==================== oled_spi_receiver_flat
`config.mk`:
```
export PLATFORM = sky130hd
export DESIGN_NAME = oled_spi_receiver_flat
export DESIGN_NICKNAME = d
export VERILOG_FILES = /design/src/rtl/oled_spi_receiver_if.sv /design/src/rtl/oled_spi_receiver.sv /design/src/flat_wrapper.sv
export SDC_FILE = /design/constraint.sdc
export NUM_CORES = 1
export LEC_CHECK = 0
export CORE_MARGIN = 1.5
export CORE_UTILIZATION = 45
export CTS_CLUSTER_DIAMETER = 60
export DETAILED_ROUTE_END_ITERATION = 16
export HOLD_SLACK_MARGIN = 0.02
export PLACE_DENSITY = 0.59
export SETUP_SLACK_MARGIN = 0.3
export SLEW_MARGIN = 20
export SYNTH_ARGS = -nofsm -noshare
export SYNTH_HDL_FRONTEND = slang
export SYNTH_SLANG_ARGS = --single-unit
```
`constraint.sdc`:
```
create_clock -name i_CLK -period 3.1 [get_ports i_CLK]
set_input_delay 0.93 -clock i_CLK [delete_from_list [all_inputs] [get_ports i_CLK]]
set_output_delay 0.93 -clock i_CLK [all_outputs]
set_load 0.05 [all_outputs]
```
`src/rtl/oled_spi_receiver_if.sv`:
```
// ============================================================================
//  Module      : oled_spi_receiver_if
//  Description : Bundle of the OLED SPI pins, the FIFO output handshake and
//                the sticky status flags of oled_spi_receiver.
//                slave  : receiver view (SPI pins in, FIFO head/status out)
//                master : transmitter/consumer view (the mirror image)
//  Ports       : i_CS, i_SCK, i_MOSI, i_DC, i_RES  - OLED SPI pins
//                i_CLR                             - clear sticky flags
//                i_READY / o_VALID / o_DATA / o_DC - FIFO head handshake
//                o_COUNT                           - FIFO occupancy
//                o_OVERFLOW / o_FRAME_ERR          - sticky error flags
//  Revision    : 1.0 - initial release
// ============================================================================
`timescale 1ns/1ps
`default_nettype none

interface oled_spi_receiver_if #(
  parameter int WIDTH      = 8,
  parameter int FIFO_DEPTH = 16
);
  logic                        i_CS;
  logic                        i_SCK;
  logic                        i_MOSI;
  logic                        i_DC;
  logic                        i_RES;
  logic                        i_CLR;
  logic                        i_READY;
  logic [WIDTH-1:0]            o_DATA;
  logic                        o_DC;
  logic                        o_VALID;
  logic [$clog2(FIFO_DEPTH):0] o_COUNT;
  logic                        o_OVERFLOW;
  logic                        o_FRAME_ERR;

  modport slave (
    input  i_CS, i_SCK, i_MOSI, i_DC, i_RES, i_CLR, i_READY,
    output o_DATA, o_DC, o_VALID, o_COUNT, o_OVERFLOW, o_FRAME_ERR
  );

  modport master (
    output i_CS, i_SCK, i_MOSI, i_DC, i_RES, i_CLR, i_READY,
    input  o_DATA, o_DC, o_VALID, o_COUNT, o_OVERFLOW, o_FRAME_ERR
  );
endinterface

`default_nettype wire

```
`src/rtl/oled_spi_receiver.sv`:
```
// ============================================================================
//  Module      : oled_spi_receiver
//  Description : Oversampling SPI slave for the OLED PMOD stream. Rebuilds
//                MSB-first bytes, tags each with DC and queues it in a FIFO.
//  Ports       : i_CLK   - system clock (SCK is only sampled, never a clock)
//                i_RST_N - asynchronous active-low reset
//                bus     - oled_spi_receiver_if.slave (SPI pins, FIFO head
//                          handshake, occupancy and sticky error flags)
//  Revision    : 1.0 - initial release
// ============================================================================
`timescale 1ns/1ps
`default_nettype none

module oled_spi_receiver #(
  parameter int WIDTH       = 8,
  parameter int SYNC_STAGES = 2,
  parameter int FIFO_DEPTH  = 16
) (
  input  wire logic            i_CLK,
  input  wire logic            i_RST_N,
  oled_spi_receiver_if.slave   bus
);

  localparam int AW = $clog2(FIFO_DEPTH);
  localparam int CW = $clog2(WIDTH);

  // Pin vector layout {cs, sck, res, mosi, dc} and its idle level
  localparam int P_CS   = 4;
  localparam int P_SCK  = 3;
  localparam int P_RES  = 2;
  localparam int P_MOSI = 1;
  localparam int P_DC   = 0;
  localparam logic [4:0] PIN_IDLE = 5'b11100;

  typedef enum logic [1:0] {
    ST_IDLE       = 2'd0,
    ST_SHIFT      = 2'd1,
    ST_RESET_HOLD = 2'd2
  } state_t;

  // Input conditioning
  logic [4:0]       sync_q [SYNC_STAGES];
  logic [4:0]       sync_d [SYNC_STAGES];
  logic [4:0]       pins_s;
  logic             sck_prev_q, sck_prev_d;
  logic             sck_rise_q, sck_rise_d;
  logic             cs_q, cs_d;
  logic             res_q, res_d;
  logic             mosi_q, mosi_d;
  logic             dc_q, dc_d;

  // Receive FSM
  state_t           state_q, state_d;
  logic [CW-1:0]    cnt_q, cnt_d;
  logic [WIDTH-2:0] shift_q, shift_d;
  logic [WIDTH-1:0] byte_full;
  logic             push;
  logic             frame_set;

  // FIFO and flags
  logic [WIDTH:0]   mem_q [FIFO_DEPTH];
  logic [WIDTH:0]   mem_d [FIFO_DEPTH];
  logic [AW-1:0]    wr_q, wr_d, rd_q, rd_d;
  logic [AW:0]      count_q, count_d;
  logic             ovf_q, ovf_d;
  logic             ferr_q, ferr_d;
  logic             pop, full, do_push, ovf_set;

  // Sampled pins are registered once more alongside the SCK edge pulse so
  // that MOSI/DC/CS/RES are all seen in the same cycle as the edge.
  always_comb begin
    sync_d[0] = {bus.i_CS, bus.i_SCK, bus.i_RES, bus.i_MOSI, bus.i_DC};
    for (int k = 1; k < SYNC_STAGES; k++) sync_d[k] = sync_q[k-1];
    pins_s     = sync_q[SYNC_STAGES-1];
    sck_prev_d = pins_s[P_SCK];
    sck_rise_d = pins_s[P_SCK] & ~sck_prev_q;
    cs_d       = pins_s[P_CS];
    res_d      = pins_s[P_RES];
    mosi_d     = pins_s[P_MOSI];
    dc_d       = pins_s[P_DC];
  end

  always_comb begin
    state_d   = state_q;
    cnt_d     = cnt_q;
    shift_d   = shift_q;
    push      = 1'b0;
    frame_set = 1'b0;
    byte_full = {shift_q, mosi_q};
    if (!res_q) begin
      // RES low overrides everything; a partial byte is a framing error.
      state_d   = ST_RESET_HOLD;
      cnt_d     = '0;
      frame_set = (cnt_q != '0);
    end else begin
      case (state_q)
        ST_IDLE: begin
          cnt_d = '0;
          if (!cs_q) state_d = ST_SHIFT;
        end
        ST_SHIFT: begin
          if (cs_q) begin
            state_d   = ST_IDLE;
            cnt_d     = '0;
            frame_set = (cnt_q != '0);
          end else if (sck_rise_q) begin
            shift_d = byte_full[WIDTH-2:0];
            if (cnt_q == CW'(WIDTH-1)) begin
              push  = 1'b1;
              cnt_d = '0;
            end else begin
              cnt_d = cnt_q + CW'(1);
            end
          end
        end
        ST_RESET_HOLD: begin
          cnt_d   = '0;
          state_d = ST_IDLE;
        end
        default: state_d = ST_IDLE;
      endcase
    end
  end

  // FIFO: a pop needs a non-empty FIFO, so push+pop on empty is push only.
  always_comb begin
    pop     = (count_q != '0) && bus.i_READY;
    full    = (count_q == (AW+1)'(FIFO_DEPTH));
    do_push = push && (!full || pop);
    ovf_set = push && full && !pop;
    mem_d   = mem_q;
    wr_d    = wr_q;
    rd_d    = rd_q;
    count_d = count_q;
    if (do_push) begin
      mem_d[wr_q] = {dc_q, byte_full};
      wr_d        = wr_q + AW'(1);
    end
    if (pop) rd_d = rd_q + AW'(1);
    case ({do_push, pop})
      2'b10:   count_d = count_q + (AW+1)'(1);
      2'b01:   count_d = count_q - (AW+1)'(1);
      default: count_d = count_q;
    endcase
    // Set has priority over a coincident clear.
    ovf_d  = ovf_set   ? 1'b1 : (bus.i_CLR ? 1'b0 : ovf_q);
    ferr_d = frame_set ? 1'b1 : (bus.i_CLR ? 1'b0 : ferr_q);
  end

  always_ff @(posedge i_CLK or negedge i_RST_N) begin
    if (!i_RST_N) begin
      for (int k = 0; k < SYNC_STAGES; k++) sync_q[k] <= PIN_IDLE;
      sck_prev_q <= 1'b1;
      sck_rise_q <= 1'b0;
      cs_q       <= 1'b1;
      res_q      <= 1'b1;
      mosi_q     <= 1'b0;
      dc_q       <= 1'b0;
      state_q    <= ST_IDLE;
      cnt_q      <= '0;
      shift_q    <= '0;
      for (int i = 0; i < FIFO_DEPTH; i++) mem_q[i] <= '0;
      wr_q       <= '0;
      rd_q       <= '0;
      count_q    <= '0;
      ovf_q      <= 1'b0;
      ferr_q     <= 1'b0;
    end else begin
      sync_q     <= sync_d;
      sck_prev_q <= sck_prev_d;
      sck_rise_q <= sck_rise_d;
      cs_q       <= cs_d;
      res_q      <= res_d;
      mosi_q     <= mosi_d;
      dc_q       <= dc_d;
      state_q    <= state_d;
      cnt_q      <= cnt_d;
      shift_q    <= shift_d;
      mem_q      <= mem_d;
      wr_q       <= wr_d;
      rd_q       <= rd_d;
      count_q    <= count_d;
      ovf_q      <= ovf_d;
      ferr_q     <= ferr_d;
    end
  end

  assign bus.o_DATA      = mem_q[rd_q][WIDTH-1:0];
  assign bus.o_DC        = mem_q[rd_q][WIDTH];
  assign bus.o_VALID     = (count_q != '0);
  assign bus.o_COUNT     = count_q;
  assign bus.o_OVERFLOW  = ovf_q;
  assign bus.o_FRAME_ERR = ferr_q;

endmodule

`default_nettype wire
```
`src/flat_wrapper.sv`:
```
// flat-port wrapper written by rule: the top's interface ports become plain ports
module oled_spi_receiver_flat 
#(
  parameter int WIDTH       = 8,
  parameter int SYNC_STAGES = 2,
  parameter int FIFO_DEPTH  = 16
)
  (i_CLK, i_RST_N, bus_i_CS, bus_i_SCK, bus_i_MOSI, bus_i_DC, bus_i_RES, bus_i_CLR, bus_i_READY, bus_o_DATA, bus_o_DC, bus_o_VALID, bus_o_COUNT, bus_o_OVERFLOW, bus_o_FRAME_ERR);
  oled_spi_receiver_if #(.WIDTH(WIDTH), .FIFO_DEPTH(FIFO_DEPTH)) bus_i ();
  input  wire logic i_CLK;
  input  wire logic i_RST_N;
  input wire logic [$bits(bus_i.i_CS)-1:0] bus_i_CS;
  input wire logic [$bits(bus_i.i_SCK)-1:0] bus_i_SCK;
  input wire logic [$bits(bus_i.i_MOSI)-1:0] bus_i_MOSI;
  input wire logic [$bits(bus_i.i_DC)-1:0] bus_i_DC;
  input wire logic [$bits(bus_i.i_RES)-1:0] bus_i_RES;
  input wire logic [$bits(bus_i.i_CLR)-1:0] bus_i_CLR;
  input wire logic [$bits(bus_i.i_READY)-1:0] bus_i_READY;
  output wire logic [$bits(bus_i.o_DATA)-1:0] bus_o_DATA;
  output wire logic [$bits(bus_i.o_DC)-1:0] bus_o_DC;
  output wire logic [$bits(bus_i.o_VALID)-1:0] bus_o_VALID;
  output wire logic [$bits(bus_i.o_COUNT)-1:0] bus_o_COUNT;
  output wire logic [$bits(bus_i.o_OVERFLOW)-1:0] bus_o_OVERFLOW;
  output wire logic [$bits(bus_i.o_FRAME_ERR)-1:0] bus_o_FRAME_ERR;
  assign bus_i.i_CS = bus_i_CS;
  assign bus_i.i_SCK = bus_i_SCK;
  assign bus_i.i_MOSI = bus_i_MOSI;
  assign bus_i.i_DC = bus_i_DC;
  assign bus_i.i_RES = bus_i_RES;
  assign bus_i.i_CLR = bus_i_CLR;
  assign bus_i.i_READY = bus_i_READY;
  assign bus_o_DATA = bus_i.o_DATA;
  assign bus_o_DC = bus_i.o_DC;
  assign bus_o_VALID = bus_i.o_VALID;
  assign bus_o_COUNT = bus_i.o_COUNT;
  assign bus_o_OVERFLOW = bus_i.o_OVERFLOW;
  assign bus_o_FRAME_ERR = bus_i.o_FRAME_ERR;
  oled_spi_receiver #(.WIDTH(WIDTH), .SYNC_STAGES(SYNC_STAGES), .FIFO_DEPTH(FIFO_DEPTH)) u_core (.i_CLK(i_CLK), .i_RST_N(i_RST_N), .bus(bus_i));
endmodule
```
==================== crp_collector_flat
**src/rtl/crp_collector_if.sv**
```systemverilog
// CRP output channel: valid/ready handshake plus the challenge/response payload.
interface crp_collector_if #(
  parameter int unsigned CHAL_W = 64,
  parameter int unsigned ONES_W = 3
);
  logic              crp_valid;
  logic              crp_ready;
  logic [CHAL_W-1:0] crp_chal;
  logic              crp_resp;
  logic [ONES_W-1:0] crp_ones;

  modport master (
    output crp_valid,
    output crp_chal,
    output crp_resp,
    output crp_ones,
    input  crp_ready
  );

  modport slave (
    input  crp_valid,
    input  crp_chal,
    input  crp_resp,
    input  crp_ones,
    output crp_ready
  );
endinterface

```
**src/rtl/crp_collector.sv**
```systemverilog
// Collects challenge/response pairs from an arbiter PUF: each challenge is
// launched REPEATS times and the response is the majority of the sampled bits.
module crp_collector #(
  parameter int unsigned CHAL_W     = 64,
  parameter int unsigned SETTLE_CYC = 16,
  parameter int unsigned REPEATS    = 7
) (
  input  logic              clk,
  input  logic              reset,
  input  logic [1023:0]     rng_in,
  input  logic              start,
  input  logic [15:0]       num_crp,
  input  logic              abort,
  input  logic              arb_resp,
  output logic [CHAL_W-1:0] chal_out,
  output logic              launch,
  output logic              busy,
  output logic              done,
  crp_collector_if.master   crp
);

  localparam int unsigned ONES_W = $clog2(REPEATS + 1);
  localparam int unsigned CNT_W  = (SETTLE_CYC > 1) ? $clog2(SETTLE_CYC) : 1;
  localparam int unsigned HALF   = REPEATS / 2;

  typedef enum logic [2:0] {
    S_IDLE,
    S_LOAD,
    S_RISE,
    S_SAMPLE,
    S_FALL,
    S_OUTPUT,
    S_DONE
  } state_t;

  state_t              r_state;
  state_t              w_next;
  logic                w_accept;
  logic                w_sample;
  logic                w_hs;
  logic                w_abort;
  logic                w_cnt_last;
  logic [15:0]         w_issued_inc;

  logic [CNT_W-1:0]    r_cnt;
  logic [ONES_W-1:0]   r_rep;
  logic [ONES_W-1:0]   r_ones;
  logic [15:0]         r_num;
  logic [15:0]         r_issued;
  logic [CHAL_W-1:0]   r_chal;
  logic [CHAL_W-1:0]   r_crp_chal;
  logic [ONES_W-1:0]   r_crp_ones;
  logic                r_crp_resp;
  logic                r_crp_valid;
  logic                r_launch;
  logic                r_busy;
  logic                r_done;

  generate
    if (CHAL_W < 1024) begin : g_rng_spare
      logic w_unused_rng;
      assign w_unused_rng = ^rng_in[1023:CHAL_W];
    end
  endgenerate

  assign w_cnt_last   = (r_cnt == CNT_W'(SETTLE_CYC - 1));
  assign w_issued_inc = r_issued + 16'd1;

  // State register
  always_ff @(posedge clk or negedge reset) begin
    if (!reset) r_state <= S_IDLE;
    else        r_state <= w_next;
  end

  // Next-state decode; abort overrides everything outside IDLE
  always_comb begin
    w_next   = r_state;
    w_accept = 1'b0;
    w_sample = 1'b0;
    w_hs     = 1'b0;
    w_abort  = 1'b0;
    case (r_state)
      S_IDLE: begin
        if (start) begin
          w_accept = 1'b1;
          w_next   = (num_crp != 16'd0) ? S_LOAD : S_DONE;
        end
      end
      S_LOAD:   w_next = S_RISE;
      S_RISE:   if (w_cnt_last) w_next = S_SAMPLE;
      S_SAMPLE: begin
        w_sample = 1'b1;
        w_next   = S_FALL;
      end
      S_FALL: begin
        if (w_cnt_last) w_next = (r_rep < ONES_W'(REPEATS)) ? S_RISE : S_OUTPUT;
      end
      S_OUTPUT: begin
        if (crp.crp_ready) begin
          w_hs   = 1'b1;
          w_next = (w_issued_inc == r_num) ? S_DONE : S_LOAD;
        end
      end
      S_DONE:   w_next = S_IDLE;
      default:  w_next = S_IDLE;
    endcase
    if (abort && (r_state != S_IDLE)) begin
      w_abort  = 1'b1;
      w_sample = 1'b0;
      w_hs     = 1'b0;
      w_next   = S_IDLE;
    end
  end

  // Registered outputs follow the state being entered; datapath counters
  always_ff @(posedge clk or negedge reset) begin
    if (!reset) begin
      r_cnt       <= '0;
      r_rep       <= '0;
      r_ones      <= '0;
      r_num       <= '0;
      r_issued    <= '0;
      r_chal      <= '0;
      r_crp_chal  <= '0;
      r_crp_ones  <= '0;
      r_crp_resp  <= 1'b0;
      r_crp_valid <= 1'b0;
      r_launch    <= 1'b0;
      r_busy      <= 1'b0;
      r_done      <= 1'b0;
    end else begin
      r_launch    <= (w_next == S_RISE) || (w_next == S_SAMPLE);
      r_crp_valid <= (w_next == S_OUTPUT);
      r_busy      <= (w_next != S_IDLE);
      r_done      <= (w_next == S_DONE);

      if (((r_state == S_RISE) || (r_state == S_FALL)) && (w_next == r_state))
        r_cnt <= r_cnt + CNT_W'(1);
      else
        r_cnt <= '0;

      if (w_accept) begin
        r_num    <= num_crp;
        r_issued <= '0;
      end

      if (r_state == S_LOAD) begin
        r_chal <= rng_in[CHAL_W-1:0];
        r_ones <= '0;
        r_rep  <= '0;
      end

      if (w_sample) begin
        r_ones <= r_ones + ONES_W'(arb_resp);
        r_rep  <= r_rep + ONES_W'(1);
      end

      // Payload is frozen on the FALL->OUTPUT transition and held through backpressure
      if ((r_state == S_FALL) && (w_next == S_OUTPUT)) begin
        r_crp_chal <= r_chal;
        r_crp_ones <= r_ones;
        r_crp_resp <= (r_ones > ONES_W'(HALF));
      end

      if (w_hs)               r_issued <= w_issued_inc;
      if (r_state == S_DONE)  r_issued <= '0;

      if (w_abort) begin
        r_issued <= '0;
        r_num    <= '0;
        r_ones   <= '0;
        r_rep    <= '0;
      end
    end
  end

  assign chal_out      = r_chal;
  assign launch        = r_launch;
  assign busy          = r_busy;
  assign done          = r_done;
  assign crp.crp_valid = r_crp_valid;
  assign crp.crp_chal  = r_crp_chal;
  assign crp.crp_ones  = r_crp_ones;
  assign crp.crp_resp  = r_crp_resp;

endmodule
```
**src/flat_wrapper.sv**
```systemverilog
// flat-port wrapper written by rule: the top's interface ports become plain ports
module crp_collector_flat 
#(
  parameter int unsigned CHAL_W     = 64,
  parameter int unsigned SETTLE_CYC = 16,
  parameter int unsigned REPEATS    = 7
)
  (clk, reset, rng_in, start, num_crp, abort, arb_resp, chal_out, launch, busy, done, crp_crp_valid, crp_crp_chal, crp_crp_resp, crp_crp_ones, crp_crp_ready);
  crp_collector_if #(.CHAL_W(CHAL_W)) crp_i ();
  input  logic clk;
  input  logic reset;
  input  logic [1023:0] rng_in;
  input  logic start;
  input  logic [15:0] num_crp;
  input  logic abort;
  input  logic arb_resp;
  output logic [CHAL_W-1:0] chal_out;
  output logic launch;
  output logic busy;
  output logic done;
  output wire logic [$bits(crp_i.crp_valid)-1:0] crp_crp_valid;
  output wire logic [$bits(crp_i.crp_chal)-1:0] crp_crp_chal;
  output wire logic [$bits(crp_i.crp_resp)-1:0] crp_crp_resp;
  output wire logic [$bits(crp_i.crp_ones)-1:0] crp_crp_ones;
  input wire logic [$bits(crp_i.crp_ready)-1:0] crp_crp_ready;
  assign crp_crp_valid = crp_i.crp_valid;
  assign crp_crp_chal = crp_i.crp_chal;
  assign crp_crp_resp = crp_i.crp_resp;
  assign crp_crp_ones = crp_i.crp_ones;
  assign crp_i.crp_ready = crp_crp_ready;
  crp_collector #(.CHAL_W(CHAL_W), .SETTLE_CYC(SETTLE_CYC), .REPEATS(REPEATS)) u_core (.clk(clk), .reset(reset), .rng_in(rng_in), .start(start), .num_crp(num_crp), .abort(abort), .arb_resp(arb_resp), .chal_out(chal_out), .launch(launch), .busy(busy), .done(done), .crp(crp_i));
endmodule
```
**config.mk**
```make
export PLATFORM = sky130hd
export DESIGN_NAME = crp_collector_flat
export DESIGN_NICKNAME = d
export VERILOG_FILES = /design/src/rtl/crp_collector_if.sv /design/src/rtl/crp_collector.sv /design/src/flat_wrapper.sv
export SDC_FILE = /design/constraint.sdc
export NUM_CORES = 1
export LEC_CHECK = 0
export CORE_AREA = 2 2 462 464
export DETAILED_ROUTE_END_ITERATION = 10
export DIE_AREA = 0 0 464 466
export PLACE_DENSITY_LB_ADDON = 0.12
export SETUP_SLACK_MARGIN = 0.2
export SLEW_MARGIN = 5
export SYNTH_ARGS = -nofsm -noshare
export SYNTH_HDL_FRONTEND = slang
export SYNTH_SLANG_ARGS = --single-unit
```
**constraint.sdc**
```tcl
create_clock -name clk -period 3.3 [get_ports clk]
set_clock_uncertainty 0.1 [all_clocks]
set_input_delay 0.33 -clock clk [delete_from_list [all_inputs] [get_ports clk]]
set_output_delay 0.33 -clock clk [all_outputs]
set_load 0.01 [all_outputs]
```
**crp_collector_flat: met1 routing**

(1 px per um)
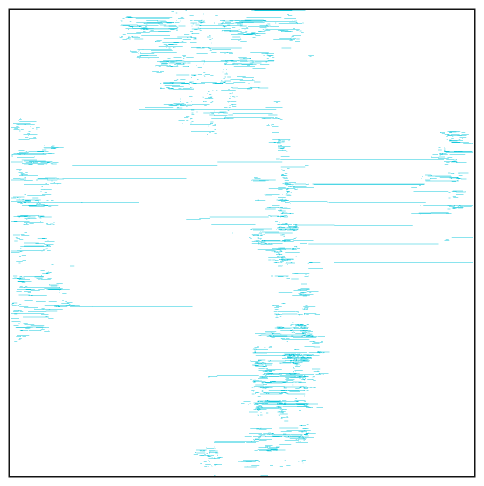
wire length on this layer: 13,200 um
longest straight run: 164 um

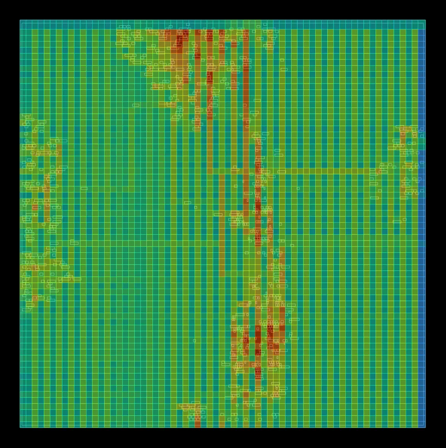
**Above:** crp_collector_flat (routing congestion).
grt met3 use: 0.0151
GR Util met2: 0.0602
total track usage: 0.0343
final core area utilization: 0.0693
post-DR wirelength/cell: 9.78 um

==> Changelog: implementation, crp_collector_flat <==
## Flow update

* Worst Max-Slew Pin Slew at 717 ps
* Area share, top type at 0.572
* Dominant kind of combinational cell: multiplexers
* ClkCell Share at 0.0421
* Synth Seq Share at 0.572
* HP Class: in2async
* Critical path fanouts, max at 7
* Post-route setup slack at between 400 and 500 ps
* Log Warnings at approximately 990
* Most frequent logic cell in the layout: clkdlybuf4s50_1
* Combinational share of power at 0.417
* WHS at 255 ps
* And+or+nand+nor area frac at 0.0913
* Seq area share at 0.310
* Tap cells at about 2,800
* Power Internal at roughly 0.0067 W
* Biggest area cells: dfrtp_1, mux2_2, a22o_1, o21ai_0, xnor2_1
* TritonCTS Sinks at 181
* Die Y-Extent at 466 um
* Fmax at between 300 and 400 MHz
* Post-synthesis cell count from yosys at about 610
* Post-layout instance area at roughly 0.015 mm^2
* CP peak stage delay at a little over 400 ps
* Setup crit end: u_core.done
* Sequential power share at 0.359
* Synth flops at between 150 and 200
* Chip Area, Yosys at a little under 0.008 mm^2
* Clock group share of total power at 0.224
* Type of origin of the critical path: flop
* Inverters at 4
* VDD IR-drop max at roughly 0.4 mV
* Worst slack, placed at -56.5 ps
* CTS Buf Count at 17
* Vias in the first global route at roughly 6,600
* Setup TNS at 0 ps
* Hold buffers post-CTS at 1
* Sequential cell count at roughly 180
* Postcts setup bufs at 0
* Register area at between 0.004 and 0.005 mm^2
* # clk buffers at 17
* CTS tree: built
* Yosys top cell by area: dfrtp_1
* Total wire length at 36,200 um
* Root Driver: clkbuf_16
* Initial antenna violation count at 11
* Area Growth Syn to Fin at 84.8%
* # fillers at between 20,000 and 25,000
* Largest delay share family, worst path: buffers and inverters
* Status: finished clean
* Most used flip-flop cell: dfrtp_1
* RSZ-0062 raised after global routing: no
* Synth unique cells at a little under 60
* Cell depth of the worst setup path at 10
* Largest net degree at the start of global routing at between 60 and 70
* Final cell count without fillers at around 3,700
* Grt total ovfl at 0
* DP Area at between 0.01 and 0.015 mm^2
* Total number of yosys warnings at 0
* Gate Area at approximately 0.0033 mm^2
* Final Hold Fails at 0
* Drt initial violations at between 200 and 250
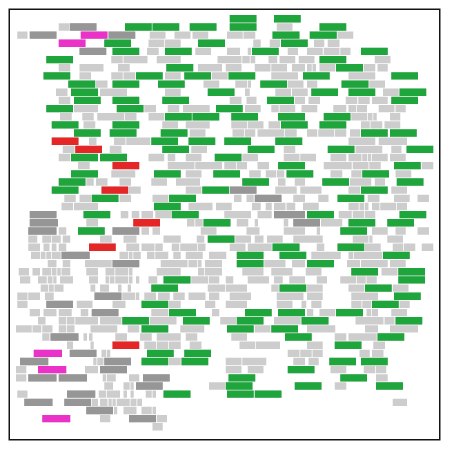
**Above:** oled_spi_receiver_flat (register map, names as in the netlist).
(3 px per um) Other sequential cells in the stronger gray, the rest of the logic in the fainter gray.
[green] u_core.mem_q | flops: 144 | where: spread over the die
[red] u_core.shift_q | flops: 7
[magenta] u_core.pins_s | flops: 5
not colored: 31

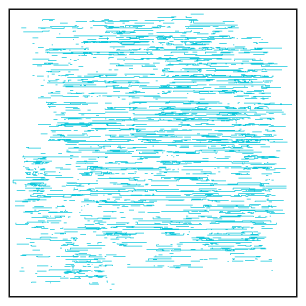
**Above:** oled_spi_receiver_flat (met1 routing).
(2 px per um)
wire length on this layer: 9,230 um
longest straight run: 77.7 um
share of all routed wire: 48%
main direction: horizontal
M1 GR Usage: 0.275
total wire length: 19,400 um
via count: 4,985

==> Changelog: implementation, oled_spi_receiver_flat <==
## Flow update

* Post-Place Cells at approximately 900
* Worst EP arrival at approximately 2200 ps
* Slew Limit Fails at 0
* Failing checks: setup timing
* Combinational share of power at 0.016
* CTS max path bufs at 2
* CTS Buf Count at 17
* Crit path DRT at around 2200 ps
* Fraction of area in non-clock buffers at 0.0835
* Fraction of layout cells with a size suffix above 1 at 0.503
* Hpwl dp at 12,100 um
* Synth Instances at slightly below 600
* Core area at ~0.019 mm^2
* Multi-input gate count at roughly 350
* Drt first pass iters at 4
* Cell depth of the worst setup path at 5
* Comb group at around 0.000075 W
* Clock-net power at between 0.002 and 0.0025 W
* Worst-path clk slew at roughly 70 ps
* Synthesized cell area at a little under 0.009 mm^2
* Log Warnings at 33
* Postcts setup bufs at 4
* Largest net degree at the start of global routing at 70
* Final cell count without fillers at 919
* Pleak at around 4.9 nW
* Post-layout instance area at approximately 0.011 mm^2
* Grt total ovfl at 0
* Drt initial violations at between 150 and 200
* Final period util at 1.02
* Worst setup path class: reg2out
* GRT Max-Usage Layer: met2
* Setup violations, final at 8
* And+or+nand+nor area frac at 0.0542
* Skew final at ~8.3 ps
* Most common cell in the netlist: dfrtp_1
* Status: complete, but fails checks
* Pwr/cell area at approximately 430 mW/mm^2
* DRC at 0
* Post-route setup slack at -46.6 ps
* Die Wd at 143 um
* WHS at ~350 ps
* # fillers at around 1,500
* Critical path fanouts, max at 8
* Tap cells at between 200 and 300
* CTS tree: built
* Type of origin of the critical path: flop
* Post-synth ARST share at 1.00
* Buffers plus inverters on the worst setup path at 2
* Num rows at roughly 50

==================== imem_sync_loadable
**imem_sync_loadable: register map, names as in the netlist**

(1 px per um) Other sequential cells in the stronger gray, the rest of the logic in the fainter gray.
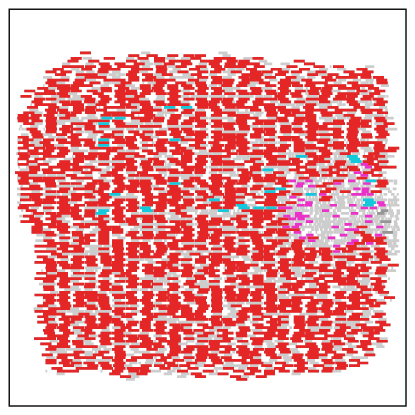

$ cat src/rtl/mips_pkg.sv
// Shared definitions for the MIPS pipeline front end.
//   NOP_INSTR    : encoding of the all-zero sll $0,$0,0 used as a bubble
//   imem_state_t : instruction-memory control states (load / drain / run)
//   even_parity  : even-parity bit of a word, zero-extended to 64 bits
package mips_pkg;

  localparam logic [31:0] NOP_INSTR = 32'h0000_0000;

  typedef enum logic [1:0] {
    IMEM_LOAD  = 2'd0,
    IMEM_DRAIN = 2'd1,
    IMEM_RUN   = 2'd2
  } imem_state_t;

  // Returns the bit that makes {bit, word} have an even number of ones.
  // Callers zero-extend narrower words; zero padding does not change the result.
  function automatic logic even_parity(input logic [63:0] word);
    return ^word;
  endfunction

endpackage

$ cat src/rtl/imem_ram.sv
// Simple dual-port storage array for the instruction memory.
// One write port and one registered read port; the data array has no reset,
// so it maps onto block RAM.
// Ports:
//   clk    in   1        rising-edge clock
//   we     in   1        write enable
//   waddr  in   ADDR_W   write word address (caller guarantees < DEPTH)
//   wdata  in   WIDTH    write word
//   re     in   1        read enable; q holds its value when low
//   raddr  in   ADDR_W   read word address (caller guarantees < DEPTH)
//   q      out  WIDTH    registered read data
module imem_ram
  import mips_pkg::*;
#(
  parameter int WIDTH  = 32,
  parameter int DEPTH  = 64,
  parameter int ADDR_W = $clog2(DEPTH)
) (
  input  logic              clk,
  input  logic              we,
  input  logic [ADDR_W-1:0] waddr,
  input  logic [WIDTH-1:0]  wdata,
  input  logic              re,
  input  logic [ADDR_W-1:0] raddr,
  output logic [WIDTH-1:0]  q
);

  logic [WIDTH-1:0] mem [DEPTH];

  always_ff @(posedge clk) begin
    if (we) begin
      mem[waddr] <= wdata;
    end
  end

  always_ff @(posedge clk) begin
    if (re) begin
      q <= mem[raddr];
    end
  end

endmodule

$ cat src/rtl/imem_sync_loadable.sv
// Run-time loadable instruction memory for the 5-stage MIPS pipeline.
// Sits between the IF-stage PC register and the IF/ID register. A boot host
// writes the program in load mode; in run mode the IF stage fetches with a
// one-cycle registered read that supports stall (hold) and flush (bubble).
// Fetches of unloaded or out-of-range words return NOP_WORD with rd_valid=1,
// so the pipeline never sees X.
//
// Optional feature: define IMEM_PARITY_EN to store an even-parity bit per
// word and report a sticky par_err output on any corrupted fetch.
//
// Ports:
//   clk       in   1       rising-edge clock
//   reset     in   1       synchronous, active-high
//   ld_mode   in   1       1 = load mode (fetch disabled), 0 = run
//   ld_we     in   1       load write strobe, only honoured in LOAD
//   ld_addr   in   ADDR_W  load word address
//   ld_data   in   DATA_W  load word
//   if_addr   in   ADDR_W  fetch word address (PC[ADDR_W+1:2])
//   if_stall  in   1       hold rd/rd_valid
//   if_flush  in   1       kill the fetch returned next cycle (beats stall)
//   rd        out  DATA_W  fetched instruction
//   rd_valid  out  1       rd holds a real fetch result
//   par_err   out  1       sticky parity error (IMEM_PARITY_EN only)
//   ld_busy   out  1       high in LOAD and DRAIN
module imem_sync_loadable
  import mips_pkg::*;
#(
  parameter int                 DATA_W   = 32,
  parameter int                 DEPTH    = 64,
  parameter int                 ADDR_W   = $clog2(DEPTH),
  parameter logic [DATA_W-1:0]  NOP_WORD = DATA_W'(NOP_INSTR)
) (
  input  logic              clk,
  input  logic              reset,
  input  logic              ld_mode,
  input  logic              ld_we,
  input  logic [ADDR_W-1:0] ld_addr,
  input  logic [DATA_W-1:0] ld_data,
  input  logic [ADDR_W-1:0] if_addr,
  input  logic              if_stall,
  input  logic              if_flush,
  output logic [DATA_W-1:0] rd,
  output logic              rd_valid,
`ifdef IMEM_PARITY_EN
  output logic              par_err,
`endif
  output logic              ld_busy
);

`ifdef IMEM_PARITY_EN
  localparam int RAM_W = DATA_W + 1;
`else
  localparam int RAM_W = DATA_W;
`endif

  // DEPTH always fits in ADDR_W+1 bits, which lets the range checks work for
  // non-power-of-two depths without width mismatches.
  localparam logic [ADDR_W:0] DEPTH_C = (ADDR_W + 1)'(DEPTH);

  imem_state_t state_reg, state_next;

  logic [DEPTH-1:0] loaded_reg;
  logic             valid_reg, valid_next;
  // sel_reg: the RAM read register holds a loaded word for the current rd.
  logic             sel_reg, sel_next;

  logic             ld_in_range;
  logic             if_in_range;
  logic             wr_en;
  logic             run_active;
  logic             fetch_en;
  logic             fetch_hit;
  logic             hold;

  logic [RAM_W-1:0] ram_wdata;
  logic [RAM_W-1:0] ram_q;
  logic [DATA_W-1:0] ram_word;
  logic             par_bad;

  // ---------------------------------------------------------------------------
  // Control FSM
  // ---------------------------------------------------------------------------
  always_ff @(posedge clk) begin
    if (reset) begin
      state_reg <= ld_mode ? IMEM_LOAD : IMEM_RUN;
    end else begin
      state_reg <= state_next;
    end
  end

  always_comb begin
    state_next = state_reg;
    case (state_reg)
      IMEM_LOAD:  if (!ld_mode) state_next = IMEM_DRAIN;
      // One settling cycle so a word written on the last load cycle is
      // visible to the first fetch.
      IMEM_DRAIN: state_next = IMEM_RUN;
      IMEM_RUN:   if (ld_mode) state_next = IMEM_LOAD;
      default:    state_next = IMEM_LOAD;
    endcase
  end

  assign ld_busy = (state_reg != IMEM_RUN);

  // ---------------------------------------------------------------------------
  // Load path
  // ---------------------------------------------------------------------------
  assign ld_in_range = ({1'b0, ld_addr} < DEPTH_C);
  // Reset kills any write presented in the same cycle.
  assign wr_en = !reset && (state_reg == IMEM_LOAD) && ld_we && ld_in_range;

`ifdef IMEM_PARITY_EN
  assign ram_wdata = {even_parity(64'(ld_data)), ld_data};
`else
  assign ram_wdata = ld_data;
`endif

  generate
    for (genvar gi = 0; gi < DEPTH; gi++) begin : g_loaded
      always_ff @(posedge clk) begin
        if (reset) begin
          loaded_reg[gi] <= 1'b0;
        end else if (wr_en && (ld_addr == ADDR_W'(gi))) begin
          loaded_reg[gi] <= 1'b1;
        end
      end
    end
  endgenerate

  // ---------------------------------------------------------------------------
  // Fetch path
  // ---------------------------------------------------------------------------
  assign if_in_range = ({1'b0, if_addr} < DEPTH_C);
  // A rising ld_mode in RUN aborts the fetch immediately, like a flush.
  assign run_active  = (state_reg == IMEM_RUN) && !ld_mode;
  assign fetch_en    = run_active && !if_flush && !if_stall;
  assign hold        = run_active && !if_flush && if_stall;
  assign fetch_hit   = fetch_en && if_in_range && loaded_reg[if_addr];

  always_comb begin
    valid_next = 1'b0;
    sel_next   = 1'b0;
    if (hold) begin
      valid_next = valid_reg;
      sel_next   = sel_reg;
    end else if (fetch_en) begin
      valid_next = 1'b1;
      sel_next   = fetch_hit;
    end
  end

  always_ff @(posedge clk) begin
    if (reset) begin
      valid_reg <= 1'b0;
      sel_reg   <= 1'b0;
    end else begin
      valid_reg <= valid_next;
      sel_reg   <= sel_next;
    end
  end

  // The RAM read register is only enabled on a hit, so during a stall or a
  // miss it keeps its value and sel_reg decides whether it reaches rd.
  imem_ram #(
    .WIDTH  (RAM_W),
    .DEPTH  (DEPTH),
    .ADDR_W (ADDR_W)
  ) u_ram (
    .clk   (clk),
    .we    (wr_en),
    .waddr (ld_addr),
    .wdata (ram_wdata),
    .re    (fetch_hit),
    .raddr (if_addr),
    .q     (ram_q)
  );

  assign ram_word = ram_q[DATA_W-1:0];

`ifdef IMEM_PARITY_EN
  logic par_err_reg;

  assign par_bad = sel_reg && (even_parity(64'(ram_word)) != ram_q[DATA_W]);

  always_ff @(posedge clk) begin
    if (reset) begin
      par_err_reg <= 1'b0;
    end else if (par_bad) begin
      par_err_reg <= 1'b1;
    end
  end

  // Report the error in the same cycle the corrupted word would have appeared.
  assign par_err = par_err_reg | par_bad;
`else
  assign par_bad = 1'b0;
`endif

  assign rd       = (sel_reg && !par_bad) ? ram_word : NOP_WORD;
  assign rd_valid = valid_reg;

endmodule

$ cat config.mk
export PLATFORM = sky130hd
export DESIGN_NAME = imem_sync_loadable
export DESIGN_NICKNAME = d
export VERILOG_FILES = /design/src/rtl/mips_pkg.sv /design/src/rtl/imem_ram.sv /design/src/rtl/imem_sync_loadable.sv
export SDC_FILE = /design/constraint.sdc
export NUM_CORES = 2
export LEC_CHECK = 0
export CAP_MARGIN = 15
export CORE_MARGIN = 5
export CORE_UTILIZATION = 55
export CTS_CLUSTER_SIZE = 12
export DETAILED_ROUTE_END_ITERATION = 12
export PLACE_DENSITY = 0.8
export SLEW_MARGIN = 15
export SYNTH_ARGS = -nofsm -noshare
export SYNTH_HDL_FRONTEND = slang
export SYNTH_SLANG_ARGS = --single-unit
$ cat constraint.sdc
create_clock -name clk -period 10.4 [get_ports clk]
set_input_delay 1.56 -clock clk [delete_from_list [all_inputs] [get_ports clk]]
set_output_delay 1.56 -clock clk [all_outputs]
set_load 0.1 [all_outputs]
==================== aes50_rmii_rx_deframer
File: config.mk
export PLATFORM = sky130hd
export DESIGN_NAME = aes50_rmii_rx_deframer
export DESIGN_NICKNAME = d
export VERILOG_FILES = /design/src/rtl/aes50_pkg.sv /design/src/rtl/aes50_rmii_rx_deframer_if.sv /design/src/rtl/aes50_crc32_byte.sv /design/src/rtl/aes50_rmii_rx_deframer.sv
export SDC_FILE = /design/constraint.sdc
export NUM_CORES = 1
export LEC_CHECK = 0
export ABC_CLOCK_PERIOD_IN_PS = 3900
export CAP_MARGIN = 0
export CORE_ASPECT_RATIO = 0.5
export CORE_UTILIZATION = 62
export DETAILED_ROUTE_END_ITERATION = 8
export PLACE_DENSITY = 0.85
export SLEW_MARGIN = 20
export SYNTH_ARGS = -nofsm -noshare
export SYNTH_HDL_FRONTEND = slang
export SYNTH_SLANG_ARGS = --single-unit
File: constraint.sdc
create_clock -name clk -period 3.9 [get_ports clk]
set_input_delay 0.78 -clock clk [delete_from_list [all_inputs] [get_ports clk]]
set_output_delay 0.78 -clock clk [all_outputs]
set_load 0.01 [all_outputs]
File: src/rtl/aes50_pkg.sv
// Shared state encoding and CRC-32 constants for the AES50 RMII receive deframer.
package aes50_pkg;

  typedef enum logic [1:0] {
    ST_IDLE     = 2'd0,
    ST_PREAMBLE = 2'd1,
    ST_DATA     = 2'd2,
    ST_DROP     = 2'd3
  } state_e;

  localparam logic [1:0]  PREAMBLE_DIBIT = 2'b01;
  localparam logic [1:0]  SFD_DIBIT      = 2'b11;

  localparam logic [31:0] CRC_POLY = 32'h04C1_1DB7;
  localparam logic [31:0] CRC_INIT = 32'hFFFF_FFFF;
  // Register value left by a good frame (data + FCS) in the LSB-first update, no final inversion.
  localparam logic [31:0] CRC_RESIDUE = 32'hDEBB_20E3;

  function automatic logic [31:0] bit_rev32(input logic [31:0] v);
    logic [31:0] r;
    for (int i = 0; i < 32; i++) r[i] = v[31-i];
    return r;
  endfunction

  localparam logic [31:0] CRC_POLY_REFL = bit_rev32(CRC_POLY);

endpackage

File: src/rtl/aes50_rmii_rx_deframer_if.sv
// Received-byte stream bundle: one byte per m_valid pulse, m_last/m_err mark the frame end.
interface aes50_rmii_rx_deframer_if;
  logic [7:0] m_data;
  logic       m_valid;
  logic       m_last;
  logic       m_err;

  modport master (output m_data, m_valid, m_last, m_err);
  modport slave  (input  m_data, m_valid, m_last, m_err);
endinterface

File: src/rtl/aes50_crc32_byte.sv
// One-byte step of the reflected CRC-32 (LSB of the byte enters first).
module aes50_crc32_byte
  import aes50_pkg::*;
(
  input  logic [31:0] i_crc,
  input  logic [7:0]  i_data,
  output logic [31:0] o_crc
);

  // NOTE: combinational logic uses blocking '=' so each bit step sees the previous one;
  // clocked state elsewhere uses non-blocking '<=' so all registers update together.
  always_comb begin
    o_crc = i_crc ^ {24'd0, i_data};
    for (int i = 0; i < 8; i++) begin
      o_crc = o_crc[0] ? ((o_crc >> 1) ^ CRC_POLY_REFL) : (o_crc >> 1);
    end
  end

endmodule

File: src/rtl/aes50_rmii_rx_deframer.sv
// RMII dibit receiver: strips preamble/SFD, assembles bytes, checks FCS/length/alignment
// and streams bytes out one behind the assembler so the final byte can carry m_last.
module aes50_rmii_rx_deframer
  import aes50_pkg::*;
#(
  parameter int MIN_LEN = 64,
  parameter int MAX_LEN = 1522
) (
  input  logic        clk,
  input  logic        reset_n,
  input  logic [2:0]  rxd_in,
  output logic [7:0]  m_data,
  output logic        m_valid,
  output logic        m_last,
  output logic        m_err,
  output logic [15:0] frames_ok,
  output logic [15:0] frames_err
);

  localparam logic [10:0] MIN_CNT = 11'(MIN_LEN);
  localparam logic [10:0] MAX_CNT = 11'(MAX_LEN);

  logic        w_crs_dv;
  logic [1:0]  w_dibit;
  state_e      r_state;
  state_e      w_state_nxt;
  logic [1:0]  r_dibit_cnt;
  logic [5:0]  r_shift;
  logic [7:0]  r_hold;
  logic        r_hold_vld;
  logic [10:0] r_byte_cnt;
  logic [31:0] r_crc;
  logic [31:0] w_crc_nxt;
  logic [7:0]  w_byte;
  logic        w_byte_done;
  logic        w_oversize;
  logic        w_emit;
  logic        w_last;
  logic        w_err;
  logic [15:0] r_frames_ok;
  logic [15:0] r_frames_err;

  aes50_rmii_rx_deframer_if u_stream ();

  assign w_crs_dv    = rxd_in[2];
  assign w_dibit     = rxd_in[1:0];
  assign w_byte      = {w_dibit, r_shift};
  assign w_byte_done = (r_state == ST_DATA) && w_crs_dv && (r_dibit_cnt == 2'd3);
  assign w_oversize  = w_byte_done && (r_byte_cnt == MAX_CNT);

  aes50_crc32_byte u_crc (
    .i_crc  (r_crc),
    .i_data (w_byte),
    .o_crc  (w_crc_nxt)
  );

  always_ff @(posedge clk or negedge reset_n) begin
    if (!reset_n) r_state <= ST_IDLE;
    else          r_state <= w_state_nxt;
  end

  // NOTE: every always_comb output gets a default first, so no path can infer a latch.
  always_comb begin
    w_state_nxt = r_state;
    case (r_state)
      ST_IDLE: begin
        if (w_crs_dv && (w_dibit == PREAMBLE_DIBIT)) w_state_nxt = ST_PREAMBLE;
      end
      ST_PREAMBLE: begin
        if (!w_crs_dv)                     w_state_nxt = ST_IDLE;
        else if (w_dibit == SFD_DIBIT)     w_state_nxt = ST_DATA;
        else if (w_dibit != PREAMBLE_DIBIT) w_state_nxt = ST_IDLE;
      end
      ST_DATA: begin
        if (!w_crs_dv)       w_state_nxt = ST_IDLE;
        else if (w_oversize) w_state_nxt = ST_DROP;
      end
      ST_DROP: begin
        if (!w_crs_dv) w_state_nxt = ST_IDLE;
      end
      default: w_state_nxt = ST_IDLE;
    endcase
  end

  // The held byte is released either when the next byte completes or when carrier drops.
  always_comb begin
    w_emit = 1'b0;
    w_last = 1'b0;
    w_err  = 1'b0;
    if (r_state == ST_DATA) begin
      if (!w_crs_dv) begin
        if (r_hold_vld) begin
          w_emit = 1'b1;
          w_last = 1'b1;
          w_err  = (r_dibit_cnt != 2'd0) || (r_crc != CRC_RESIDUE) || (r_byte_cnt < MIN_CNT);
        end
      end else if (w_byte_done && r_hold_vld) begin
        w_emit = 1'b1;
        w_last = w_oversize;
        w_err  = w_oversize;
      end
    end
  end

  // NOTE: hold, shift and CRC state are all reset, so a reset mid-frame leaves nothing stale.
  always_ff @(posedge clk or negedge reset_n) begin
    if (!reset_n) begin
      r_dibit_cnt <= 2'd0;
      r_shift     <= 6'd0;
      r_hold      <= 8'd0;
      r_hold_vld  <= 1'b0;
      r_byte_cnt  <= 11'd0;
      r_crc       <= CRC_INIT;
    end else if (r_state != ST_DATA) begin
      r_dibit_cnt <= 2'd0;
      r_hold_vld  <= 1'b0;
      r_byte_cnt  <= 11'd0;
      r_crc       <= CRC_INIT;
    end else if (w_crs_dv) begin
      r_dibit_cnt <= r_dibit_cnt + 2'd1;
      r_shift     <= {w_dibit, r_shift[5:2]};
      if (w_byte_done) begin
        r_hold     <= w_byte;
        r_hold_vld <= 1'b1;
        r_byte_cnt <= r_byte_cnt + 11'd1;
        r_crc      <= w_crc_nxt;
      end
    end
  end

  always_ff @(posedge clk or negedge reset_n) begin
    if (!reset_n) begin
      u_stream.m_data  <= 8'd0;
      u_stream.m_valid <= 1'b0;
      u_stream.m_last  <= 1'b0;
      u_stream.m_err   <= 1'b0;
      r_frames_ok      <= 16'd0;
      r_frames_err     <= 16'd0;
    end else begin
      u_stream.m_valid <= w_emit;
      u_stream.m_last  <= w_last;
      u_stream.m_err   <= w_err;
      if (w_emit) u_stream.m_data <= r_hold;
      if (w_last) begin
        if (w_err) begin
          if (r_frames_err != 16'hFFFF) r_frames_err <= r_frames_err + 16'd1;
        end else begin
          if (r_frames_ok != 16'hFFFF) r_frames_ok <= r_frames_ok + 16'd1;
        end
      end
    end
  end

  assign m_data     = u_stream.m_data;
  assign m_valid    = u_stream.m_valid;
  assign m_last     = u_stream.m_last;
  assign m_err      = u_stream.m_err;
  assign frames_ok  = r_frames_ok;
  assign frames_err = r_frames_err;

endmodule

==================== collatz_sweep_ctrl
$ cat src/rtl/collatz_sweep_ctrl.sv
// -----------------------------------------------------------------------------
// collatz_sweep_ctrl
//
// Sweeps the iterative Collatz step datapath over the seeds
// base .. base+count-1. For each seed the controller does three things:
//   1. It loads the datapath.
//   2. It lets the datapath step until it reports not-busy, or until the step
//      budget (MAX_STEPS RUN cycles) runs out.
//   3. It collects the datapath results.
// Across the sweep it keeps the seed with the strictly longest orbit and the
// largest path record. Seeds that time out do not take part in either result.
//
// Ports
//   clk, reset        clock; synchronous active-high reset
//   cmd_start         start a sweep (accepted only while idle)
//   cmd_base/count    first seed / number of seeds, sampled with cmd_start
//   cmd_abort         end the sweep early (LOAD/RUN/COLLECT only)
//   dp_load/dp_seed   one-cycle load strobe and the seed to load
//   dp_run            datapath steps this cycle
//   dp_busy           datapath still iterating (valid from cycle after load)
//   dp_orbit_len      datapath orbit length, sampled in COLLECT
//   dp_path_record    datapath maximum value, sampled in COLLECT
//   busy, done        not idle / one-cycle end-of-sweep pulse
//   aborted           sweep ended by cmd_abort; held until next start
//   timeout_seen      sticky: some seed used the whole step budget
//   wrapped           sticky: the seed counter wrapped past all-ones
//   seeds_done        seeds collected so far
//   best_seed/len     seed with the longest orbit and that orbit length
//   best_record       largest path record among non-timed-out seeds
//
// Datapath handshake:
//   dp_load is high for the single LOAD cycle, with dp_seed stable.
//   From the next cycle on, dp_busy is valid. In RUN, dp_run mirrors dp_busy,
//   so the datapath advances exactly one step in each cycle it reports busy.
//   The first RUN cycle that sees dp_busy low ends the seed. The results are
//   then taken in the following COLLECT cycle.
// -----------------------------------------------------------------------------
module collatz_sweep_ctrl #(
  parameter int BITS      = 32,
  parameter int CNT_BITS  = 16,
  parameter int MAX_STEPS = 4096
) (
  input  logic                clk,
  input  logic                reset,
  input  logic                cmd_start,
  input  logic [BITS-1:0]     cmd_base,
  input  logic [CNT_BITS-1:0] cmd_count,
  input  logic                cmd_abort,
  output logic                dp_load,
  output logic [BITS-1:0]     dp_seed,
  output logic                dp_run,
  input  logic                dp_busy,
  input  logic [BITS-1:0]     dp_orbit_len,
  input  logic [BITS-1:0]     dp_path_record,
  output logic                busy,
  output logic                done,
  output logic                aborted,
  output logic                timeout_seen,
  output logic                wrapped,
  output logic [CNT_BITS-1:0] seeds_done,
  output logic [BITS-1:0]     best_seed,
  output logic [BITS-1:0]     best_len,
  output logic [BITS-1:0]     best_record
);

  // The step counter only has to reach MAX_STEPS-1; the seed leaves RUN there.
  localparam int                 STEP_W    = $clog2(MAX_STEPS);
  localparam logic [STEP_W-1:0]  STEP_LAST = STEP_W'(MAX_STEPS - 1);

  typedef enum logic [2:0] {
    S_IDLE    = 3'd0,
    S_LOAD    = 3'd1,
    S_RUN     = 3'd2,
    S_COLLECT = 3'd3,
    S_DONE    = 3'd4
  } state_t;

  state_t              state_q, state_d;
  logic [BITS-1:0]     cur_seed_q, cur_seed_d;
  logic [CNT_BITS-1:0] count_q, count_d;
  logic [STEP_W-1:0]   step_cnt_q, step_cnt_d;
  logic                seed_to_q, seed_to_d;
  logic                aborted_q, aborted_d;
  logic                timeout_seen_q, timeout_seen_d;
  logic                wrapped_q, wrapped_d;
  logic [CNT_BITS-1:0] seeds_done_q, seeds_done_d;
  logic [BITS-1:0]     best_seed_q, best_seed_d;
  logic [BITS-1:0]     best_len_q, best_len_d;
  logic [BITS-1:0]     best_record_q, best_record_d;

  logic [CNT_BITS-1:0] seeds_inc;
  assign seeds_inc = seeds_done_q + CNT_BITS'(1);

  always_comb begin
    state_d        = state_q;
    cur_seed_d     = cur_seed_q;
    count_d        = count_q;
    step_cnt_d     = step_cnt_q;
    seed_to_d      = seed_to_q;
    aborted_d      = aborted_q;
    timeout_seen_d = timeout_seen_q;
    wrapped_d      = wrapped_q;
    seeds_done_d   = seeds_done_q;
    best_seed_d    = best_seed_q;
    best_len_d     = best_len_q;
    best_record_d  = best_record_q;

    unique case (state_q)
      S_IDLE: begin
        // Start takes priority over a simultaneous abort; abort is ignored here.
        if (cmd_start) begin
          cur_seed_d     = cmd_base;
          count_d        = cmd_count;
          aborted_d      = 1'b0;
          timeout_seen_d = 1'b0;
          wrapped_d      = 1'b0;
          seeds_done_d   = '0;
          best_seed_d    = '0;
          best_len_d     = '0;
          best_record_d  = '0;
          state_d        = (cmd_count == '0) ? S_DONE : S_LOAD;
        end
      end

      S_LOAD: begin
        if (cmd_abort) begin
          aborted_d = 1'b1;
          state_d   = S_DONE;
        end else begin
          step_cnt_d = '0;
          seed_to_d  = 1'b0;
          state_d    = S_RUN;
        end
      end

      S_RUN: begin
        if (cmd_abort) begin
          aborted_d = 1'b1;
          state_d   = S_DONE;
        end else begin
          step_cnt_d = step_cnt_q + STEP_W'(1);
          if (!dp_busy) begin
            state_d = S_COLLECT;
          end else if (step_cnt_q == STEP_LAST) begin
            timeout_seen_d = 1'b1;
            seed_to_d      = 1'b1;
            state_d        = S_COLLECT;
          end
        end
      end

      S_COLLECT: begin
        // Abort beats collection: the seed in flight is dropped entirely.
        if (cmd_abort) begin
          aborted_d = 1'b1;
          state_d   = S_DONE;
        end else begin
          // Strict compares keep the earlier seed on ties.
          if (!seed_to_q) begin
            if (dp_orbit_len > best_len_q) begin
              best_len_d  = dp_orbit_len;
              best_seed_d = cur_seed_q;
            end
            if (dp_path_record > best_record_q) begin
              best_record_d = dp_path_record;
            end
          end
          seeds_done_d = seeds_inc;
          if (seeds_inc == count_q) begin
            state_d = S_DONE;
          end else begin
            cur_seed_d = cur_seed_q + BITS'(1);
            if (cur_seed_q == '1) begin
              wrapped_d = 1'b1;
            end
            state_d = S_LOAD;
          end
        end
      end

      S_DONE: begin
        state_d = S_IDLE;
      end

      default: begin
        state_d = S_IDLE;
      end
    endcase
  end

  always_ff @(posedge clk) begin
    if (reset) begin
      state_q        <= S_IDLE;
      cur_seed_q     <= '0;
      count_q        <= '0;
      step_cnt_q     <= '0;
      seed_to_q      <= 1'b0;
      aborted_q      <= 1'b0;
      timeout_seen_q <= 1'b0;
      wrapped_q      <= 1'b0;
      seeds_done_q   <= '0;
      best_seed_q    <= '0;
      best_len_q     <= '0;
      best_record_q  <= '0;
    end else begin
      state_q        <= state_d;
      cur_seed_q     <= cur_seed_d;
      count_q        <= count_d;
      step_cnt_q     <= step_cnt_d;
      seed_to_q      <= seed_to_d;
      aborted_q      <= aborted_d;
      timeout_seen_q <= timeout_seen_d;
      wrapped_q      <= wrapped_d;
      seeds_done_q   <= seeds_done_d;
      best_seed_q    <= best_seed_d;
      best_len_q     <= best_len_d;
      best_record_q  <= best_record_d;
    end
  end

  // Control outputs are decodes of the state register; dp_run alone follows
  // dp_busy combinationally so the datapath never steps past its final value.
  assign dp_load      = (state_q == S_LOAD);
  assign dp_seed      = cur_seed_q;
  assign dp_run       = (state_q == S_RUN) && dp_busy;
  assign busy         = (state_q != S_IDLE);
  assign done         = (state_q == S_DONE);
  assign aborted      = aborted_q;
  assign timeout_seen = timeout_seen_q;
  assign wrapped      = wrapped_q;
  assign seeds_done   = seeds_done_q;
  assign best_seed    = best_seed_q;
  assign best_len     = best_len_q;
  assign best_record  = best_record_q;

endmodule

$ cat config.mk
export PLATFORM = sky130hd
export DESIGN_NAME = collatz_sweep_ctrl
export DESIGN_NICKNAME = d
export VERILOG_FILES = /design/src/rtl/collatz_sweep_ctrl.sv
export SDC_FILE = /design/constraint.sdc
export NUM_CORES = 1
export LEC_CHECK = 0
export ABC_CLOCK_PERIOD_IN_PS = 3600
export CAP_MARGIN = 10
export CORE_ASPECT_RATIO = 0.6
export CORE_UTILIZATION = 46
export DETAILED_ROUTE_END_ITERATION = 12
export PLACE_DENSITY = 0.85
export SLEW_MARGIN = 25
export SYNTH_ARGS = -nofsm -noshare
export SYNTH_HDL_FRONTEND = slang
export SYNTH_SLANG_ARGS = --single-unit
export TNS_END_PERCENT = 30
$ cat constraint.sdc
create_clock -name clk -period 3.6 [get_ports clk]
set_clock_uncertainty 0.1 [all_clocks]
set_input_delay 0.72 -clock clk [delete_from_list [all_inputs] [get_ports clk]]
set_output_delay 0.72 -clock clk [all_outputs]
set_load 0.02 [all_outputs]
==================== led_pattern_sequencer
### src/rtl/led_pkg.sv
// Shared types and defaults for the LED pattern sequencer.
package led_pkg;

  typedef enum logic [1:0] {
    MODE_JOHNSON_R = 2'd0,
    MODE_JOHNSON_L = 2'd1,
    MODE_RUN       = 2'd2,
    MODE_BLINK     = 2'd3
  } mode_e;

  localparam int unsigned DEFAULT_WIDTH    = 8;
  localparam int unsigned DEFAULT_DIV_MAX  = 25_000_000;
  localparam int unsigned DEFAULT_DEBOUNCE = 1_000_000;

  // Mode order on each accepted button press, wrapping back to the first mode.
  function automatic mode_e mode_next(input mode_e m);
    mode_e n;
    unique case (m)
      MODE_JOHNSON_R: n = MODE_JOHNSON_L;
      MODE_JOHNSON_L: n = MODE_RUN;
      MODE_RUN:       n = MODE_BLINK;
      MODE_BLINK:     n = MODE_JOHNSON_R;
      default:        n = MODE_JOHNSON_R;
    endcase
    return n;
  endfunction

endpackage

### src/rtl/led_pattern_sequencer_step_tick_gen.sv
// Step-rate divider: one tick every max(1, DIV_MAX >> speed) unpaused cycles.
module step_tick_gen #(
  parameter int unsigned DIV_MAX = 25_000_000
) (
  input  logic       clk,
  input  logic       reset,
  input  logic [1:0] speed,
  input  logic       pause,
  input  logic       restart,
  output logic       tick
);

  localparam int unsigned CW = (DIV_MAX > 1) ? $clog2(DIV_MAX) : 1;

  logic [CW-1:0] r_cnt;
  logic [31:0]   w_lim;
  logic [31:0]   w_last;
  logic          w_at_end;

  // Limit follows speed every cycle; ">=" lets a shortened period fire at once.
  always_comb begin
    w_lim = 32'(DIV_MAX) >> speed;
    if (w_lim == 32'd0) begin
      w_lim = 32'd1;
    end
    w_last   = w_lim - 32'd1;
    w_at_end = (32'(r_cnt) >= w_last);
    tick     = w_at_end && !pause && !restart;
  end

  // Divider count: cleared by restart or at period end, frozen while paused.
  always_ff @(posedge clk or negedge reset) begin
    if (!reset) begin
      r_cnt <= '0;
    end else if (restart) begin
      r_cnt <= '0;
    end else if (!pause) begin
      if (w_at_end) begin
        r_cnt <= '0;
      end else begin
        r_cnt <= r_cnt + CW'(1);
      end
    end
  end

endmodule

### src/rtl/led_pattern_sequencer.sv
// 8-LED pattern controller: button debounce, mode register, pattern register.
module led_pattern_sequencer
  import led_pkg::*;
#(
  parameter int unsigned WIDTH    = DEFAULT_WIDTH,
  parameter int unsigned DIV_MAX  = DEFAULT_DIV_MAX,
  parameter int unsigned DEBOUNCE = DEFAULT_DEBOUNCE
) (
  input  logic             clk,
  input  logic             reset,
  input  logic             mode_btn,
  input  logic [1:0]       speed,
  input  logic             pause,
  output logic [WIDTH-1:0] led,
  output logic [1:0]       mode,
  output logic             step
);

  localparam int unsigned      DBW = (DEBOUNCE > 1) ? $clog2(DEBOUNCE) : 1;
  localparam logic [WIDTH-1:0] DOT = {1'b1, {(WIDTH-1){1'b0}}};

  logic             r_sync1;
  logic             r_sync2;
  logic             r_stable;
  logic [DBW-1:0]   r_db_cnt;
  logic             w_db_diff;
  logic             w_db_done;
  logic             w_mode_adv;
  logic             w_tick;
  mode_e            r_mode;
  mode_e            w_mode_nxt;
  logic [WIDTH-1:0] r_led;
  logic [WIDTH-1:0] w_led_nxt;
  logic             r_step;
  logic             w_step_nxt;

  // Two-flop synchronizer for the asynchronous button.
  always_ff @(posedge clk or negedge reset) begin
    if (!reset) begin
      r_sync1 <= 1'b0;
      r_sync2 <= 1'b0;
    end else begin
      r_sync1 <= mode_btn;
      r_sync2 <= r_sync1;
    end
  end

  // Accept a new level on the DEBOUNCE-th consecutive differing sample.
  always_comb begin
    w_db_diff  = (r_sync2 != r_stable);
    w_db_done  = w_db_diff && (r_db_cnt == DBW'(DEBOUNCE - 1));
    w_mode_adv = w_db_done && r_sync2;
  end

  // Debounce counter and stable level; any matching sample restarts the count.
  always_ff @(posedge clk or negedge reset) begin
    if (!reset) begin
      r_db_cnt <= '0;
      r_stable <= 1'b0;
    end else begin
      if (!w_db_diff || w_db_done) begin
        r_db_cnt <= '0;
      end else begin
        r_db_cnt <= r_db_cnt + DBW'(1);
      end
      if (w_db_done) begin
        r_stable <= r_sync2;
      end
    end
  end

  step_tick_gen #(
    .DIV_MAX (DIV_MAX)
  ) u_step_tick_gen (
    .clk     (clk),
    .reset   (reset),
    .speed   (speed),
    .pause   (pause),
    .restart (w_mode_adv),
    .tick    (w_tick)
  );

  // Mode state register.
  always_ff @(posedge clk or negedge reset) begin
    if (!reset) begin
      r_mode <= MODE_JOHNSON_R;
    end else begin
      r_mode <= w_mode_nxt;
    end
  end

  // Next mode and next pattern; a mode change overrides a coincident tick.
  always_comb begin
    w_mode_nxt = r_mode;
    w_led_nxt  = r_led;
    w_step_nxt = 1'b0;
    if (w_mode_adv) begin
      w_mode_nxt = mode_next(r_mode);
      w_led_nxt  = (w_mode_nxt == MODE_RUN) ? DOT : '0;
    end else if (w_tick) begin
      w_step_nxt = 1'b1;
      unique case (r_mode)
        MODE_JOHNSON_R: w_led_nxt = {~r_led[0], r_led[WIDTH-1:1]};
        MODE_JOHNSON_L: w_led_nxt = {r_led[WIDTH-2:0], ~r_led[WIDTH-1]};
        MODE_RUN: begin
          if ($countones(r_led) != 1) begin
            w_led_nxt = DOT;
          end else begin
            w_led_nxt = {r_led[0], r_led[WIDTH-1:1]};
          end
        end
        MODE_BLINK:     w_led_nxt = ~r_led;
        default:        w_led_nxt = r_led;
      endcase
    end
  end

  // Pattern register and step pulse load together so step marks a fresh pattern.
  always_ff @(posedge clk or negedge reset) begin
    if (!reset) begin
      r_led  <= '0;
      r_step <= 1'b0;
    end else begin
      r_led  <= w_led_nxt;
      r_step <= w_step_nxt;
    end
  end

  assign led  = r_led;
  assign mode = r_mode;
  assign step = r_step;

endmodule

### config.mk
export PLATFORM = sky130hd
export DESIGN_NAME = led_pattern_sequencer
export DESIGN_NICKNAME = d
export VERILOG_FILES = /design/src/rtl/led_pkg.sv /design/src/rtl/led_pattern_sequencer_step_tick_gen.sv /design/src/rtl/led_pattern_sequencer.sv
export SDC_FILE = /design/constraint.sdc
export NUM_CORES = 1
export LEC_CHECK = 0
export ABC_AREA = 0
export CORE_UTILIZATION = 34
export DETAILED_ROUTE_END_ITERATION = 10
export PLACE_DENSITY_LB_ADDON = 0.12
export SYNTH_ARGS = -nofsm -noshare
export SYNTH_HDL_FRONTEND = slang
export SYNTH_HIERARCHICAL = 1
export SYNTH_SLANG_ARGS = --single-unit
export TNS_END_PERCENT = 50
### constraint.sdc
create_clock -name clk -period 8.8 [get_ports clk]
set_clock_uncertainty 0.1 [all_clocks]
set_input_delay 1.76 -clock clk [delete_from_list [all_inputs] [get_ports clk]]
set_output_delay 1.76 -clock clk [all_outputs]
set_load 0.01 [all_outputs]
**collatz_sweep_ctrl: zoomed window**

Window x 135 to 160, y 77 to 102 um. Cells in gray, sequential cells in the stronger gray; small squares are vias.
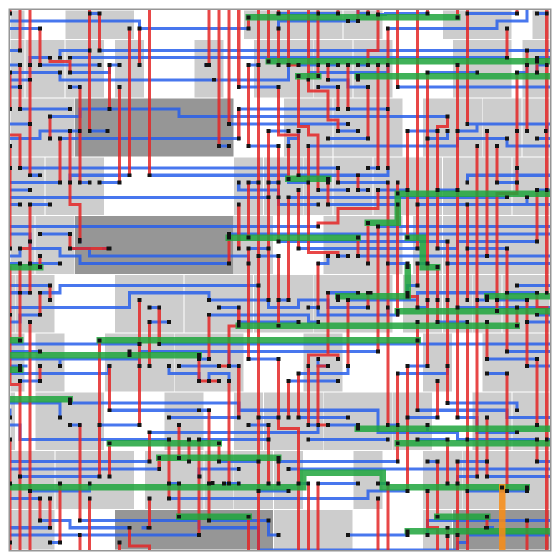
[red] metal 2
[orange] metal 4
[blue] metal 1
[green] metal 3
netlist names of flops here include: seeds_done (3), count_q (1)
most frequent: nand2_1 (9), nor2_1 (6), a21oi_1 (6)
sequential cells in the window: 4
cells with their middle in the window: 67

==> Changelog: implementation, collatz_sweep_ctrl <==
## Flow update

* RD Place Congestion at between 0.9 and 1
* Seq area share at 0.253
* Clock group share of total power at 0.377
* IO buf count at roughly 270
* Fraction of layout cells with a size suffix above 1 at 0.0764
* Synth mux share at 0.0230
* Synth unique cells at roughly 74
* Final core area utilization at 0.638
* Setup TNS at 0 ps
* Ant. Diodes at 2
* CTS max path bufs at 2
* Total track usage at 0.301
* Total wire length at approximately 35,000 um
* Worst slack, placed at 31.1 ps
* Inverters at 73
* Slew headroom at 0.318
* Core area at ~0.022 mm^2
* Clock-net power at around 0.0019 W
* Final period util at 0.944
* Post-synth EDFFs at 0
* H-Tree Depth at 4
* Metal2 WL at between 15,000 and 20,000 um
* # resized after CTS at 0
* # clk buffers at 20
* GRT Max-Usage Layer: met2
* Power Internal at roughly 0.0035 W
* Most common cell in the netlist: dfxtp_1
* CTS Buf Count at 17
* Adder-Cell Fraction of Synth Area at 0.0811
* # IOs at 268
* Yosys aoi share at 0.232
* Grt total ovfl at 0
* Met3 wire length at ~3700 um
* Tmin final at 3400 ps
* Drt initial violations at 1,023
* Tap cells at roughly 300
* Seq group at 0.00214 W
* Vias in the first global route at about 11,000
* Post-synth ARST share at 0
* Clock latency on the worst-skew pair at 440 ps
* Drt first pass iters at 6
* Post-Place Cells at 1,847
* Most frequent logic cell in the layout: clkdlybuf4s50_1
* Final cell count without fillers at roughly 1,900
* WHS at about 370 ps
* Combinational share of power at 0.198
* DRC at 0
* R2r endpoint: dp_seed[10]
* Pwr/cell area at about 360 mW/mm^2
* Post-synth top cells: dfxtp_1, nand2_1, a21oi_1, nand3_1, nor2_1
* Log Warnings at 26
* Largest net degree at the start of global routing at ~80
* Multi-input gate count at around 960
* Total number of yosys warnings at 0
* Post-route setup slack at between 200 and 250 ps
* Comb/total area at 0.437
* Sw Pwr at approximately 0.0015 W
* Critical path fanouts, max at 13
* WHS Endpoint: best_seed[18]
* DRT met1 WL at between 15,000 and 20,000 um
* VDD IR-drop max at approximately 0.34 mV
* Chip Area, Yosys at 0.0105 mm^2
* Hold Path Cell Cnt at 2
* # fillers at around 1,900
* First-pass GRT wire length at ~56,000 um
* Hold buffers post-CTS at 0
* Status: finished clean
* Syn_nets at 1,494
* Post-synthesis cell count from yosys at ~1,300
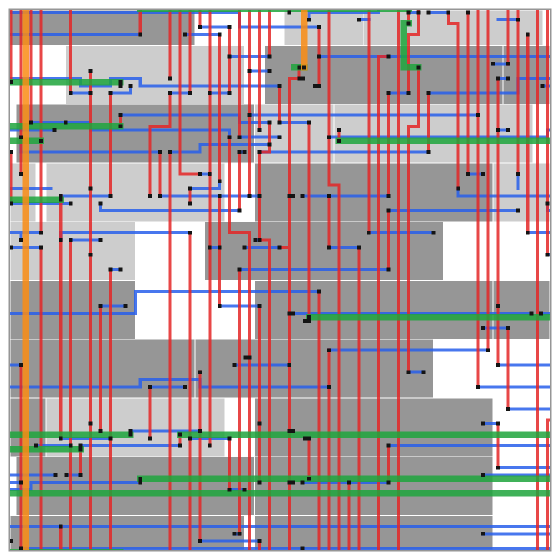
**Above:** imem_sync_loadable (zoomed window).
Window x 284 to 309, y 284 to 309 um. Cells in gray, sequential cells in the stronger gray; small squares are vias.
[green] metal 3
[red] metal 2
[blue] metal 1
[orange] metal 4
sequential cells in the window: 14
cells with their middle in the window: 22
most frequent: edfxtp_1 (14), mux4_2 (5), mux2i_1 (2)
netlist names of flops here include: u_ram.mem (14)

About 'register map, names as in the netlist' of imem_sync_loadable:
[cyan] u_ram.q | flops: 32 | where: a band across the middle
[magenta] loaded_reg | flops: 64 | where: right middle
[red] u_ram.mem | flops: 2,048 | where: spread over the die
not colored: 4
final core area utilization: 0.615
Seq area share: 0.703
register area: 0.0638 mm^2
Seq group: 0.00953 W

==> Changelog: implementation, imem_sync_loadable <==
## Flow update

* Synthesized cell area at ~0.082 mm^2
* Synth mux share at 0.177
* Power Internal at ~0.013 W
* Status: finished clean
* Top Layer Used: met5
* DP Area at 0.0851 mm^2
* Yosys top cell by area: edfxtp_1
* Synth Instances at 3,448
* Multi-input gate count at ~1,100
* Worst EP arrival at 3450 ps
* Post-DR wirelength/cell at roughly 40 um
* Type of origin of the critical path: flop
* Avg Inst Size Synth at approximately 24 um^2
* Initial antenna violation count at 20
* Hpwl dp at 101,000 um
* Most common cell in the netlist: edfxtp_1
* Sequential power share at 0.561
* Skew final at roughly 40 ps
* Comb/total area at 0.192
* Via count at ~41,000
* Vias in the first global route at approximately 41,000
* R2r endpoint: u_ram.mem[40][23]
* Yosys aoi share at 0.0129
* Buffers plus inverters on the worst setup path at 2
* GRT Max-Usage Layer: met2
* Final cell count without fillers at around 5,700
* MaxCap Viol Count at 0
* DRT met1 WL at roughly 74,000 um
* Post-synth top cells: edfxtp_1, mux4_2, nor2_1, clkbuf_1, buf_2
* Dominant kind of combinational cell: multiplexers
* Setup crit end: rd[22]
* Die Y-Extent at 395 um
* Total number of yosys warnings at 0
* Crit path DRT at between 8000 and 9000 ps
* GR Util met2 at 0.447
* # IOs at approximately 84
* Grt total ovfl at 0
* Nets at 3,695
* Post-synth EDFFs at around 2,100
* Worst Setup End Kind: primary output
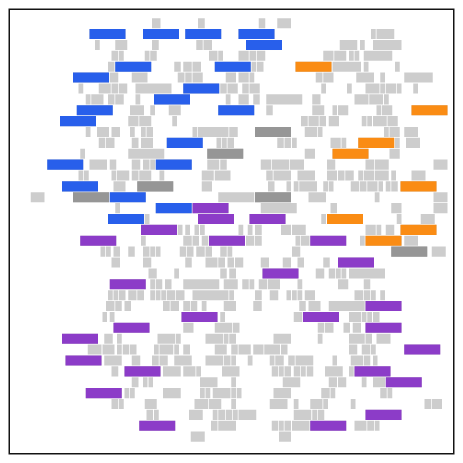
**Above:** led_pattern_sequencer (register map, names as in the netlist).
(4 px per um) Other sequential cells in the stronger gray, the rest of the logic in the fainter gray.
[purple] u_step_tick_gen/r_cnt | flops: 25
[blue] r_db_cnt | flops: 20
[orange] led | flops: 8
not colored: 6
Seq group: 0.000383 W
register area: 0.00148 mm^2

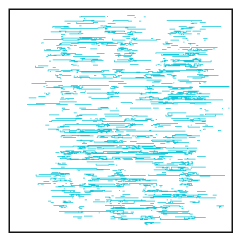
**Above:** led_pattern_sequencer (met1 routing).
(2 px per um)
longest straight run: 29.4 um
nets with wire on the layer: 469
share of all routed wire: 50%
wire length on this layer: 4,630 um

==> Changelog: implementation, led_pattern_sequencer <==
## Flow update

* Status: finished clean
* Slew headroom at 0.239
* Die Wd at roughly 110 um
* Worst EP arrival at around 5600 ps
* # resized after CTS at 0
* Synth Instances at roughly 470
* Inverters at 29
* Yosys aoi share at 0.154
* Drt initial violations at ~180
* RSZ-0062 raised after global routing: no
* Comb group at between 0.0003 and 0.0004 W
* Sw Pwr at just over 0.0004 W
* WHS at between 200 and 300 ps
* Post-synthesis cell count from yosys at approximately 470
* Sw Share at 0.376
* Area share, top type at 0.367
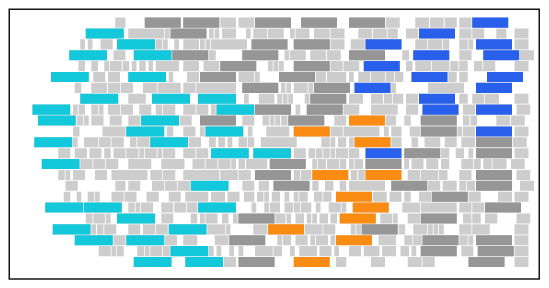
**Above:** aes50_rmii_rx_deframer (register map, names as in the netlist).
(4 px per um) Other sequential cells in the stronger gray, the rest of the logic in the fainter gray.
[orange] r_byte_cnt | flops: 11
[blue] frames_ok | flops: 16 | where: top right
[cyan] r_crc | flops: 32
not colored: 46
register area: 0.00267 mm^2
Seq group: 0.00111 W
final core area utilization: 0.749
Seq area share: 0.439

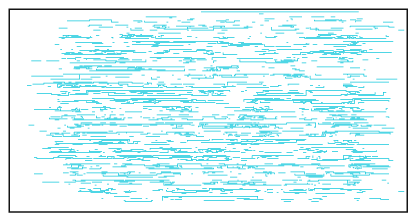
**Above:** aes50_rmii_rx_deframer (met1 routing).
(3 px per um)
longest straight run: 52.4 um
nets with wire on the layer: 476
share of all routed wire: 46%
via count: 3,558
M1 GR Usage: 0.325
total wire length: 10,400 um

==> Changelog: implementation, aes50_rmii_rx_deframer <==
## Flow update

* Area share, top type at 0.348
* Pwr/cell area at approximately 370 mW/mm^2
* Hold buffers post-CTS at 0
* Setup violations, final at 0
* Inverters at 10
* Crit path cell chain: clkdlybuf4s50_1 -> nand4b_1 -> nor4_1 -> o21ai_1 -> and3b_1 -> mux2_2
* Xor/xnor share at 0.194
* Clock latency on the worst-skew pair at 340 ps
* Fmax at 326 MHz
* Dominant kind of combinational cell: XOR/XNOR gates
* Fraction of layout cells with a size suffix above 1 at 0.177
* Status: finished clean
* Multi-input gate count at 340
* Final Hold Fails at 0
* Synth Seq Share at 0.508
* Setup crit end: frames_err[1]
* Final cell count without fillers at about 640
* Drt first pass iters at 5
* Vias per inst at ~5.6
* IO buf count at between 40 and 50
* ClkCell Share at 0.0448
* VDD IR-drop max at about 0.24 mV
* GR Util met2 at 0.447
* PnR Total Power at ~0.0023 W
* Top cell class by occupied area: sequential cells
* Comb/total area at 0.402
* Post-synth EDFFs at 0
* Sequential power share at 0.490
* DRT met1 WL at about 4800 um
* # fillers at around 540
* Chip Area, Yosys at about 0.0053 mm^2
* CP max stage cell: clkdlybuf4s50_1
* Type of origin of the critical path: primary input
* Yosys top cell by area: dfrtp_1

==> layout pictures side by side <==
Routing congestion.
shot_01.png
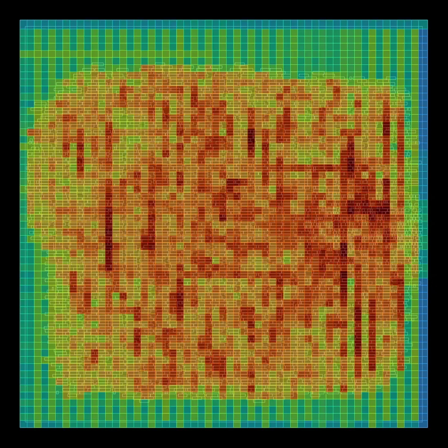
shot_02.png
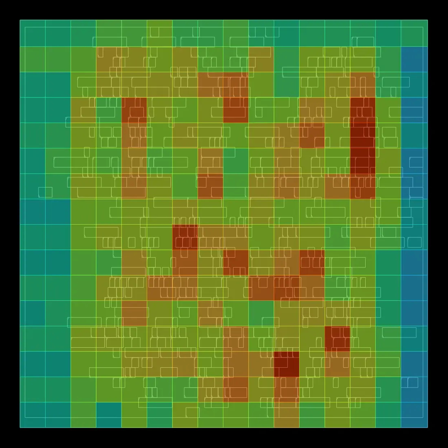
shot_03.png
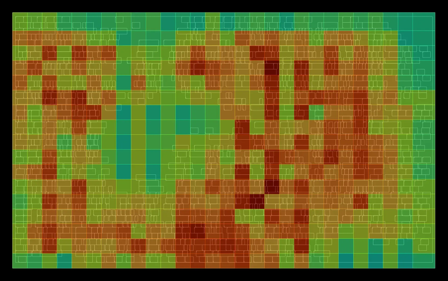
shot_02.png comes from led_pattern_sequencer.
shot_01.png comes from imem_sync_loadable.
shot_03.png comes from collatz_sweep_ctrl.
The one with the least wire per cell is shot_02.png.
The one with the most wire per cell is shot_01.png.



## Gallery

Logic cells by family.
Plate I
(2 px per um)
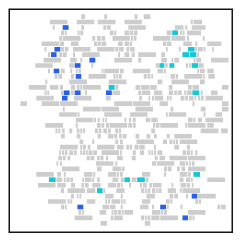
Plate II
(2 px per um)
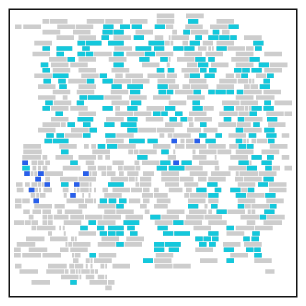
Plate III
(2 px per um)
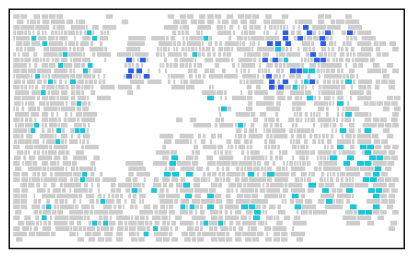
Plate IV
(3 px per um)
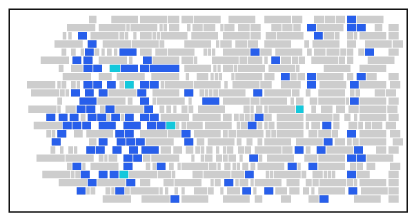
led_pattern_sequencer: Plate I
oled_spi_receiver_flat: Plate II
aes50_rmii_rx_deframer: Plate IV
collatz_sweep_ctrl: Plate III
Of these, smallest die: Plate IV
Of these, most cells: Plate III

Key to Plate III:
[cyan] AND-OR and OR-AND gates | cells: 94 | most used: a21o_1 | where: spread over the die
[blue] XOR/XNOR gates | cells: 31 | most used: xnor2_1


==> screenshots <==
Zoomed window.
panel A
Window x 71 to 96, y 71 to 96 um. Cells in gray, sequential cells in the stronger gray; small squares are vias.
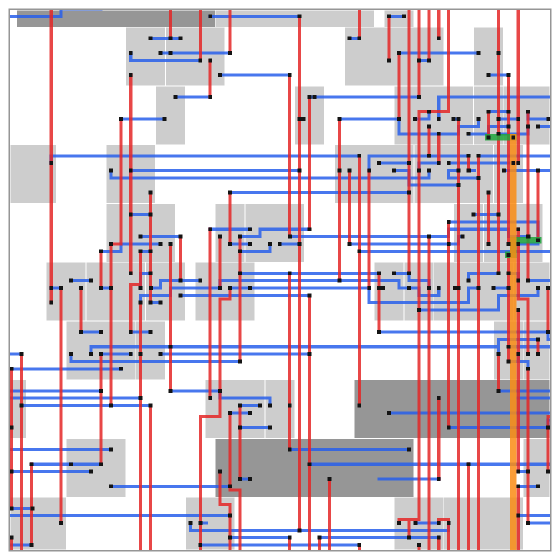
panel B
Window x 87 to 112, y 38 to 63 um. Cells in gray, sequential cells in the stronger gray; small squares are vias.
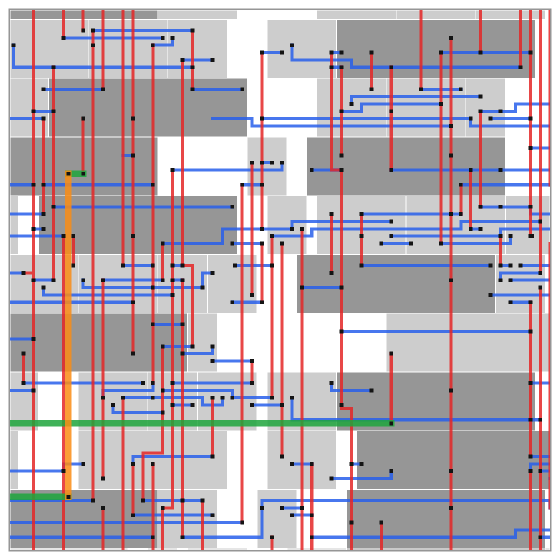
panel C
Window x 95 to 120, y 95 to 120 um. Cells in gray, sequential cells in the stronger gray; small squares are vias.
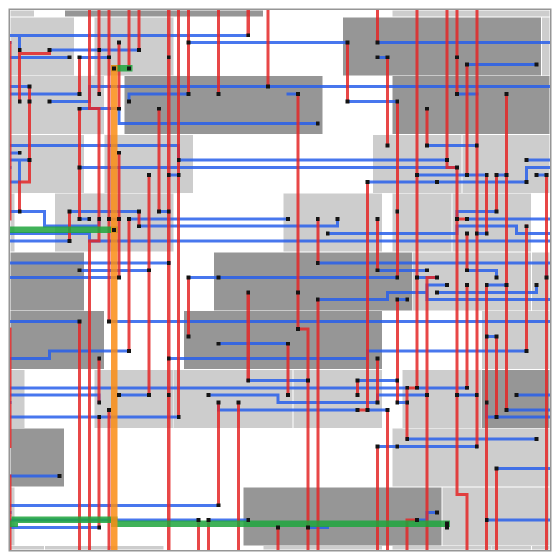
| picture | from |
|---|---|
| panel A | led_pattern_sequencer |
| panel B | aes50_rmii_rx_deframer |
| panel C | oled_spi_receiver_flat |

Power figures rest on the tool's default switching activity, not on a simulated workload.
